######## block 1 ########
**Block 1: M1 wires**

Cells faint in the background.
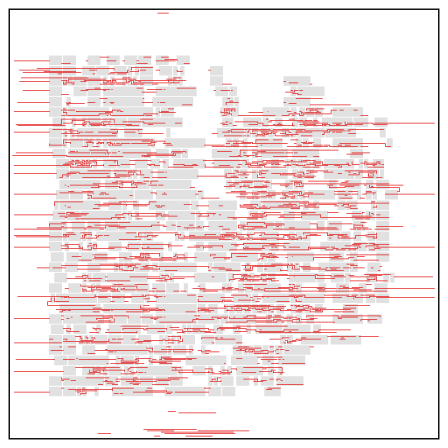
**Block 1: met2 routing**

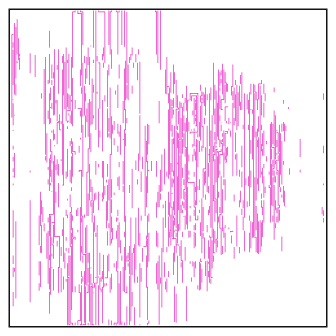
**Block 1: the metal 3 layer**

Cells faint in the background.
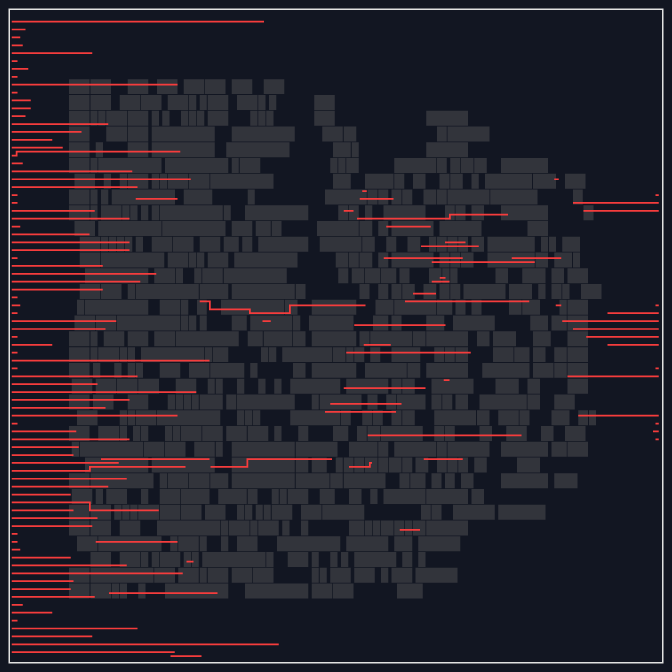
==> src/rtl/regfile_wb_arbiter.sv <==
// Register-file write-port arbiter: pipeline writeback always wins, one buffered MDU result drains into free slots.
// Also keeps a pending-write scoreboard for decode RAW hazards and forces a WB bubble when the buffer starves.
module regfile_wb_arbiter #(
  parameter int MAX_WAIT = 4,
  parameter int DATA_W   = 32
) (
  input  logic              clk,
  input  logic              reset,
  input  logic              pipe_we,
  input  logic [4:0]        pipe_rd,
  input  logic [DATA_W-1:0] pipe_wd,
  input  logic              mdu_issue,
  input  logic [4:0]        mdu_issue_rd,
  input  logic              mdu_valid,
  input  logic [4:0]        mdu_rd,
  input  logic [DATA_W-1:0] mdu_wd,
  output logic              mdu_ready,
  input  logic [4:0]        rs1,
  input  logic [4:0]        rs2,
  output logic              hazard,
  output logic              stall_pipe,
  output logic              rf_we,
  output logic [4:0]        rf_waddr,
  output logic [DATA_W-1:0] rf_wdata
);

  localparam logic [3:0] STALL_AT = 4'(MAX_WAIT - 1);

  logic              hold_valid;
  logic [4:0]        hold_rd;
  logic [DATA_W-1:0] hold_wd;
  logic [3:0]        wait_cnt;
  logic [31:0]       pending;

  logic              pipe_wr;
  logic              grant_hold;
  logic              accept;
  logic              load;
  logic [31:0]       set_mask;
  logic [31:0]       clr_mask;
  logic [31:0]       pending_next;

  // A write to x0 is not a write, so it leaves the port free for the hold register.
  assign pipe_wr    = pipe_we && (pipe_rd != 5'd0);
  assign grant_hold = hold_valid && !pipe_wr;
  assign mdu_ready  = !hold_valid || grant_hold;
  assign accept     = mdu_valid && mdu_ready;
  assign load       = accept && (mdu_rd != 5'd0);

  assign rf_we    = pipe_wr || grant_hold;
  assign rf_waddr = pipe_wr ? pipe_rd : hold_rd;
  assign rf_wdata = pipe_wr ? pipe_wd : hold_wd;

  assign hazard = ((rs1 != 5'd0) && pending[rs1]) || ((rs2 != 5'd0) && pending[rs2]);

  always_comb begin
    set_mask = '0;
    clr_mask = '0;
    if (mdu_issue) set_mask[mdu_issue_rd] = 1'b1;
    if (grant_hold) clr_mask[hold_rd] = 1'b1;
    // Set is applied after clear so a re-issue to the draining register stays pending.
    pending_next = ((pending & ~clr_mask) | set_mask) & 32'hFFFF_FFFE;
  end

  always_ff @(posedge clk) begin
    if (reset) begin
      hold_valid <= 1'b0;
      wait_cnt   <= 4'd0;
      stall_pipe <= 1'b0;
      pending    <= '0;
    end else begin
      if (load) hold_valid <= 1'b1;
      else if (grant_hold) hold_valid <= 1'b0;

      // Saturate so a long protocol-violating pipe stream cannot wrap and re-trigger.
      if (!hold_valid || grant_hold) wait_cnt <= 4'd0;
      else if (wait_cnt != 4'hF) wait_cnt <= wait_cnt + 4'd1;

      if (grant_hold) stall_pipe <= 1'b0;
      else if (hold_valid && (wait_cnt == STALL_AT)) stall_pipe <= 1'b1;

      pending <= pending_next;
    end
  end

  always_ff @(posedge clk) begin
    if (load) begin
      hold_rd <= mdu_rd;
      hold_wd <= mdu_wd;
    end
  end

endmodule

==> config.mk <==
export PLATFORM = sky130hd
export DESIGN_NAME = regfile_wb_arbiter
export DESIGN_NICKNAME = d
export VERILOG_FILES = /design/src/rtl/regfile_wb_arbiter.sv
export SDC_FILE = /design/constraint.sdc
export NUM_CORES = 1
export LEC_CHECK = 0
export CORE_MARGIN = 10
export CORE_UTILIZATION = 46
export DETAILED_ROUTE_END_ITERATION = 8
export GPL_TIMING_DRIVEN = 0
export PLACE_DENSITY = 0.81
export SYNTH_ARGS = -nofsm -noshare
export SYNTH_HDL_FRONTEND = slang
export SYNTH_SLANG_ARGS = --single-unit
==> constraint.sdc <==
create_clock -name clk -period 4.7 [get_ports clk]
set_input_delay 0.94 -clock clk [delete_from_list [all_inputs] [get_ports clk]]
set_output_delay 0.94 -clock clk [all_outputs]
set_load 0.005 [all_outputs]
==> job_summary.md <==
## Implementation flow summary

| Metric | Value |
|---|---|
| Top cell by count, worst path | `clkdlybuf4s50_1` |
| Largest stage delay on the critical path | `0.52 ns` |
| Max cap viols | `0` |
| CTS max path bufs | `2` |
| Diode count | `0` |
| Setup Viol. Count Final | `0` |
| Final Skew | `0.002831 ns` |
| Non-clk invs | `3` |
| Status | `finished, final reports clean` |
| Compound Share, Synth | `0.1195` |
| CTS tree | `yes` |
| Yosys Instances | `404` |
| Crit-path cells | `clkdlybuf4s50_1 > buf_6 > mux4_2 > mux2i_1 > nor3b_1 > a311oi_1 > nand4_1 > clkdlybuf4s50_1` |
| Slowest library cell on the worst path | `clkdlybuf4s50_1` |
| Worst-path clk slew | `0.07 ns` |
| RSZ-0062 raised after global routing | `no` |
| CTS root buf | `clkbuf_8` |
| Largest net degree at the start of global routing | `23` |
| Clock Power Share | `0.320` |
| Post-CTS Hold Fix Bufs | `0` |
| CP bufs+invs | `3` |
| DR pass1 iterations | `5` |
| Comb/total area | `0.3498` |
| Worst Hold Launch | `wait_cnt[3]$_SDFFE_PP0P_` |
| WS Path Type | `in -> out` |
Notes on 'M1 wires' of block 1 above:
nets with wire on the layer = 589
wire length on this layer = 4,810 um
Total Routed Length: 12,430 um
met1 usage: 0.2177
via count: 3,539

Notes on 'met2 routing' of block 1 above:
nets with wire on the layer = 531
share of all routed wire = 48%
main direction = vertical
wire length on this layer = 5,970 um
longest straight run = 54.6 um
met2 Resource Use GR: 0.3171

Notes on 'the metal 3 layer' of block 1 above:
longest straight run = 45.8 um
nets with wire on the layer = 122
main direction = horizontal
met3 GRT Util: 0.09318


######## block 2 ########
**Block 2: M1 wires**

Cells faint in the background.
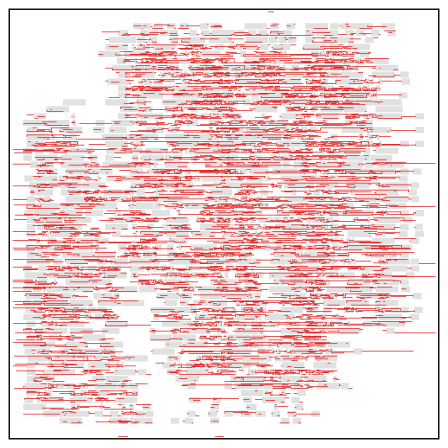
### config.mk
export PLATFORM = sky130hd
export DESIGN_NAME = instruction_fetch_unit
export DESIGN_NICKNAME = d
export VERILOG_FILES = /design/src/rtl/instruction_fetch_unit.sv
export SDC_FILE = /design/constraint.sdc
export NUM_CORES = 1
export LEC_CHECK = 0
export CORE_MARGIN = 5
export CORE_UTILIZATION = 45
export CTS_CLUSTER_SIZE = 24
export DETAILED_ROUTE_END_ITERATION = 10
export MAX_ROUTING_LAYER = met4
export PLACE_DENSITY = 0.73
export SLEW_MARGIN = 15
export SYNTH_ARGS = -nofsm -noshare
export SYNTH_HDL_FRONTEND = slang
export SYNTH_SLANG_ARGS = --single-unit
### constraint.sdc
create_clock -name CLK -period 2.16 [get_ports CLK]
set_clock_uncertainty 0.2 [all_clocks]
set_input_delay 0.216 -clock CLK [delete_from_list [all_inputs] [get_ports CLK]]
set_output_delay 0.216 -clock CLK [all_outputs]
set_load 0.02 [all_outputs]
### src/rtl/instruction_fetch_unit.sv
// Instruction fetch stage and IF/ID pipeline register: owns the PC, drives the
// busywait instruction-memory handshake and absorbs stalls, waits and redirects.
module instruction_fetch_unit #(
  parameter logic [31:0] RESET_PC  = 32'h0000_0000,
  parameter logic [31:0] NOP_INSTR = 32'h0000_0013
) (
  input  logic        CLK,
  input  logic        RESET,
  output logic [31:0] IMEM_ADDR,
  output logic        IMEM_READ,
  input  logic [31:0] IMEM_READDATA,
  input  logic        IMEM_BUSYWAIT,
  input  logic        STALL,
  input  logic        BRANCH_TAKEN,
  input  logic [31:0] BRANCH_TARGET,
  output logic [31:0] INSTRUCTION,
  output logic [31:0] PC_ID,
  output logic [31:0] PC_PLUS4_ID,
  output logic        VALID_ID
);

  localparam logic [1:0] ST_START   = 2'd0;
  localparam logic [1:0] ST_FETCH   = 2'd1;
  localparam logic [1:0] ST_HOLD    = 2'd2;
  localparam logic [1:0] ST_DISCARD = 2'd3;

  logic [1:0]  state_q, state_d;
  logic [31:0] pc_q, pc_d;
  logic [31:0] redir_q, redir_d;
  logic [31:0] skid_q, skid_d;
  logic [31:0] skid_pc_q, skid_pc_d;
  logic [31:0] instr_q, instr_d;
  logic [31:0] pc_id_q, pc_id_d;
  logic [31:0] pc_plus4_id_q, pc_plus4_id_d;
  logic        valid_id_q, valid_id_d;

  logic [31:0] target;
  logic [31:0] pc_plus4;
  logic        complete;

  function automatic logic [31:0] word_align(input logic [31:0] addr);
    return {addr[31:2], 2'b00};
  endfunction

  // Wraps modulo 2^32 by construction of the 32-bit sum.
  function automatic logic [31:0] next_word(input logic [31:0] addr);
    return addr + 32'd4;
  endfunction

  assign IMEM_ADDR = pc_q;
  assign IMEM_READ = (state_q == ST_FETCH) || (state_q == ST_DISCARD);
  assign complete  = IMEM_READ && !IMEM_BUSYWAIT;
  assign target    = word_align(BRANCH_TARGET);
  assign pc_plus4  = next_word(pc_q);

  always_comb begin
    state_d       = state_q;
    pc_d          = pc_q;
    redir_d       = redir_q;
    skid_d        = skid_q;
    skid_pc_d     = skid_pc_q;
    instr_d       = instr_q;
    pc_id_d       = pc_id_q;
    pc_plus4_id_d = pc_plus4_id_q;
    valid_id_d    = valid_id_q;

    case (state_q)
      ST_START: begin
        state_d = ST_FETCH;
      end

      ST_FETCH: begin
        if (BRANCH_TAKEN) begin
          instr_d    = NOP_INSTR;
          valid_id_d = 1'b0;
          if (complete) begin
            pc_d = target;
          end else begin
            // The outstanding request cannot be aborted; drain it first.
            redir_d = target;
            state_d = ST_DISCARD;
          end
        end else if (complete) begin
          pc_d = pc_plus4;
          if (!STALL) begin
            instr_d       = IMEM_READDATA;
            pc_id_d       = pc_q;
            pc_plus4_id_d = pc_plus4;
            valid_id_d    = 1'b1;
          end else begin
            skid_d    = IMEM_READDATA;
            skid_pc_d = pc_q;
            state_d   = ST_HOLD;
          end
        end else if (!STALL) begin
          instr_d    = NOP_INSTR;
          valid_id_d = 1'b0;
        end
      end

      ST_HOLD: begin
        if (BRANCH_TAKEN) begin
          instr_d    = NOP_INSTR;
          valid_id_d = 1'b0;
          pc_d       = target;
          state_d    = ST_FETCH;
        end else if (!STALL) begin
          instr_d       = skid_q;
          pc_id_d       = skid_pc_q;
          pc_plus4_id_d = next_word(skid_pc_q);
          valid_id_d    = 1'b1;
          state_d       = ST_FETCH;
        end
      end

      ST_DISCARD: begin
        instr_d    = NOP_INSTR;
        valid_id_d = 1'b0;
        if (BRANCH_TAKEN) begin
          redir_d = target;
        end
        // A redirect arriving in the draining cycle itself is the newest one.
        if (complete) begin
          pc_d    = BRANCH_TAKEN ? target : redir_q;
          state_d = ST_FETCH;
        end
      end

      default: begin
        state_d = ST_START;
      end
    endcase
  end

  always_ff @(posedge CLK or negedge RESET) begin
    if (!RESET) begin
      state_q       <= ST_START;
      pc_q          <= RESET_PC;
      redir_q       <= 32'h0;
      skid_q        <= 32'h0;
      skid_pc_q     <= 32'h0;
      instr_q       <= NOP_INSTR;
      pc_id_q       <= 32'h0;
      pc_plus4_id_q <= 32'h0;
      valid_id_q    <= 1'b0;
    end else begin
      state_q       <= state_d;
      pc_q          <= pc_d;
      redir_q       <= redir_d;
      skid_q        <= skid_d;
      skid_pc_q     <= skid_pc_d;
      instr_q       <= instr_d;
      pc_id_q       <= pc_id_d;
      pc_plus4_id_q <= pc_plus4_id_d;
      valid_id_q    <= valid_id_d;
    end
  end

  assign INSTRUCTION = instr_q;
  assign PC_ID       = pc_id_q;
  assign PC_PLUS4_ID = pc_plus4_id_q;
  assign VALID_ID    = valid_id_q;

endmodule

==> job_summary.md <==
## Implementation flow summary

| Metric | Value |
|---|---|
| Status | `complete, but fails checks` |
| Failing checks | `setup timing` |
| Tapcells | `330` |
| Top cell excl fill/tap | `dfrtp_1` |
| Setup Viol. Count Final | `2` |
| Placed cell count | `1,717` |
| Met2 Resource Use GR | `0.3629` |
| Clk Latency, worst-skew pair | `0.53 ns` |
| Crit Reg-Reg Startpoint | `skid_pc_q[3]$_DFFE_PN0P_` |
| Metal1 wirelength | `14,350 um` |
| Initial antenna violation count | `2` |
| Power Density | `1041 nW/um^2` |
| Post-synth regs | `225` |
| Final worst setup slack | `-0.01493 ns` |
| Ys async rst share | `1.000` |
| Sw frac | `0.3396` |
| CTS Sinks | `225` |
| Highest metal used | `met4` |
| Overall Power | `16.21 mW` |
## Picture notes: 'M1 wires' of block 2
wire length on this layer = 14,300 um
share of all routed wire = 44%
Total Routed Length: 32,770 um
met1 usage: 0.3148
via count: 9,806


######## block 3 ########
**Block 3: M1 wires**

Cells faint in the background.
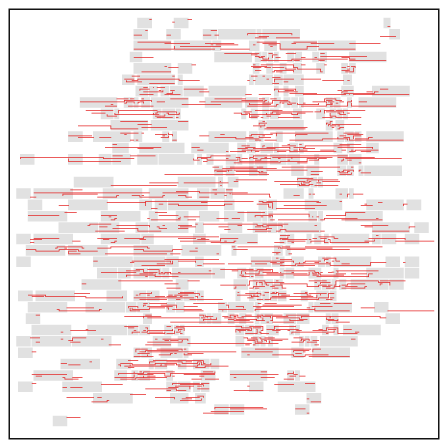
## src/rtl/seg_pkg.sv

```systemverilog
`default_nettype none
// ============================================================================
// seg_pkg : shared seven-segment code table, FSM states and decode result type
// Revision : 1.0
// ============================================================================
package seg_pkg;

    // Active-low segment patterns g..a, decimal point stripped
    localparam logic [6:0] SEG_CODE_0 = 7'h40;
    localparam logic [6:0] SEG_CODE_1 = 7'h79;
    localparam logic [6:0] SEG_CODE_2 = 7'h24;
    localparam logic [6:0] SEG_CODE_3 = 7'h30;
    localparam logic [6:0] SEG_CODE_4 = 7'h19;
    localparam logic [6:0] SEG_CODE_5 = 7'h12;
    localparam logic [6:0] SEG_CODE_6 = 7'h02;
    localparam logic [6:0] SEG_CODE_7 = 7'h78;
    localparam logic [6:0] SEG_CODE_8 = 7'h00;
    localparam logic [6:0] SEG_CODE_9 = 7'h10;
    localparam logic [6:0] SEG_CODE_A = 7'h08;
    localparam logic [6:0] SEG_CODE_B = 7'h03;
    localparam logic [6:0] SEG_CODE_C = 7'h46;
    localparam logic [6:0] SEG_CODE_D = 7'h21;
    localparam logic [6:0] SEG_CODE_E = 7'h06;
    localparam logic [6:0] SEG_CODE_F = 7'h0E;
    localparam logic [6:0] SEG_BLANK  = 7'h7F;

    typedef enum logic [1:0] {
        ST_IDLE   = 2'd0,
        ST_SETTLE = 2'd1,
        ST_LOCKED = 2'd2
    } seg_state_e;

    typedef struct packed {
        logic       hit;
        logic       blank;
        logic [3:0] nibble;
    } seg_dec_t;

endpackage
`default_nettype wire

```

## src/rtl/seg_code_dec.sv

```systemverilog
`default_nettype none
// ============================================================================
// seg_code_dec : combinational lookup of a 7-bit segment pattern to a nibble
// Revision : 1.0
// ============================================================================
module seg_code_dec
    import seg_pkg::*;
(
    input  logic [6:0] pat_i,
    output seg_dec_t   dec_o
);

    always_comb begin
        dec_o     = '0;
        dec_o.hit = 1'b1;
        case (pat_i)
            SEG_CODE_0: dec_o.nibble = 4'h0;
            SEG_CODE_1: dec_o.nibble = 4'h1;
            SEG_CODE_2: dec_o.nibble = 4'h2;
            SEG_CODE_3: dec_o.nibble = 4'h3;
            SEG_CODE_4: dec_o.nibble = 4'h4;
            SEG_CODE_5: dec_o.nibble = 4'h5;
            SEG_CODE_6: dec_o.nibble = 4'h6;
            SEG_CODE_7: dec_o.nibble = 4'h7;
            SEG_CODE_8: dec_o.nibble = 4'h8;
            SEG_CODE_9: dec_o.nibble = 4'h9;
            SEG_CODE_A: dec_o.nibble = 4'hA;
            SEG_CODE_B: dec_o.nibble = 4'hB;
            SEG_CODE_C: dec_o.nibble = 4'hC;
            SEG_CODE_D: dec_o.nibble = 4'hD;
            SEG_CODE_E: dec_o.nibble = 4'hE;
            SEG_CODE_F: dec_o.nibble = 4'hF;
            SEG_BLANK: begin
                dec_o.hit   = 1'b0;
                dec_o.blank = 1'b1;
            end
            default:    dec_o.hit = 1'b0;
        endcase
    end

endmodule
`default_nettype wire

```

## src/rtl/seg_bus_decoder.sv

```systemverilog
`default_nettype none
// ============================================================================
// seg_bus_decoder : decodes a two-digit multiplexed seven-segment bus to nibbles
// Revision : 1.0
// ============================================================================
module seg_bus_decoder
    import seg_pkg::*;
#(
    parameter int STABLE_CYC = 16,
    parameter int CNT_W      = 16
) (
    input  logic       clk,
    input  logic       rst_n,
    input  logic       cs1_n,
    input  logic       cs2_n,
    input  logic [7:0] dx,
    output logic [3:0] dig1_val,
    output logic [3:0] dig2_val,
    output logic       dig1_dp,
    output logic       dig2_dp,
    output logic       dig1_blank,
    output logic       dig2_blank,
    output logic [1:0] dig_vld,
    output logic       upd,
    output logic       err,
    output logic [7:0] err_cnt
);

    localparam logic [CNT_W-1:0] CNT_LAST = CNT_W'(STABLE_CYC - 1);
    localparam logic [CNT_W-1:0] CNT_MAX  = {CNT_W{1'b1}};

    // Bus word {cs1_n, cs2_n, dx}; idle value is all ones
    logic [9:0]       sync1_q;
    logic [9:0]       s_q;
    logic [9:0]       p_q;

    seg_state_e       state_q, state_d;
    logic [CNT_W-1:0] cnt_q, cnt_d;
    logic             commit;
    logic             both_hi;
    logic             changed;

    seg_dec_t         dec;
    logic             known;
    logic             sel1;
    logic             sel2;

    logic [3:0]       val1_q, val1_d, val2_q, val2_d;
    logic             dp1_q, dp1_d, dp2_q, dp2_d;
    logic             bl1_q, bl1_d, bl2_q, bl2_d;
    logic [1:0]       vld_q, vld_d;
    logic             upd_q, upd_d;
    logic             err_q, err_d;
    logic [7:0]       ecnt_q, ecnt_d;

    assign both_hi = s_q[9] & s_q[8];
    assign changed = (s_q != p_q);

    always_comb begin
        state_d = state_q;
        cnt_d   = cnt_q;
        commit  = 1'b0;
        case (state_q)
            ST_IDLE: begin
                cnt_d = '0;
                if (!both_hi) state_d = ST_SETTLE;
            end
            ST_SETTLE: begin
                if (changed) begin
                    cnt_d = '0;
                    if (both_hi) state_d = ST_IDLE;
                end else if (cnt_q == CNT_LAST) begin
                    commit  = 1'b1;
                    state_d = ST_LOCKED;
                end else if (cnt_q != CNT_MAX) begin
                    cnt_d = cnt_q + CNT_W'(1);
                end
            end
            ST_LOCKED: begin
                if (changed) begin
                    cnt_d   = '0;
                    state_d = both_hi ? ST_IDLE : ST_SETTLE;
                end
            end
            default: begin
                cnt_d   = '0;
                state_d = ST_IDLE;
            end
        endcase
    end

    seg_code_dec u_dec (
        .pat_i (s_q[6:0]),
        .dec_o (dec)
    );

    assign known = dec.hit | dec.blank;
    assign sel1  = commit & ~s_q[9] & known;
    assign sel2  = commit & ~s_q[8] & known;

    // A blank pattern keeps the last nibble so the value survives a blank-out
    always_comb begin
        val1_d = val1_q;
        val2_d = val2_q;
        dp1_d  = dp1_q;
        dp2_d  = dp2_q;
        bl1_d  = bl1_q;
        bl2_d  = bl2_q;
        vld_d  = vld_q;
        if (sel1) begin
            if (dec.hit) val1_d = dec.nibble;
            bl1_d    = dec.blank;
            dp1_d    = ~s_q[7];
            vld_d[0] = 1'b1;
        end
        if (sel2) begin
            if (dec.hit) val2_d = dec.nibble;
            bl2_d    = dec.blank;
            dp2_d    = ~s_q[7];
            vld_d[1] = 1'b1;
        end
        upd_d  = (val1_d != val1_q) | (val2_d != val2_q) |
                 (dp1_d != dp1_q) | (dp2_d != dp2_q) |
                 (bl1_d != bl1_q) | (bl2_d != bl2_q);
        err_d  = commit & ~known;
        ecnt_d = (err_d && (ecnt_q != 8'hFF)) ? ecnt_q + 8'd1 : ecnt_q;
    end

    always_ff @(posedge clk or negedge rst_n) begin
        if (!rst_n) begin
            sync1_q <= 10'h3FF;
            s_q     <= 10'h3FF;
            p_q     <= 10'h3FF;
            state_q <= ST_IDLE;
            cnt_q   <= '0;
            val1_q  <= '0;
            val2_q  <= '0;
            dp1_q   <= 1'b0;
            dp2_q   <= 1'b0;
            bl1_q   <= 1'b0;
            bl2_q   <= 1'b0;
            vld_q   <= '0;
            upd_q   <= 1'b0;
            err_q   <= 1'b0;
            ecnt_q  <= '0;
        end else begin
            sync1_q <= {cs1_n, cs2_n, dx};
            s_q     <= sync1_q;
            p_q     <= s_q;
            state_q <= state_d;
            cnt_q   <= cnt_d;
            val1_q  <= val1_d;
            val2_q  <= val2_d;
            dp1_q   <= dp1_d;
            dp2_q   <= dp2_d;
            bl1_q   <= bl1_d;
            bl2_q   <= bl2_d;
            vld_q   <= vld_d;
            upd_q   <= upd_d;
            err_q   <= err_d;
            ecnt_q  <= ecnt_d;
        end
    end

    assign dig1_val   = val1_q;
    assign dig2_val   = val2_q;
    assign dig1_dp    = dp1_q;
    assign dig2_dp    = dp2_q;
    assign dig1_blank = bl1_q;
    assign dig2_blank = bl2_q;
    assign dig_vld    = vld_q;
    assign upd        = upd_q;
    assign err        = err_q;
    assign err_cnt    = ecnt_q;

endmodule
`default_nettype wire

```

## config.mk

```make
export PLATFORM = sky130hd
export DESIGN_NAME = seg_bus_decoder
export DESIGN_NICKNAME = d
export VERILOG_FILES = /design/src/rtl/seg_pkg.sv /design/src/rtl/seg_code_dec.sv /design/src/rtl/seg_bus_decoder.sv
export SDC_FILE = /design/constraint.sdc
export NUM_CORES = 1
export LEC_CHECK = 0
export CORE_UTILIZATION = 35
export CTS_BUF_LIST = sky130_fd_sc_hd__clkbuf_8 sky130_fd_sc_hd__clkbuf_16
export DETAILED_ROUTE_END_ITERATION = 10
export PLACE_DENSITY = 0.57
export SYNTH_ARGS = -nofsm -noshare
export SYNTH_HDL_FRONTEND = slang
export SYNTH_SLANG_ARGS = --single-unit
```

## constraint.sdc

```tcl
create_clock -name clk -period 6.6 [get_ports clk]
set_clock_uncertainty 0.15 [all_clocks]
set_input_delay 1.32 -clock clk [delete_from_list [all_inputs] [get_ports clk]]
set_output_delay 1.32 -clock clk [all_outputs]
set_load 0.02 [all_outputs]
```

==> job_summary.md <==
## Implementation flow summary

| Metric | Value |
|---|---|
| Normalized max-slew margin | `0.4228` |
| Worst Hold Launch | `sync1_q[5]$_DFF_PN1_` |
| IO buf count | `35` |
| Post-Place Cell Area | `3956 sq um` |
| Hold Violations, Final | `0` |
| Pre-CTS WS | `3.634 ns` |
| Vias in the first global route | `2,388` |
| Final Util | `0.4270` |
| CTS Sinks | `72` |
| Status | `finished, final reports clean` |
| Final Non-Filler Cells | `506` |
| Worst-path clk slew | `0.07 ns` |
| Initial antenna violation count | `0` |
| Setup Buffers After CTS | `0` |
| Power Density | `210.9 nW/um^2` |
| Pleak | `1.611 nW` |
| Dominant kind of combinational cell | `simple AND/OR/NAND/NOR gates` |
| Tapcells | `133` |
| Worst Setup SP | `s_q[1]$_DFF_PN1_` |
## Picture notes: 'M1 wires' of block 3
longest straight run = 27.6 um
share of all routed wire = 50%
wire length on this layer = 3,620 um
main direction = horizontal
via count: 2,649
met1 usage: 0.2198
Total Routed Length: 7263 um


######## block 4 ########
**Block 4: track usage over the die**

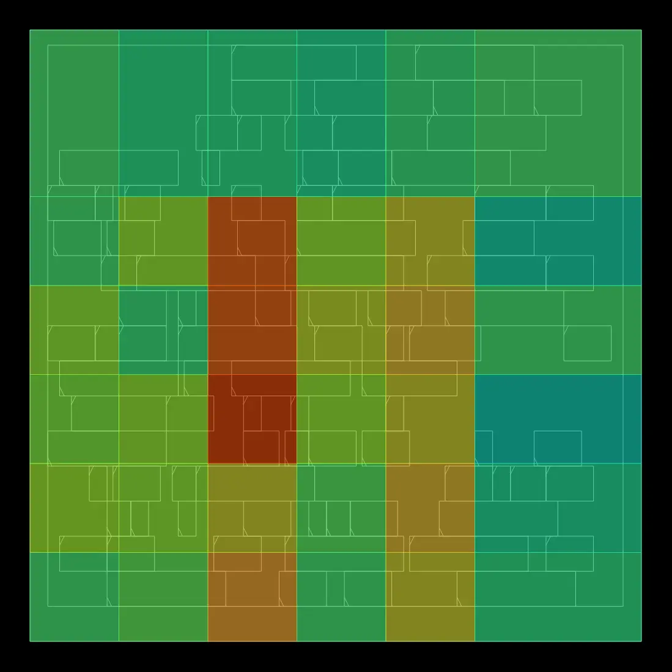
**Block 4: the metal 3 layer**

Cells faint in the background.
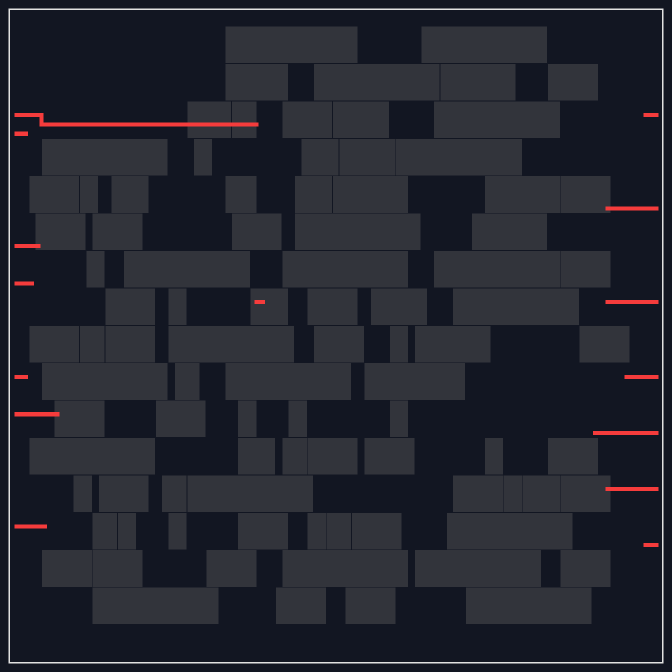
[src/rtl/arith_pkg.sv]
// Shared arithmetic-datapath definitions: FSM state encoding, default width and
// a constant-evaluable clog2 helper.
package arith_pkg;

  typedef enum logic {
    IDLE = 1'b0,
    RUN  = 1'b1
  } state_t;

  localparam int DEFAULT_WIDTH = 4;

  // Clamped to 1 so that a counter built from it is never zero-width.
  function automatic int clog2(input int v);
    int r;
    r = 0;
    for (int i = 0; i < 31; i++) begin
      if ((1 << i) < v) r = i + 1;
    end
    return (r < 1) ? 1 : r;
  endfunction

endpackage

[src/rtl/full_subtractor.sv]
// Combinational 1-bit full subtractor: d = a - b - bin, bout = borrow out.
module full_subtractor (
  input  logic a,
  input  logic b,
  input  logic bin,
  output logic d,
  output logic bout
);

  assign d    = a ^ b ^ bin;
  assign bout = (~a & b) | (~(a ^ b) & bin);

endmodule

[src/rtl/serial_subtractor.sv]
// Bit-serial subtractor: Diff = A - B - bin, one bit per clock, LSB first,
// with a start/busy/done handshake. One result per WIDTH+1 cycles back-to-back.
module serial_subtractor
  import arith_pkg::*;
#(
  parameter int WIDTH = DEFAULT_WIDTH
) (
  input  logic             clk,
  input  logic             rst_n,
  input  logic             start,
  input  logic [WIDTH-1:0] A,
  input  logic [WIDTH-1:0] B,
  input  logic             bin,
  output logic [WIDTH-1:0] Diff,
  output logic             bo,
  output logic             busy,
  output logic             done
);

  localparam int CW = clog2(WIDTH);

  state_t           state_q, state_d;
  logic [WIDTH-1:0] a_sh_q, a_sh_d;
  logic [WIDTH-1:0] b_sh_q, b_sh_d;
  logic [WIDTH-1:0] d_sh_q, d_sh_d;
  logic             br_q, br_d;
  logic [CW-1:0]    cnt_q, cnt_d;
  logic [WIDTH-1:0] diff_q, diff_d;
  logic             bo_q, bo_d;
  logic             done_q, done_d;

  logic d_bit, br_nxt, last;

  full_subtractor u_fs (
    .a    (a_sh_q[0]),
    .b    (b_sh_q[0]),
    .bin  (br_q),
    .d    (d_bit),
    .bout (br_nxt)
  );

  assign last = (cnt_q == CW'(WIDTH - 1));

  always_comb begin
    state_d = state_q;
    a_sh_d  = a_sh_q;
    b_sh_d  = b_sh_q;
    d_sh_d  = d_sh_q;
    br_d    = br_q;
    cnt_d   = cnt_q;
    diff_d  = diff_q;
    bo_d    = bo_q;
    done_d  = 1'b0;
    case (state_q)
      IDLE: begin
        // Operands are sampled only here, so start/A/B/bin are don't-care in RUN.
        if (start) begin
          a_sh_d  = A;
          b_sh_d  = B;
          br_d    = bin;
          cnt_d   = '0;
          state_d = RUN;
        end
      end
      RUN: begin
        a_sh_d = a_sh_q >> 1;
        b_sh_d = b_sh_q >> 1;
        d_sh_d = {d_bit, d_sh_q[WIDTH-1:1]};
        br_d   = br_nxt;
        cnt_d  = cnt_q + CW'(1);
        if (last) begin
          diff_d  = {d_bit, d_sh_q[WIDTH-1:1]};
          bo_d    = br_nxt;
          done_d  = 1'b1;
          cnt_d   = '0;
          state_d = IDLE;
        end
      end
      default: state_d = IDLE;
    endcase
  end

  always_ff @(posedge clk or negedge rst_n) begin
    if (!rst_n) begin
      state_q <= IDLE;
      a_sh_q  <= '0;
      b_sh_q  <= '0;
      d_sh_q  <= '0;
      br_q    <= 1'b0;
      cnt_q   <= '0;
      diff_q  <= '0;
      bo_q    <= 1'b0;
      done_q  <= 1'b0;
    end else begin
      state_q <= state_d;
      a_sh_q  <= a_sh_d;
      b_sh_q  <= b_sh_d;
      d_sh_q  <= d_sh_d;
      br_q    <= br_d;
      cnt_q   <= cnt_d;
      diff_q  <= diff_d;
      bo_q    <= bo_d;
      done_q  <= done_d;
    end
  end

  assign Diff = diff_q;
  assign bo   = bo_q;
  assign busy = (state_q == RUN);
  assign done = done_q;

endmodule

[config.mk]
export PLATFORM = sky130hd
export DESIGN_NAME = serial_subtractor
export DESIGN_NICKNAME = d
export VERILOG_FILES = /design/src/rtl/arith_pkg.sv /design/src/rtl/full_subtractor.sv /design/src/rtl/serial_subtractor.sv
export SDC_FILE = /design/constraint.sdc
export NUM_CORES = 1
export LEC_CHECK = 0
export ABC_CLOCK_PERIOD_IN_PS = 1750
export CAP_MARGIN = 20
export CORE_UTILIZATION = 45
export CTS_CLUSTER_SIZE = 20
export DETAILED_ROUTE_END_ITERATION = 7
export PLACE_DENSITY_LB_ADDON = 0.15
export SLEW_MARGIN = 20
export SYNTH_ARGS = -nofsm -noshare
export SYNTH_HDL_FRONTEND = slang
export SYNTH_SLANG_ARGS = --single-unit
[constraint.sdc]
create_clock -name clk -period 1.75 [get_ports clk]
set_clock_uncertainty 0.1 [all_clocks]
set_input_delay 0.175 -clock clk [delete_from_list [all_inputs] [get_ports clk]]
set_output_delay 0.175 -clock clk [all_outputs]
set_load 0.005 [all_outputs]
==> job_summary.md <==
## Implementation flow summary

| Metric | Value |
|---|---|
| Vias per std cell | `4.863` |
| Seq pwr share | `0.468` |
| Mux area share | `0.2345` |
| Status | `finished, final reports clean` |
| Critical Path Stages | `1` |
| CP bufs+invs | `1` |
| Cell Int Power | `1.265 mW` |
| First-pass GRT wire length | `2435 um` |
| Crit-path max FO | `7` |
| Top cell category | `sequential cells` |
| Clk Latency, worst-skew pair | `0.29 ns` |
| Top cell excl fill/tap | `dfrtp_1` |
| Non-clk buf share | `0.1763` |
| Ys flop type | `dfrtp_1` |
| Pre-CTS WS | `0.3726 ns` |
| Syn Inst Count | `69` |
| Fmax | `0.6333 GHz` |
| Dominant kind of combinational cell | `multiplexers` |
| Synth area leaders | `dfrtp_1 (57%), mux2i_1 (13%), mux2_4 (8.1%), o21ai_0 (3.2%), buf_6 (2.4%)` |
| R2R Setup Slk | `0.36 ns` |
| Yosys stat chip area | `928.4 sq um` |
| Simple share | `0.05526` |
| Worst setup EP type | `primary output` |
## Picture notes: 'track usage over the die' of block 4
layer with the highest usage: met2
met3 GRT Util: 0.03396
wire length per cell: 12.22 um
Final Util: 0.5921

## Picture notes: 'the metal 3 layer' of block 4
nets with wire on the layer = 14
wire length on this layer = 46.5 um
main direction = horizontal
Total Routed Length: 1430 um
via count: 569


######## block 5 ########
### src/rtl/instr_sequencer_pkg.sv
// Shared definitions for the instruction sequencer: opcodes, instruction
// field positions, sequencer states and opcode classification helpers.
package proc_pkg;

  localparam logic [3:0] OP_NOP  = 4'h0;
  localparam logic [3:0] OP_ADD  = 4'h1;
  localparam logic [3:0] OP_SUB  = 4'h2;
  localparam logic [3:0] OP_AND  = 4'h3;
  localparam logic [3:0] OP_OR   = 4'h4;
  localparam logic [3:0] OP_XOR  = 4'h5;
  localparam logic [3:0] OP_ADDI = 4'h6;
  localparam logic [3:0] OP_LUI  = 4'h7;
  localparam logic [3:0] OP_MOV  = 4'h8;
  localparam logic [3:0] OP_HALT = 4'hF;

  // Low bit of each instruction field; widths are 4/4/4/4/16.
  localparam int OPC_LO  = 28;
  localparam int DST_LO  = 24;
  localparam int SRC1_LO = 20;
  localparam int SRC2_LO = 16;
  localparam int IMM_LO  = 0;

  typedef enum logic [2:0] {
    ST_IDLE   = 3'd0,
    ST_READ   = 3'd1,
    ST_EXEC   = 3'd2,
    ST_WB     = 3'd3,
    ST_RETIRE = 3'd4,
    ST_HALTED = 3'd5
  } seq_state_t;

  function automatic logic is_alu_op(input logic [3:0] opc);
    return (opc >= OP_ADD) && (opc <= OP_MOV);
  endfunction

  function automatic logic is_illegal_op(input logic [3:0] opc);
    return (opc > OP_MOV) && (opc != OP_HALT);
  endfunction

endpackage

### src/rtl/instr_sequencer_alu.sv
// Combinational ALU for the sequencer; reports which flags the opcode updates.
module seq_alu
  import proc_pkg::*;
#(
  parameter int DW = 32
) (
  input  logic [3:0]    opcode,
  input  logic [DW-1:0] a,
  input  logic [DW-1:0] b,
  input  logic [15:0]   imm16,
  output logic [DW-1:0] result,
  output logic          carry,
  output logic          zero_valid,
  output logic          carry_valid
);

  logic [DW:0]   wide;
  logic [DW-1:0] imm_sext;

  assign imm_sext = {{(DW-16){imm16[15]}}, imm16};

  always_comb begin
    wide        = '0;
    result      = '0;
    carry       = 1'b0;
    zero_valid  = 1'b0;
    carry_valid = 1'b0;
    unique case (opcode)
      OP_ADD: begin
        wide        = {1'b0, a} + {1'b0, b};
        result      = wide[DW-1:0];
        carry       = wide[DW];
        zero_valid  = 1'b1;
        carry_valid = 1'b1;
      end
      OP_SUB: begin
        // Top bit of the widened difference is the unsigned borrow (a < b).
        wide        = {1'b0, a} - {1'b0, b};
        result      = wide[DW-1:0];
        carry       = wide[DW];
        zero_valid  = 1'b1;
        carry_valid = 1'b1;
      end
      OP_AND: begin
        result      = a & b;
        zero_valid  = 1'b1;
        carry_valid = 1'b1;
      end
      OP_OR: begin
        result      = a | b;
        zero_valid  = 1'b1;
        carry_valid = 1'b1;
      end
      OP_XOR: begin
        result      = a ^ b;
        zero_valid  = 1'b1;
        carry_valid = 1'b1;
      end
      OP_ADDI: begin
        wide        = {1'b0, a} + {1'b0, imm_sext};
        result      = wide[DW-1:0];
        carry       = wide[DW];
        zero_valid  = 1'b1;
        carry_valid = 1'b1;
      end
      OP_LUI:  result = {imm16, {(DW-16){1'b0}}};
      OP_MOV:  result = a;
      default: result = '0;
    endcase
  end

endmodule

### src/rtl/instr_sequencer.sv
// Multi-cycle issue stage: accepts an instruction, reads the register file,
// executes in seq_alu and writes the result back before accepting the next.
module instr_sequencer
  import proc_pkg::*;
#(
  parameter int DW     = 32,
  parameter int NREG_W = 4
) (
  input  logic              aclk,
  input  logic              rst,
  input  logic              instr_valid,
  output logic              instr_ready,
  input  logic [31:0]       instr,
  output logic              rf_en,
  output logic              rf_rd,
  output logic              rf_wt,
  output logic [NREG_W-1:0] rf_so1,
  output logic [NREG_W-1:0] rf_so2,
  output logic [NREG_W-1:0] rf_si,
  output logic [DW-1:0]     rf_ip,
  input  logic [DW-1:0]     rf_op1,
  input  logic [DW-1:0]     rf_op2,
  output logic              flag_z,
  output logic              flag_c,
  output logic              retired,
  output logic              illegal,
  output logic              halted
);

  seq_state_t    state_q, state_d;
  logic [31:0]   instr_q, instr_d;
  logic [DW-1:0] result_q, result_d;
  logic          flag_z_q, flag_z_d;
  logic          flag_c_q, flag_c_d;

  logic [3:0]    opc;
  logic [DW-1:0] alu_result;
  logic          alu_carry, alu_zero_valid, alu_carry_valid;

  assign opc = instr_q[OPC_LO +: 4];

  seq_alu #(.DW(DW)) u_alu (
    .opcode      (opc),
    .a           (rf_op1),
    .b           (rf_op2),
    .imm16       (instr_q[IMM_LO +: 16]),
    .result      (alu_result),
    .carry       (alu_carry),
    .zero_valid  (alu_zero_valid),
    .carry_valid (alu_carry_valid)
  );

  always_ff @(posedge aclk) begin
    if (rst) begin
      state_q  <= ST_IDLE;
      instr_q  <= '0;
      result_q <= '0;
      flag_z_q <= 1'b0;
      flag_c_q <= 1'b0;
    end else begin
      state_q  <= state_d;
      instr_q  <= instr_d;
      result_q <= result_d;
      flag_z_q <= flag_z_d;
      flag_c_q <= flag_c_d;
    end
  end

  always_comb begin
    state_d  = state_q;
    instr_d  = instr_q;
    result_d = result_q;
    flag_z_d = flag_z_q;
    flag_c_d = flag_c_q;
    unique case (state_q)
      ST_IDLE: begin
        if (instr_valid) begin
          instr_d = instr;
          if (instr[OPC_LO +: 4] == OP_HALT)     state_d = ST_HALTED;
          else if (is_alu_op(instr[OPC_LO +: 4])) state_d = ST_READ;
          else                                   state_d = ST_RETIRE;
        end
      end
      ST_READ: state_d = ST_EXEC;
      ST_EXEC: begin
        // Register-file data is valid this cycle; LUI/MOV keep the old flags.
        result_d = alu_result;
        if (alu_zero_valid)  flag_z_d = (alu_result == '0);
        if (alu_carry_valid) flag_c_d = alu_carry;
        state_d = ST_WB;
      end
      ST_WB:     state_d = ST_IDLE;
      ST_RETIRE: state_d = ST_IDLE;
      ST_HALTED: state_d = ST_HALTED;
      default:   state_d = ST_IDLE;
    endcase
  end

  always_comb begin
    instr_ready = 1'b0;
    rf_en       = 1'b0;
    rf_rd       = 1'b0;
    rf_wt       = 1'b0;
    rf_so1      = '0;
    rf_so2      = '0;
    rf_si       = '0;
    rf_ip       = '0;
    retired     = 1'b0;
    illegal     = 1'b0;
    halted      = 1'b0;
    unique case (state_q)
      ST_IDLE: instr_ready = 1'b1;
      ST_READ: begin
        rf_en  = 1'b1;
        rf_rd  = 1'b1;
        rf_so1 = instr_q[SRC1_LO +: NREG_W];
        rf_so2 = instr_q[SRC2_LO +: NREG_W];
      end
      ST_WB: begin
        rf_en   = 1'b1;
        rf_wt   = 1'b1;
        rf_si   = instr_q[DST_LO +: NREG_W];
        rf_ip   = result_q;
        retired = 1'b1;
      end
      ST_RETIRE: begin
        retired = 1'b1;
        illegal = is_illegal_op(opc);
      end
      ST_HALTED: halted = 1'b1;
      default: ;
    endcase
  end

  assign flag_z = flag_z_q;
  assign flag_c = flag_c_q;

endmodule
### config.mk
export PLATFORM = sky130hd
export DESIGN_NAME = instr_sequencer
export DESIGN_NICKNAME = d
export VERILOG_FILES = /design/src/rtl/instr_sequencer_pkg.sv /design/src/rtl/instr_sequencer_alu.sv /design/src/rtl/instr_sequencer.sv
export SDC_FILE = /design/constraint.sdc
export NUM_CORES = 1
export LEC_CHECK = 0
export ABC_AREA = 1
export CORE_UTILIZATION = 60
export DETAILED_ROUTE_END_ITERATION = 12
export PLACE_DENSITY = 0.85
export SLEW_MARGIN = 5
export SYNTH_ARGS = -nofsm -noshare
export SYNTH_HDL_FRONTEND = slang
export SYNTH_SLANG_ARGS = --single-unit
### constraint.sdc
create_clock -name aclk -period 5.83 [get_ports aclk]
set_input_delay 1.166 -clock aclk [delete_from_list [all_inputs] [get_ports aclk]]
set_output_delay 1.166 -clock aclk [all_outputs]
set_load 0.02 [all_outputs]
**Block 5: M1 wires**

Cells faint in the background.
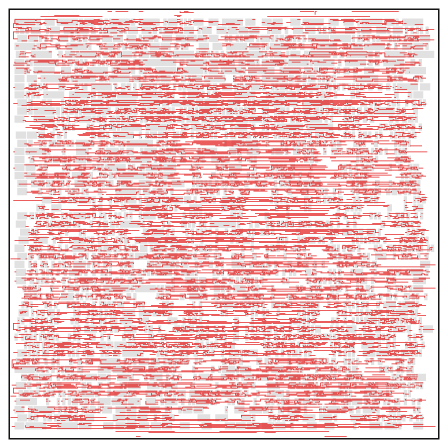
nets with wire on the layer = 2,413
wire length on this layer = 19,100 um
via count: 15,530
met1 usage: 0.6056
Total Routed Length: 50,800 um

==> job_summary.md <==
## Implementation flow summary

| Metric | Value |
|---|---|
| Status | `finished, final reports clean` |
| Syn Nets | `2,496` |
| Power Density | `200.0 nW/um^2` |
| Crit path DAT | `4.77 ns` |
| Sequential share of cell area | `0.09927` |
| Seq/Total Area, Yosys | `0.1139` |
| Initial DRC Count | `2,005` |
| Comb/total area | `0.6195` |
| OpenROAD warnings | `95` |
| Critical Path RT | `6.11 ns` |
| Yosys stat chip area | `12,130 sq um` |
| Met3 WL post-DR | `6932 um` |
| GRT overflow | `0` |
| Max cap viols | `0` |
| Worst Setup SP | `rf_op1[13]` |
| Final worst setup slack | `1.335 ns` |
| Vias per std cell | `5.911` |
| Clk Latency, worst-skew pair | `0.36 ns` |
| Post-CTS Hold Fix Bufs | `0` |
| YS warnings | `0` |
| Fin Setup TNS | `0 ns` |
**Block 5: met2 routing**

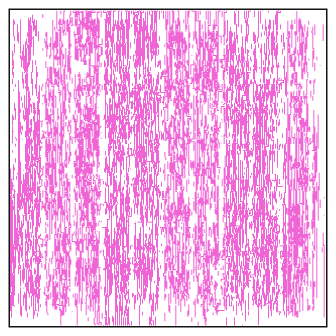
wire length on this layer = 20.8 mm
longest straight run = 68.0 um
met2 Resource Use GR: 0.7305


######## block 6 ########
**Block 6: M1 wires**

Cells faint in the background.
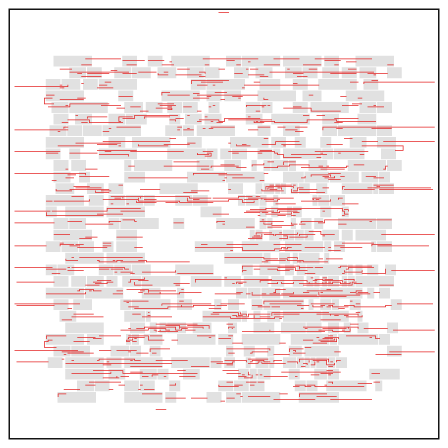
**Block 6: met2 routing**

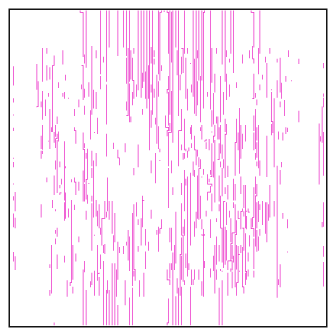
<file path="config.mk">
export PLATFORM = sky130hd
export DESIGN_NAME = packet_send_ctrl
export DESIGN_NICKNAME = d
export VERILOG_FILES = /design/src/rtl/ddp_pkt_pkg.sv /design/src/rtl/packet_send_ctrl_ack_sync.sv /design/src/rtl/packet_send_ctrl.sv
export SDC_FILE = /design/constraint.sdc
export NUM_CORES = 1
export LEC_CHECK = 0
export CAP_MARGIN = 40
export CORE_MARGIN = 8
export CORE_UTILIZATION = 40
export CTS_CLUSTER_SIZE = 16
export DETAILED_ROUTE_END_ITERATION = 8
export PLACE_DENSITY_LB_ADDON = 0.12
export SLEW_MARGIN = 20
export SYNTH_ARGS = -nofsm -noshare
export SYNTH_HDL_FRONTEND = slang
export SYNTH_SLANG_ARGS = --single-unit
</file>
<file path="constraint.sdc">
create_clock -name CLK -period 1.7 [get_ports CLK]
set_input_delay 0.17 -clock CLK [delete_from_list [all_inputs] [get_ports CLK]]
set_output_delay 0.17 -clock CLK [all_outputs]
set_load 0.05 [all_outputs]
</file>
<file path="src/rtl/ddp_pkt_pkg.sv">
// Shared definitions for the DDP test-packet path.
//   TABLE_DEPTH / PKT_WIDTH : packet table geometry
//   *_MSB / *_LSB           : packet field positions (header, gen, dest, flags, data)
//   HDR_VALID               : header code marking a table entry as a real packet
//   send_state_t            : packet_send_ctrl sequencer states
package ddp_pkt_pkg;

  localparam int unsigned TABLE_DEPTH = 20;
  localparam int unsigned PKT_WIDTH   = 38;

  localparam int unsigned HDR_MSB   = 37;
  localparam int unsigned HDR_LSB   = 35;
  localparam int unsigned GEN_MSB   = 34;
  localparam int unsigned GEN_LSB   = 27;
  localparam int unsigned DEST_MSB  = 26;
  localparam int unsigned DEST_LSB  = 20;
  localparam int unsigned FLAGS_MSB = 19;
  localparam int unsigned FLAGS_LSB = 16;
  localparam int unsigned DATA_MSB  = 15;
  localparam int unsigned DATA_LSB  = 0;

  localparam logic [2:0] HDR_VALID = 3'b111;

  typedef enum logic [2:0] {
    ST_IDLE,
    ST_LOAD,
    ST_REQ_HI,
    ST_REQ_LO,
    ST_GAP,
    ST_FIN
  } send_state_t;

  function automatic logic hdr_is_valid(input logic [PKT_WIDTH-1:0] pkt);
    return pkt[HDR_MSB:HDR_LSB] == HDR_VALID;
  endfunction

endpackage

</file>
<file path="src/rtl/packet_send_ctrl_ack_sync.sv">
// ack_sync: STAGES-deep flip-flop synchronizer for an asynchronous level.
//   CLK   : destination clock
//   RST_N : asynchronous active-low reset, clears the whole chain
//   D     : asynchronous input
//   Q     : synchronized output (D delayed by STAGES flops)
module ack_sync #(
  parameter int unsigned STAGES = 2
) (
  input  logic CLK,
  input  logic RST_N,
  input  logic D,
  output logic Q
);

  logic [STAGES-1:0] chain;

  always_ff @(posedge CLK or negedge RST_N) begin
    if (!RST_N) begin
      chain <= '0;
    end else begin
      chain[0] <= D;
      for (int unsigned i = 1; i < STAGES; i++) begin
        chain[i] <= chain[i-1];
      end
    end
  end

  assign Q = chain[STAGES-1];

endmodule

</file>
<file path="src/rtl/packet_send_ctrl.sv">
// packet_send_ctrl: walks the packet table and injects each valid entry into
// the DDP input stage with a four-phase SEND_REQ/SEND_ACK handshake.
//   CLK, RST_N : clock, asynchronous active-low reset
//   START      : pulse, begins a run when idle
//   STOP       : pulse, abort at the next point where no handshake is open
//   PKT_NUM    : packets requested, sampled on accepted START
//   RD_ADDR    : table read address;  RD_DATA : combinational table data
//   PACKET_OUT : registered packet;   PC_OUT : its table index
//   SEND_REQ   : four-phase request;  SEND_ACK : asynchronous acknowledge
//   SENT_CNT   : completed handshakes this run
//   BUSY       : run in progress;     DONE : one-cycle end-of-run pulse
module packet_send_ctrl
  import ddp_pkt_pkg::*;
#(
  parameter int unsigned DEPTH       = TABLE_DEPTH,
  parameter int unsigned ADDR_W      = 5,
  parameter int unsigned PKT_W       = PKT_WIDTH,
  parameter int unsigned GAP_CYC     = 2,
  parameter int unsigned SYNC_STAGES = 2
) (
  input  logic              CLK,
  input  logic              RST_N,
  input  logic              START,
  input  logic              STOP,
  input  logic [ADDR_W-1:0] PKT_NUM,
  output logic [ADDR_W-1:0] RD_ADDR,
  input  logic [PKT_W-1:0]  RD_DATA,
  output logic [PKT_W-1:0]  PACKET_OUT,
  output logic              SEND_REQ,
  input  logic              SEND_ACK,
  output logic [ADDR_W-1:0] PC_OUT,
  output logic [ADDR_W:0]   SENT_CNT,
  output logic              BUSY,
  output logic              DONE
);

  localparam logic [ADDR_W-1:0] DEPTH_A  = ADDR_W'(DEPTH);
  localparam int unsigned       GAP_W    = (GAP_CYC > 1) ? $clog2(GAP_CYC) : 1;
  localparam logic [GAP_W-1:0]  GAP_LAST = (GAP_CYC > 0) ? GAP_W'(GAP_CYC - 1) : '0;

  send_state_t       state, state_d;
  logic              ack_s;
  logic              stop_pend;
  logic              stop_eff;
  logic [ADDR_W-1:0] limit_q;
  logic [ADDR_W-1:0] start_limit;
  logic [ADDR_W:0]   sent_inc;
  logic [GAP_W-1:0]  gap_cnt;

  ack_sync #(.STAGES(SYNC_STAGES)) u_ack_sync (
    .CLK   (CLK),
    .RST_N (RST_N),
    .D     (SEND_ACK),
    .Q     (ack_s)
  );

  assign start_limit = (PKT_NUM > DEPTH_A) ? DEPTH_A : PKT_NUM;
  assign sent_inc    = SENT_CNT + 1'b1;
  // A STOP arriving in the same cycle as a decision point takes effect there,
  // not one cycle later.
  assign stop_eff    = stop_pend | STOP;

  always_ff @(posedge CLK or negedge RST_N) begin
    if (!RST_N) begin
      state <= ST_IDLE;
    end else begin
      state <= state_d;
    end
  end

  always_comb begin
    state_d  = state;
    SEND_REQ = 1'b0;
    BUSY     = 1'b1;
    DONE     = 1'b0;
    case (state)
      ST_IDLE: begin
        BUSY = 1'b0;
        if (START) begin
          state_d = (start_limit == '0) ? ST_FIN : ST_LOAD;
        end
      end
      ST_LOAD: begin
        if (stop_eff || !hdr_is_valid(RD_DATA)) begin
          state_d = ST_FIN;
        end else begin
          state_d = ST_REQ_HI;
        end
      end
      ST_REQ_HI: begin
        SEND_REQ = 1'b1;
        if (ack_s) begin
          state_d = ST_REQ_LO;
        end
      end
      ST_REQ_LO: begin
        if (!ack_s) begin
          if (sent_inc == {1'b0, limit_q} || stop_eff) begin
            state_d = ST_FIN;
          end else if (GAP_CYC == 0) begin
            state_d = ST_LOAD;
          end else begin
            state_d = ST_GAP;
          end
        end
      end
      ST_GAP: begin
        if (stop_eff) begin
          state_d = ST_FIN;
        end else if (gap_cnt == GAP_LAST) begin
          state_d = ST_LOAD;
        end
      end
      ST_FIN: begin
        DONE    = 1'b1;
        state_d = ST_IDLE;
      end
      default: begin
        state_d = ST_IDLE;
      end
    endcase
  end

  always_ff @(posedge CLK or negedge RST_N) begin
    if (!RST_N) begin
      RD_ADDR    <= '0;
      PACKET_OUT <= '0;
      PC_OUT     <= '0;
      SENT_CNT   <= '0;
      limit_q    <= '0;
      gap_cnt    <= '0;
      stop_pend  <= 1'b0;
    end else begin
      case (state)
        ST_IDLE: begin
          if (START) begin
            RD_ADDR  <= '0;
            SENT_CNT <= '0;
            limit_q  <= start_limit;
          end
        end
        ST_LOAD: begin
          PACKET_OUT <= RD_DATA;
          PC_OUT     <= RD_ADDR;
        end
        ST_REQ_LO: begin
          if (!ack_s) begin
            SENT_CNT <= sent_inc;
            gap_cnt  <= '0;
            // Advance only when another packet follows, so the address
            // stays within the table at the end of a full run.
            if (state_d == ST_GAP || state_d == ST_LOAD) begin
              RD_ADDR <= RD_ADDR + 1'b1;
            end
          end
        end
        ST_GAP: begin
          gap_cnt <= gap_cnt + 1'b1;
        end
        default: begin
        end
      endcase

      if (state == ST_IDLE || state == ST_FIN) begin
        stop_pend <= 1'b0;
      end else if (STOP) begin
        stop_pend <= 1'b1;
      end
    end
  end

endmodule

</file>
==> job_summary.md <==
## Implementation flow summary

| Metric | Value |
|---|---|
| Status | `complete, but fails checks` |
| Failing checks | `setup timing` |
| Worst-path clk slew | `0.07 ns` |
| Adder Area Share | `0.008783` |
| Ports | `105` |
| Initial DRC Count | `51` |
| Seq/Total Area, Yosys | `0.5797` |
| CTS max path bufs | `2` |
| CTS Buf Count | `9` |
| Worst ir drop on vdd | `0.001018 V` |
| Yosys xor share | `0.02942` |
| Syn Nets | `271` |
| Setup Viol. Count Final | `5` |
| R2R Setup Slk | `-0.15 ns` |
| Seq pwr share | `0.291` |
| Final worst setup slack | `-0.1470 ns` |
| Initial antenna violation count | `0` |
| Layout net count | `407` |
| Ys async rst share | `1.000` |
| Hold WC Path Type | `in -> reg` |
| Post-synth EDFFs | `0` |
| Cell with the most instances after synthesis | `dfrtp_1` |
| Die H | `100.4 um` |
| IO buf count | `104` |
| R2r worst-path depth | `8` |
About 'M1 wires' of block 6:
share of all routed wire = 41%
main direction = horizontal
wire length on this layer = 2,990 um
longest straight run = 26.2 um
nets with wire on the layer = 365
met1 usage: 0.1600
via count: 2,187
Total Routed Length: 7310 um

About 'met2 routing' of block 6:
wire length on this layer = 3,700 um
nets with wire on the layer = 372
share of all routed wire = 51%
met2 Resource Use GR: 0.2426


######## block 7 ########
File: src/rtl/scalar_fu_pkg.sv
// Shared types for the scalar FU issue front end: FU opcodes and issue FSM states.
package scalar_fu_pkg;

  typedef enum logic [2:0] {
    ADD = 3'd0,
    SNA = 3'd1,
    MUL = 3'd2,
    LSH = 3'd3,
    RSH = 3'd4
  } aluop_t;

  typedef enum logic [1:0] {
    IDLE = 2'd0,
    EXEC = 2'd1,
    RESP = 2'd2
  } state_t;

endpackage

File: src/rtl/scalar_rf.sv
// Local scalar register file: two asynchronous read ports, FU writeback plus an
// external load port that takes priority when both target the same entry.
module scalar_rf #(
  parameter int DATA_W   = 16,
  parameter int RF_DEPTH = 8,
  parameter int RF_AW    = 3
) (
  input  logic              CLK,
  input  logic              nRST,
  input  logic [RF_AW-1:0]  rd_addr_a,
  output logic [DATA_W-1:0] rd_data_a,
  input  logic [RF_AW-1:0]  rd_addr_b,
  output logic [DATA_W-1:0] rd_data_b,
  input  logic              wr_en,
  input  logic [RF_AW-1:0]  wr_addr,
  input  logic [DATA_W-1:0] wr_data,
  input  logic              wb_en,
  input  logic [RF_AW-1:0]  wb_addr,
  input  logic [DATA_W-1:0] wb_data
);

  logic [DATA_W-1:0] mem [RF_DEPTH];

  assign rd_data_a = mem[rd_addr_a];
  assign rd_data_b = mem[rd_addr_b];

  // The external write is scheduled last so it overrides a same-address writeback.
  always_ff @(posedge CLK) begin
    if (!nRST) begin
      for (int i = 0; i < RF_DEPTH; i++) mem[i] <= '0;
    end else begin
      if (wb_en) mem[wb_addr] <= wb_data;
      if (wr_en) mem[wr_addr] <= wr_data;
    end
  end

endmodule

File: src/rtl/scalar_fu_issue.sv
// Issue/sequencing front end for scalar_fu: accepts one instruction, holds FU
// inputs for the op latency, writes the result back and returns it.
module scalar_fu_issue
  import scalar_fu_pkg::*;
#(
  parameter int DATA_W   = 16,
  parameter int RF_DEPTH = 8,
  parameter int MUL_LAT  = 2,
  localparam int RF_AW   = $clog2(RF_DEPTH)
) (
  input  logic              CLK,
  input  logic              nRST,
  input  logic              instr_valid,
  output logic              instr_ready,
  input  logic [2:0]        instr_op,
  input  logic [RF_AW-1:0]  instr_rd,
  input  logic [RF_AW-1:0]  instr_rs1,
  input  logic [RF_AW-1:0]  instr_rs2,
  input  logic [DATA_W-1:0] instr_imm,
  input  logic              wr_en,
  input  logic [RF_AW-1:0]  wr_addr,
  input  logic [DATA_W-1:0] wr_data,
  output logic [2:0]        fu_aluop,
  output logic [DATA_W-1:0] fu_a,
  output logic [DATA_W-1:0] fu_b,
  output logic [DATA_W-1:0] fu_c,
  input  logic [DATA_W-1:0] fu_out,
  output logic              rsp_valid,
  input  logic              rsp_ready,
  output logic [DATA_W-1:0] rsp_data,
  output logic [RF_AW-1:0]  rsp_rd,
  output state_t            dbg_state
);

  state_t            state_q, state_next;
  logic [2:0]        op_q;
  logic [RF_AW-1:0]  rd_q;
  logic [DATA_W-1:0] a_q, b_q, imm_q;
  logic [2:0]        cnt_q;
  logic [DATA_W-1:0] rsp_data_q;
  logic [RF_AW-1:0]  rsp_rd_q;
  logic [DATA_W-1:0] rs1_data, rs2_data;
  logic              capture, wb_en, last_cycle;

  scalar_rf #(.DATA_W(DATA_W), .RF_DEPTH(RF_DEPTH), .RF_AW(RF_AW)) u_rf (
    .CLK       (CLK),
    .nRST      (nRST),
    .rd_addr_a (instr_rs1),
    .rd_data_a (rs1_data),
    .rd_addr_b (instr_rs2),
    .rd_data_b (rs2_data),
    .wr_en     (wr_en),
    .wr_addr   (wr_addr),
    .wr_data   (wr_data),
    .wb_en     (wb_en),
    .wb_addr   (rd_q),
    .wb_data   (fu_out)
  );

  // MUL is a multicycle path through the FU; every other opcode settles in one cycle.
  assign last_cycle = (op_q == MUL) ? (cnt_q == 3'(MUL_LAT - 1)) : (cnt_q == 3'd0);

  // Handshakes: a transfer happens on a rising edge where valid && ready; an
  // offered instruction may change only after it transfers, and rsp_data/rsp_rd
  // stay fixed while rsp_valid is high until the consumer takes them.
  always_comb begin
    state_next  = state_q;
    capture     = 1'b0;
    wb_en       = 1'b0;
    instr_ready = 1'b0;
    rsp_valid   = 1'b0;
    fu_aluop    = '0;
    fu_a        = '0;
    fu_b        = '0;
    fu_c        = '0;
    case (state_q)
      IDLE: begin
        instr_ready = 1'b1;
        if (instr_valid) begin
          capture    = 1'b1;
          state_next = EXEC;
        end
      end
      EXEC: begin
        fu_aluop = op_q;
        fu_a     = a_q;
        fu_b     = b_q;
        fu_c     = imm_q;
        if (last_cycle) begin
          wb_en      = 1'b1;
          state_next = RESP;
        end
      end
      RESP: begin
        rsp_valid = 1'b1;
        if (rsp_ready) state_next = IDLE;
      end
      default: state_next = IDLE;
    endcase
  end

  always_ff @(posedge CLK) begin
    if (!nRST) begin
      state_q    <= IDLE;
      op_q       <= '0;
      rd_q       <= '0;
      a_q        <= '0;
      b_q        <= '0;
      imm_q      <= '0;
      cnt_q      <= '0;
      rsp_data_q <= '0;
      rsp_rd_q   <= '0;
    end else begin
      state_q <= state_next;
      if (capture) begin
        op_q  <= instr_op;
        rd_q  <= instr_rd;
        a_q   <= rs1_data;
        b_q   <= rs2_data;
        imm_q <= instr_imm;
        cnt_q <= '0;
      end else if (state_q == EXEC) begin
        cnt_q <= cnt_q + 3'd1;
      end
      if (wb_en) begin
        rsp_data_q <= fu_out;
        rsp_rd_q   <= rd_q;
      end
    end
  end

  assign rsp_data  = rsp_data_q;
  assign rsp_rd    = rsp_rd_q;
  assign dbg_state = state_q;

endmodule

File: config.mk
export PLATFORM = sky130hd
export DESIGN_NAME = scalar_fu_issue
export DESIGN_NICKNAME = d
export VERILOG_FILES = /design/src/rtl/scalar_fu_pkg.sv /design/src/rtl/scalar_rf.sv /design/src/rtl/scalar_fu_issue.sv
export SDC_FILE = /design/constraint.sdc
export NUM_CORES = 1
export LEC_CHECK = 0
export CAP_MARGIN = 20
export CELL_PAD_IN_SITES_DETAIL_PLACEMENT = 1
export CELL_PAD_IN_SITES_GLOBAL_PLACEMENT = 2
export CORE_UTILIZATION = 30
export DETAILED_ROUTE_END_ITERATION = 8
export GPL_TIMING_DRIVEN = 0
export PLACE_DENSITY = 0.73
export SKIP_LAST_GASP = 1
export SYNTH_ARGS = -nofsm -noshare
export SYNTH_HDL_FRONTEND = slang
export SYNTH_HIERARCHICAL = 1
export SYNTH_SLANG_ARGS = --single-unit
File: constraint.sdc
create_clock -name CLK -period 3.6 [get_ports CLK]
set_clock_uncertainty 0.1 [all_clocks]
set_input_delay 0.54 -clock CLK [delete_from_list [all_inputs] [get_ports CLK]]
set_output_delay 0.54 -clock CLK [all_outputs]
set_load 0.01 [all_outputs]
==> job_summary.md <==
## Implementation flow summary

| Metric | Value |
|---|---|
| Status | `finished, final reports clean` |
| Non-clk invs | `3` |
| Highest metal used | `met5` |
| Final-report max-slew violation count | `0` |
| Largest net degree at the start of global routing | `17` |
| Vias per std cell | `5.036` |
| WHS Path Cells | `2` |
| Adder Area Share | `0.003206` |
| Final Non-Filler Cells | `1,705` |
| RSZ-0062 raised after global routing | `no` |
| Mapped cell area | `11,710 sq um` |
| Overall Power | `6.442 mW` |
| Net Switching | `1.634 mW` |
| Worst Setup SP | `cnt_q[0]$_SDFFE_PP0P_` |
| Post-synth cell types | `45` |
| Layer with the highest usage | `met2` |
| CTS Buf Count | `26` |
| Comb/total area | `0.3990` |
| Crit path DAT | `3.55 ns` |
| Clk Latency, worst-skew pair | `0.54 ns` |
| Max FFs per register | `128` |
| Top cell category | `multi-input combinational cells` |
| Post-Place Cell Area | `13,840 sq um` |
| Clock Power Share | `0.431` |
| WS Path Type | `reg -> reg` |
**Block 7: M1 wires**

Cells faint in the background.
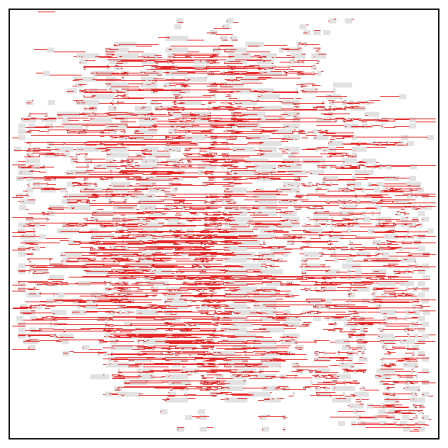
share of all routed wire = 44%
nets with wire on the layer = 1,163
main direction = horizontal
longest straight run = 139 um
wire length on this layer = 17,900 um
Total Routed Length: 40,240 um
via count: 8,587
met1 usage: 0.2742

**Block 7: met2 routing**

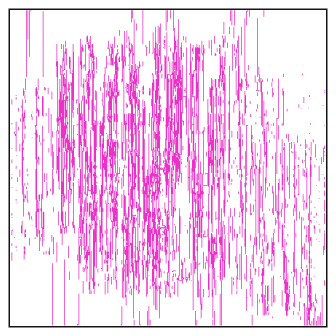
share of all routed wire = 46%
main direction = vertical
met2 Resource Use GR: 0.3380


######## block 8 ########
===== src/rtl/gcd_pkg.sv =====
// Shared definitions for the gcd core and its host: FSM encodings, default word width
// and the result FIFO entry layout.
package gcd_pkg;

    localparam int WORD = 8;

    localparam logic [2:0] ST_IDLE   = 3'd0;
    localparam logic [2:0] ST_START  = 3'd1;
    localparam logic [2:0] ST_SETTLE = 3'd2;
    localparam logic [2:0] ST_WAIT   = 3'd3;
    localparam logic [2:0] ST_PUSH   = 3'd4;

    typedef enum logic [2:0] {
        IDLE   = ST_IDLE,
        START  = ST_START,
        SETTLE = ST_SETTLE,
        WAIT   = ST_WAIT,
        PUSH   = ST_PUSH
    } state_t;

    // A FIFO entry is {err, data}: the error flag sits directly above a word-wide result.
    typedef struct packed {
        logic            err;
        logic [WORD-1:0] data;
    } entry_t;

endpackage


===== src/rtl/gcd_res_fifo.sv =====
// Result FIFO for gcd_host: first-word-fall-through, exact occupancy count, power-of-2 depth.
module gcd_res_fifo #(
    parameter int W     = 9,
    parameter int DEPTH = 4
) (
    input  logic                     clk,
    input  logic                     rst,
    input  logic                     push,
    input  logic [W-1:0]             push_data,
    input  logic                     pop,
    output logic [W-1:0]             head_data,
    output logic                     full,
    output logic                     empty,
    output logic [$clog2(DEPTH):0]   count
);

    localparam int AW = $clog2(DEPTH);

    logic [W-1:0]  mem [DEPTH];
    logic [AW-1:0] wr_ptr;
    logic [AW-1:0] rd_ptr;
    logic          do_push;
    logic          do_pop;

    assign full      = (count == (AW+1)'(DEPTH));
    assign empty     = (count == '0);
    assign do_push   = push && !full;
    assign do_pop    = pop && !empty;
    assign head_data = mem[rd_ptr];

    // Pointers wrap naturally because DEPTH is a power of two.
    always_ff @(posedge clk) begin
        if (rst) begin
            wr_ptr <= '0;
            rd_ptr <= '0;
            count  <= '0;
        end else begin
            if (do_push) wr_ptr <= wr_ptr + 1'b1;
            if (do_pop)  rd_ptr <= rd_ptr + 1'b1;
            case ({do_push, do_pop})
                2'b10:   count <= count + 1'b1;
                2'b01:   count <= count - 1'b1;
                default: count <= count;
            endcase
        end
    end

    always_ff @(posedge clk) begin
        if (do_push) mem[wr_ptr] <= push_data;
    end

endmodule


===== src/rtl/gcd_host.sv =====
// Initiator for a single gcd core: accepts operand pairs, restarts the core per pair,
// bypasses zero operands, aborts hung computations on timeout and queues results.
module gcd_host
    import gcd_pkg::*;
#(
    parameter int word    = WORD,
    parameter int DEPTH   = 4,
    parameter int TIMEOUT = 1024
) (
    input  logic            clk,
    input  logic            rst,
    input  logic            req_valid,
    output logic            req_ready,
    input  logic [word-1:0] req_x,
    input  logic [word-1:0] req_y,
    output logic            res_valid,
    input  logic            res_ready,
    output logic [word-1:0] res_data,
    output logic            res_err,
    output logic            core_rst,
    output logic [word-1:0] core_x,
    output logic [word-1:0] core_y,
    input  logic [word-1:0] core_data,
    input  logic            core_ready,
    output logic            busy
);

    localparam int CW = $clog2(TIMEOUT);
    localparam int NW = $clog2(DEPTH) + 1;

    state_t          state;
    state_t          next_state;
    logic [CW-1:0]   wait_cnt;
    logic [word-1:0] result_q;
    logic            err_q;
    logic            accept;
    logic            bypass;
    logic            timed_out;
    logic            fifo_full;
    logic            fifo_empty;
    logic [NW-1:0]   fifo_count;
    logic [word:0]   head;

    assign req_ready = !rst && (state == IDLE) && (fifo_count < NW'(DEPTH));
    assign accept    = req_valid && req_ready;
    assign bypass    = (req_x == '0) || (req_y == '0);
    assign timed_out = (state == WAIT) && !core_ready && (wait_cnt == CW'(TIMEOUT - 1));
    assign core_rst  = rst || (state == START);
    assign busy      = (state != IDLE);
    assign res_valid = !fifo_empty;
    assign res_data  = head[word-1:0];
    assign res_err   = head[word];

    always_ff @(posedge clk) begin
        if (rst) state <= IDLE;
        else     state <= next_state;
    end

    always_comb begin
        next_state = state;
        case (state)
            IDLE:    if (accept) next_state = bypass ? PUSH : START;
            START:   next_state = SETTLE;
            SETTLE:  next_state = WAIT;
            WAIT:    if (core_ready || timed_out) next_state = PUSH;
            PUSH:    next_state = IDLE;
            default: next_state = IDLE;
        endcase
    end

    // A zero operand makes x|y the answer, so the bypass result is loaded at accept time.
    always_ff @(posedge clk) begin
        if (rst) begin
            core_x   <= '0;
            core_y   <= '0;
            result_q <= '0;
            err_q    <= 1'b0;
            wait_cnt <= '0;
        end else begin
            if (accept) begin
                core_x   <= req_x;
                core_y   <= req_y;
                result_q <= req_x | req_y;
                err_q    <= 1'b0;
            end
            if (state == SETTLE) begin
                wait_cnt <= '0;
            end else if (state == WAIT) begin
                if (core_ready) begin
                    result_q <= core_data;
                    err_q    <= 1'b0;
                end else if (timed_out) begin
                    result_q <= '0;
                    err_q    <= 1'b1;
                end
                if (wait_cnt != CW'(TIMEOUT - 1)) wait_cnt <= wait_cnt + 1'b1;
            end
        end
    end

    gcd_res_fifo #(
        .W     (word + 1),
        .DEPTH (DEPTH)
    ) u_fifo (
        .clk       (clk),
        .rst       (rst),
        .push      ((state == PUSH) && !fifo_full),
        .push_data ({err_q, result_q}),
        .pop       (res_ready),
        .head_data (head),
        .full      (fifo_full),
        .empty     (fifo_empty),
        .count     (fifo_count)
    );

endmodule

===== config.mk =====
export PLATFORM = sky130hd
export DESIGN_NAME = gcd_host
export DESIGN_NICKNAME = d
export VERILOG_FILES = /design/src/rtl/gcd_pkg.sv /design/src/rtl/gcd_res_fifo.sv /design/src/rtl/gcd_host.sv
export SDC_FILE = /design/constraint.sdc
export NUM_CORES = 1
export LEC_CHECK = 0
export ABC_AREA = 1
export CORE_UTILIZATION = 30
export DETAILED_ROUTE_END_ITERATION = 8
export DONT_BUFFER_PORTS = 1
export SLEW_MARGIN = 40
export SYNTH_ARGS = -nofsm -noshare
export SYNTH_HDL_FRONTEND = slang
export SYNTH_SLANG_ARGS = --single-unit

===== constraint.sdc =====
create_clock -name clk -period 2.2 [get_ports clk]
set_clock_uncertainty 0.15 [all_clocks]
set_input_delay 0.33 -clock clk [delete_from_list [all_inputs] [get_ports clk]]
set_output_delay 0.33 -clock clk [all_outputs]
set_load 0.05 [all_outputs]

**Block 8: M1 wires**

Cells faint in the background.
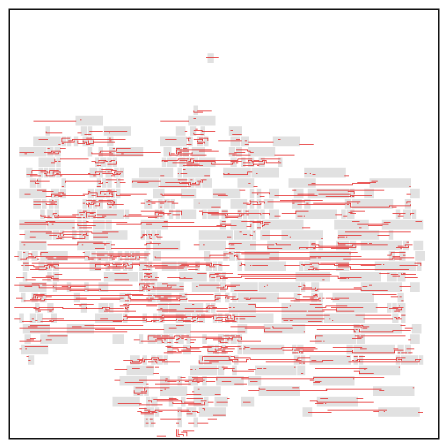
share of all routed wire = 44%
main direction = horizontal
wire length on this layer = 3,620 um
nets with wire on the layer = 443
met1 usage: 0.1778
via count: 2,807
Total Routed Length: 8165 um

**Block 8: met2 routing**

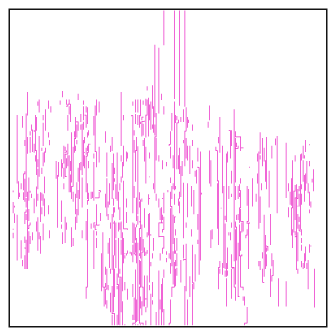
longest straight run = 53.7 um
main direction = vertical
share of all routed wire = 49%
met2 Resource Use GR: 0.2240

==> job_summary.md <==
## Implementation flow summary

| Metric | Value |
|---|---|
| Tapcells | `143` |
| Final Util | `0.3659` |
| Die H | `111.9 um` |
| Max H-tree Level | `3` |
| Failing checks | `DRC` |
| Cell type with the largest total area | `edfxtp_1` |
| Crit-path max FO | `5` |
| Clock Power Share | `0.336` |
| Final Non-Filler Cells | `583` |
| # DRC | `3` |
| Worst setup EP type | `register` |
| OpenROAD warnings | `29` |
| Status | `complete, but fails checks` |
| Post-CTS Hold Fix Bufs | `7` |
| Flop+latch power | `2.05 mW` |
| Final Cell Area | `4249 sq um` |
| YS warnings | `0` |
| Pleak | `1.652 nW` |

######## block 9 ########
**Block 9: M1 wires**

Cells faint in the background.
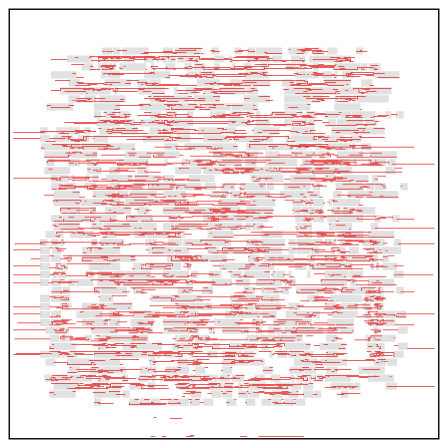
===== src/rtl/alu_pkg.sv =====
// Shared definitions for the ALU result collector: unit tags, entry layout, counter width.
package alu_pkg;

  localparam int DATA_W     = 32;
  localparam int DROP_CNT_W = 4;

  localparam logic [1:0] TAG_ARITH = 2'b00;
  localparam logic [1:0] TAG_LOGIC = 2'b01;
  localparam logic [1:0] TAG_CMP   = 2'b10;
  localparam logic [1:0] TAG_SHIFT = 2'b11;

  typedef struct packed {
    logic [DATA_W-1:0] data;
    logic [1:0]        tag;
    logic              carry;
  } entry_t;

endpackage


===== src/rtl/result_fifo.sv =====
// Register-based synchronous FIFO; a pop in the same cycle frees room for a push when full.
module result_fifo #(
  parameter int W     = 35,
  parameter int DEPTH = 4
) (
  input  logic         clk,
  input  logic         rst,
  input  logic         push,
  input  logic         pop,
  input  logic [W-1:0] din,
  output logic [W-1:0] dout,
  output logic         full,
  output logic         empty
);
  localparam int AW = $clog2(DEPTH);

  logic [W-1:0]  mem [DEPTH];
  logic [AW-1:0] rd_ptr, wr_ptr;
  logic [AW:0]   cnt;
  logic          do_push, do_pop;

  assign empty   = (cnt == '0);
  assign full    = (cnt == (AW+1)'(DEPTH));
  assign do_pop  = pop && !empty;
  assign do_push = push && (!full || do_pop);
  assign dout    = mem[rd_ptr];

  always_ff @(posedge clk or negedge rst) begin
    if (!rst) begin
      rd_ptr <= '0;
      wr_ptr <= '0;
      cnt    <= '0;
      for (int i = 0; i < DEPTH; i++) mem[i] <= '0;
    end else begin
      if (do_push) begin
        mem[wr_ptr] <= din;
        wr_ptr      <= wr_ptr + AW'(1);
      end
      if (do_pop) rd_ptr <= rd_ptr + AW'(1);
      case ({do_push, do_pop})
        2'b10:   cnt <= cnt + (AW+1)'(1);
        2'b01:   cnt <= cnt - (AW+1)'(1);
        default: cnt <= cnt;
      endcase
    end
  end
endmodule


===== src/rtl/alu_result_collector.sv =====
// Captures one ALU unit result per cycle (fixed priority), buffers it, and tracks drop/collision errors.
module alu_result_collector
  import alu_pkg::*;
#(
  parameter int in_data_width        = 16,
  parameter int arith_out_data_width = DATA_W,
  parameter int fifo_depth           = 4
) (
  input  logic                            clk,
  input  logic                            rst,
  input  logic                            arith_flag,
  input  logic                            logic_flag,
  input  logic                            cmp_flag,
  input  logic                            shift_flag,
  input  logic                            carry_out,
  input  logic [arith_out_data_width-1:0] arith_out,
  input  logic [in_data_width-1:0]        logic_out,
  input  logic [in_data_width-1:0]        cmp_out,
  input  logic [in_data_width-1:0]        shift_out,
  output logic                            res_valid,
  input  logic                            res_ready,
  output logic [arith_out_data_width-1:0] res_data,
  output logic [1:0]                      res_tag,
  output logic                            res_carry,
  output logic                            ovf_err,
  output logic                            col_err,
  output logic [DROP_CNT_W-1:0]           drop_cnt,
  input  logic                            err_clr
);
  localparam int AW  = arith_out_data_width;
  localparam int IW  = in_data_width;
  localparam int EW  = AW + 3;

  logic [EW-1:0] new_entry, head;
  logic [AW-1:0] sel_data;
  logic [1:0]    sel_tag;
  logic          sel_carry;
  logic [2:0]    nflags;
  logic          any_flag, collide, full, empty, pop, drop;

  assign nflags   = {2'b0, arith_flag} + {2'b0, logic_flag} + {2'b0, cmp_flag} + {2'b0, shift_flag};
  assign any_flag = (nflags != 3'd0);
  assign collide  = (nflags > 3'd1);

  always_comb begin
    sel_data  = '0;
    sel_tag   = TAG_ARITH;
    sel_carry = 1'b0;
    if (arith_flag) begin
      sel_data  = arith_out;
      sel_carry = carry_out;
    end else if (logic_flag) begin
      sel_data = {{(AW-IW){1'b0}}, logic_out};
      sel_tag  = TAG_LOGIC;
    end else if (cmp_flag) begin
      sel_data = {{(AW-IW){1'b0}}, cmp_out};
      sel_tag  = TAG_CMP;
    end else if (shift_flag) begin
      sel_data = {{(AW-IW){shift_out[IW-1]}}, shift_out};
      sel_tag  = TAG_SHIFT;
    end
  end

  assign new_entry = {sel_data, sel_tag, sel_carry};
  assign pop       = res_valid && res_ready;
  assign drop      = any_flag && full && !pop;

  result_fifo #(.W(EW), .DEPTH(fifo_depth)) u_fifo (
    .clk   (clk),
    .rst   (rst),
    .push  (any_flag),
    .pop   (pop),
    .din   (new_entry),
    .dout  (head),
    .full  (full),
    .empty (empty)
  );

  // Outputs forced to zero while empty so nothing stale is ever presented.
  assign res_valid = !empty;
  assign res_data  = empty ? '0   : head[EW-1:3];
  assign res_tag   = empty ? 2'b0 : head[2:1];
  assign res_carry = empty ? 1'b0 : head[0];

  // A new error in the same cycle as err_clr takes precedence.
  always_ff @(posedge clk or negedge rst) begin
    if (!rst) begin
      ovf_err  <= 1'b0;
      col_err  <= 1'b0;
      drop_cnt <= '0;
    end else begin
      if (drop)         ovf_err <= 1'b1;
      else if (err_clr) ovf_err <= 1'b0;
      if (collide)      col_err <= 1'b1;
      else if (err_clr) col_err <= 1'b0;
      if (drop) begin
        if (err_clr)                drop_cnt <= DROP_CNT_W'(1);
        else if (drop_cnt != '1)    drop_cnt <= drop_cnt + DROP_CNT_W'(1);
      end else if (err_clr) begin
        drop_cnt <= '0;
      end
    end
  end
endmodule

===== config.mk =====
export PLATFORM = sky130hd
export DESIGN_NAME = alu_result_collector
export DESIGN_NICKNAME = d
export VERILOG_FILES = /design/src/rtl/alu_pkg.sv /design/src/rtl/result_fifo.sv /design/src/rtl/alu_result_collector.sv
export SDC_FILE = /design/constraint.sdc
export NUM_CORES = 1
export LEC_CHECK = 0
export CAP_MARGIN = 15
export CORE_MARGIN = 10
export CORE_UTILIZATION = 50
export CTS_BUF_LIST = sky130_fd_sc_hd__clkbuf_8
export DETAILED_ROUTE_END_ITERATION = 16
export PLACE_DENSITY_LB_ADDON = 0.1
export SLEW_MARGIN = 30
export SYNTH_ARGS = -nofsm -noshare
export SYNTH_HDL_FRONTEND = slang
export SYNTH_HIERARCHICAL = 1
export SYNTH_SLANG_ARGS = --single-unit

===== constraint.sdc =====
create_clock -name clk -period 3 [get_ports clk]
set_input_delay 0.6 -clock clk [delete_from_list [all_inputs] [get_ports clk]]
set_output_delay 0.6 -clock clk [all_outputs]
set_load 0.05 [all_outputs]

==> job_summary.md <==
## Implementation flow summary

| Metric | Value |
|---|---|
| Status | `finished, final reports clean` |
| OpenROAD warnings | `32` |
| Initial DRC Count | `177` |
| Cell Int Power | `6.965 mW` |
| Crit Reg-Reg Startpoint | `u_fifo/cnt[0]$_DFFE_PN0P_` |
| Worst setup EP type | `primary output` |
| Share of layout cells above drive strength 1 | `0.4292` |
| Post-CTS resize count | `1` |
| Ports | `131` |
| Simple share | `0.08415` |
| Crit path DAT | `2.30 ns` |
| Adder Area Share | `0.02084` |
| RSZ-0062 raised after global routing | `no` |
| Sequential Area | `3831 sq um` |
| Area of the die | `21,290 sq um` |
| YS warnings | `6` |
| Num rows | `45` |
| Wire length per cell | `20.80 um` |
| Post-synth EDFFs | `0` |
| Met2 Resource Use GR | `0.3201` |
| Reg with most FFs | `u_fifo/mem` |
| Ys flop type | `dfrtp_1` |
| Crit-path cells | `nor3_2 > buf_12 > nor2b_1 > clkdlybuf4s50_1` |
| Largest stage delay on the critical path | `0.71 ns` |
| Die width | `145.9 um` |
| Final period util | `0.9671` |
About 'M1 wires' of block 9:
wire length on this layer = 8,370 um
nets with wire on the layer = 763
via count: 5,245
Total Routed Length: 19,680 um
met1 usage: 0.2285


######## block 10 ########
**Block 10: M1 wires**

Cells faint in the background.
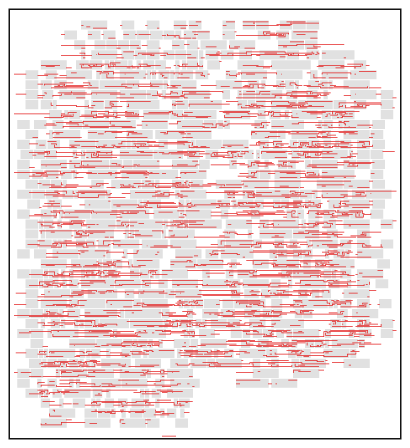
**Block 10: met2 routing**

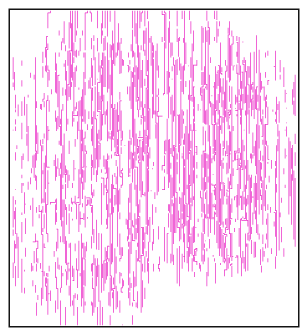
**Block 10: the metal 3 layer**

Cells faint in the background.
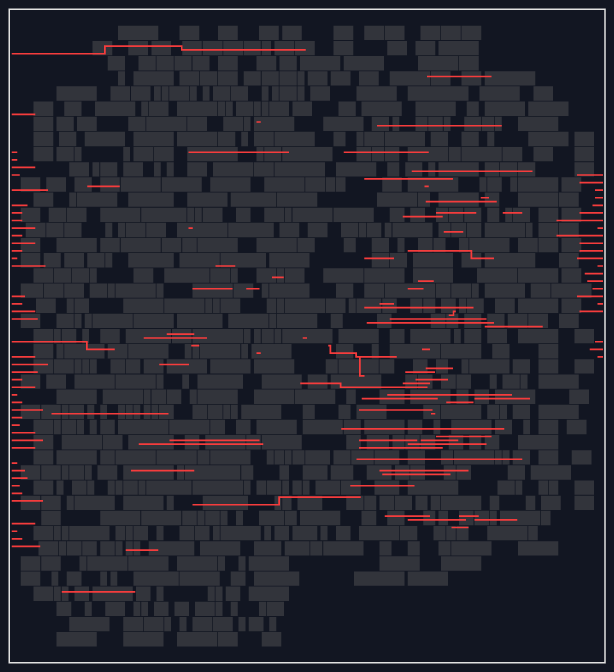
==> config.mk <==
export PLATFORM = sky130hd
export DESIGN_NAME = sliced_adder
export DESIGN_NICKNAME = d
export VERILOG_FILES = /design/src/rtl/alu_pkg.sv /design/src/rtl/adder_slice.sv /design/src/rtl/sliced_adder.sv
export SDC_FILE = /design/constraint.sdc
export NUM_CORES = 1
export LEC_CHECK = 0
export CAP_MARGIN = 5
export CORE_ASPECT_RATIO = 1.1
export CORE_MARGIN = 1.5
export CORE_UTILIZATION = 54
export CTS_CLUSTER_DIAMETER = 50
export CTS_CLUSTER_SIZE = 40
export DETAILED_ROUTE_END_ITERATION = 8
export PLACE_DENSITY = 0.81
export SLEW_MARGIN = 30
export SYNTH_ARGS = -nofsm -noshare
export SYNTH_HDL_FRONTEND = slang
export SYNTH_SLANG_ARGS = --single-unit
==> constraint.sdc <==
create_clock -name clk -period 6.6 [get_ports clk]
set_input_delay 1.32 -clock clk [delete_from_list [all_inputs] [get_ports clk]]
set_output_delay 1.32 -clock clk [all_outputs]
set_load 0.02 [all_outputs]
==> src/rtl/alu_pkg.sv <==
// Shared types and defaults for the sliced adder: FSM state, default geometry,
// and the slice-index width helper.
package alu_pkg;

    typedef enum logic [1:0] {
        IDLE = 2'd0,
        RUN  = 2'd1,
        DONE = 2'd2
    } state_e;

    localparam int DEF_WIDTH = 32;
    localparam int DEF_SLICE = 8;

    // Slice counter needs at least one bit even when there is a single slice.
    function automatic int idx_width(input int nslice);
        int w;
        w = $clog2(nslice);
        return (w < 1) ? 1 : w;
    endfunction

endpackage

==> src/rtl/adder_slice.sv <==
// Combinational SLICE-bit ripple adder with active-low carry in and carry out.
module adder_slice #(
    parameter int SLICE = 8
) (
    input  logic [SLICE-1:0] a_i,
    input  logic [SLICE-1:0] b_i,
    input  logic             nc_i,
    output logic [SLICE-1:0] s_o,
    output logic             nc_o
);

    // Ripple the true-polarity carry through the slice, inverting only at the edges.
    always_comb begin
        logic c;
        c   = ~nc_i;
        s_o = '0;
        for (int i = 0; i < SLICE; i++) begin
            s_o[i] = a_i[i] ^ b_i[i] ^ c;
            c      = (a_i[i] & b_i[i]) | (c & (a_i[i] ^ b_i[i]));
        end
        nc_o = ~c;
    end

endmodule

==> src/rtl/sliced_adder.sv <==
// Multi-cycle adder/subtractor computing one SLICE-bit slice per clock, LSB first.
// Define SLICED_ADDER_FLAGS_EN to add registered Z/N/V flag outputs.
module sliced_adder
    import alu_pkg::*;
#(
    parameter int WIDTH = DEF_WIDTH,
    parameter int SLICE = DEF_SLICE
) (
    input  logic             clk,
    input  logic             rst_n,
    input  logic             start,
    input  logic             sub,
    input  logic             nCin,
    input  logic [WIDTH-1:0] A,
    input  logic [WIDTH-1:0] B,
    output logic             ready,
    output logic             valid,
    output logic [WIDTH-1:0] S,
`ifdef SLICED_ADDER_FLAGS_EN
    output logic             nCout,
    output logic             Z,
    output logic             N,
    output logic             V
`else
    output logic             nCout
`endif
);

    localparam int NSLICE = WIDTH / SLICE;
    localparam int KW     = idx_width(NSLICE);

    if (((WIDTH % SLICE) != 0) || (WIDTH < SLICE)) begin : g_bad_cfg
        $fatal(1, "sliced_adder: WIDTH must be a non-zero multiple of SLICE");
    end

    state_e           state_q;
    logic [KW-1:0]    k_q;
    logic [WIDTH-1:0] opa_q;
    logic [WIDTH-1:0] opb_q;
    logic             nc_q;
    logic [WIDTH-1:0] acc_q;
    logic [WIDTH-1:0] s_q;
    logic             ncout_q;
    logic             valid_q;
    logic             ready_q;

    logic [SLICE-1:0] a_sl_s;
    logic [SLICE-1:0] b_sl_s;
    logic [SLICE-1:0] sum_s;
    logic             nco_s;
    logic [WIDTH-1:0] acc_d;
    logic             last_s;

    // Select the active slice and merge its sum into the running accumulator.
    always_comb begin
        a_sl_s = opa_q[int'(k_q)*SLICE +: SLICE];
        b_sl_s = opb_q[int'(k_q)*SLICE +: SLICE];
        acc_d  = acc_q;
        acc_d[int'(k_q)*SLICE +: SLICE] = sum_s;
        last_s = (k_q == KW'(NSLICE - 1));
    end

    adder_slice #(
        .SLICE (SLICE)
    ) u_slice (
        .a_i  (a_sl_s),
        .b_i  (b_sl_s),
        .nc_i (nc_q),
        .s_o  (sum_s),
        .nc_o (nco_s)
    );

`ifdef SLICED_ADDER_FLAGS_EN
    logic z_q;
    logic n_q;
    logic v_q;
    logic v_s;

    // Signed overflow: operands agree in sign but the result MSB does not.
    always_comb begin
        v_s = (opa_q[WIDTH-1] == opb_q[WIDTH-1]) && (sum_s[SLICE-1] != opa_q[WIDTH-1]);
    end

    // Flags commit only on the completion edge, alongside S.
    always_ff @(posedge clk) begin
        if (!rst_n) begin
            z_q <= 1'b0;
            n_q <= 1'b0;
            v_q <= 1'b0;
        end else if ((state_q == RUN) && last_s) begin
            z_q <= (acc_d == '0);
            n_q <= acc_d[WIDTH-1];
            v_q <= v_s;
        end else begin
            z_q <= z_q;
            n_q <= n_q;
            v_q <= v_q;
        end
    end

    assign Z = z_q;
    assign N = n_q;
    assign V = v_q;
`endif

    // Control FSM with operand capture, slice stepping and result commit.
    always_ff @(posedge clk) begin
        if (!rst_n) begin
            state_q <= IDLE;
            k_q     <= '0;
            opa_q   <= '0;
            opb_q   <= '0;
            nc_q    <= 1'b0;
            acc_q   <= '0;
            s_q     <= '0;
            ncout_q <= 1'b1;
            valid_q <= 1'b0;
            ready_q <= 1'b1;
        end else begin
            case (state_q)
                IDLE, DONE: begin
                    valid_q <= 1'b0;
                    if (start) begin
                        opa_q   <= A;
                        opb_q   <= sub ? ~B : B;
                        nc_q    <= nCin;
                        k_q     <= '0;
                        ready_q <= 1'b0;
                        state_q <= RUN;
                    end else begin
                        ready_q <= 1'b1;
                        state_q <= IDLE;
                    end
                end
                RUN: begin
                    acc_q <= acc_d;
                    nc_q  <= nco_s;
                    if (last_s) begin
                        k_q     <= '0;
                        s_q     <= acc_d;
                        ncout_q <= nco_s;
                        valid_q <= 1'b1;
                        ready_q <= 1'b1;
                        state_q <= DONE;
                    end else begin
                        k_q <= k_q + KW'(1);
                    end
                end
                default: begin
                    k_q     <= '0;
                    valid_q <= 1'b0;
                    ready_q <= 1'b1;
                    state_q <= IDLE;
                end
            endcase
        end
    end

    assign ready = ready_q;
    assign valid = valid_q;
    assign S     = s_q;
    assign nCout = ncout_q;

endmodule

==> job_summary.md <==
## Implementation flow summary

| Metric | Value |
|---|---|
| Status | `finished, final reports clean` |
| Met3 WL post-DR | `965 um` |
| Crit Reg-Reg Startpoint | `k_q[1]$_SDFFE_PN0P_` |
| Flop+latch power | `881 uW` |
| Power Density | `257.8 nW/um^2` |
| Hold WC Path Type | `reg -> reg` |
| Tapcells | `150` |
| FP Core Util | `0.5551` |
| Sequential Area | `2723 sq um` |
| CTS tree | `yes` |
| CTS root buf | `clkbuf_16` |
| Worst-path clk slew | `0.06 ns` |
| GRT overflow | `0` |
| Top cell excl fill/tap | `dfxtp_1` |
| Syn_area_per_cell | `9.905 sq um` |
| Largest stage delay on the critical path | `0.66 ns` |
| Num rows | `41` |
Notes on 'M1 wires' of block 10 above:
share of all routed wire = 40%
nets with wire on the layer = 718
longest straight run = 29.9 um
main direction = horizontal
wire length on this layer = 6,200 um
met1 usage: 0.3095
Total Routed Length: 15,550 um
via count: 5,058

Notes on 'met2 routing' of block 10 above:
nets with wire on the layer = 682
longest straight run = 45.2 um
wire length on this layer = 8,090 um
main direction = vertical
share of all routed wire = 52%
met2 Resource Use GR: 0.4701

Notes on 'the metal 3 layer' of block 10 above:
share of all routed wire = 6.2%
longest straight run = 29.4 um
nets with wire on the layer = 106
wire length on this layer = 965 um
main direction = horizontal
met3 GRT Util: 0.05150



==> screenshots <==
Met2 routing.
(a)
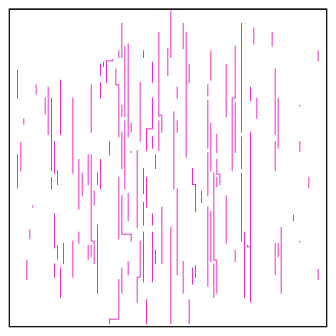
(b)
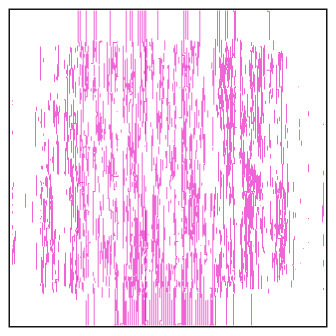
(c)
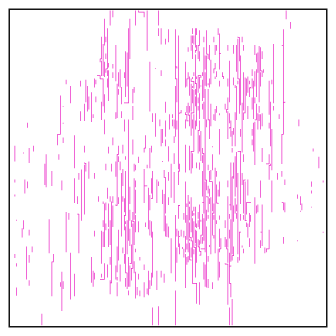
(d)
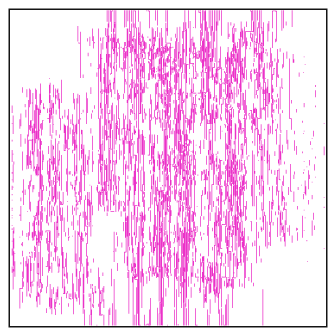
(b) -> block 9
(a) -> block 4
(c) -> block 3
(d) -> block 2


==> screenshots <==
Sequential cells coloured by netlist name.
image #1
Bar = 10 um.
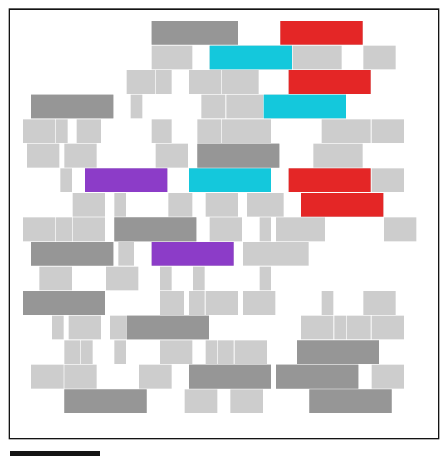
image #2
Bar = 20 um.
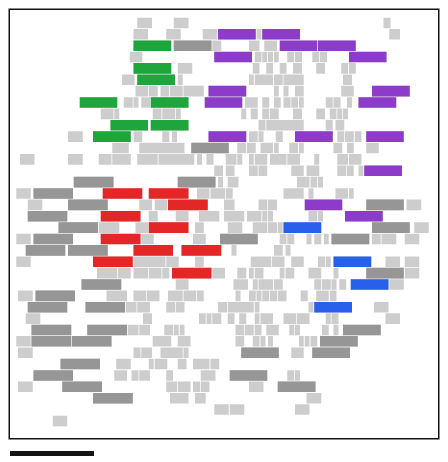
image #3
Bar = 20 um.
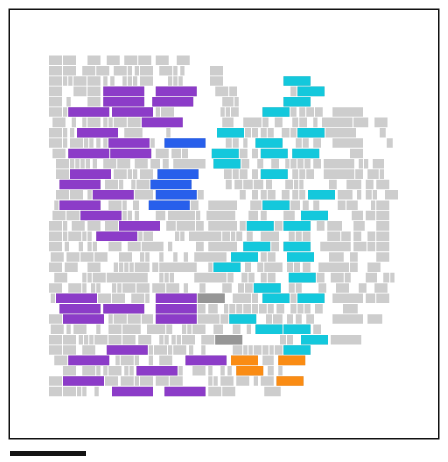
image #4
Bar = 20 um.
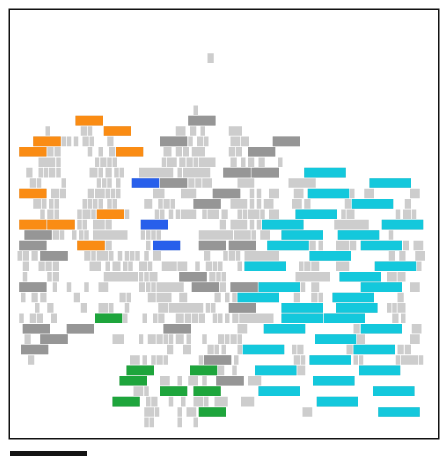
For block 8, see image #4.
For block 3, see image #2.
For block 1, see image #3.
For block 4, see image #1.

Key to image #1:
red -> Diff  # flops 4
cyan -> d_sh_q  # flops 3
purple -> cnt_q  # flops 2

No activity file was given, so power comes from the tool's default toggle rates.
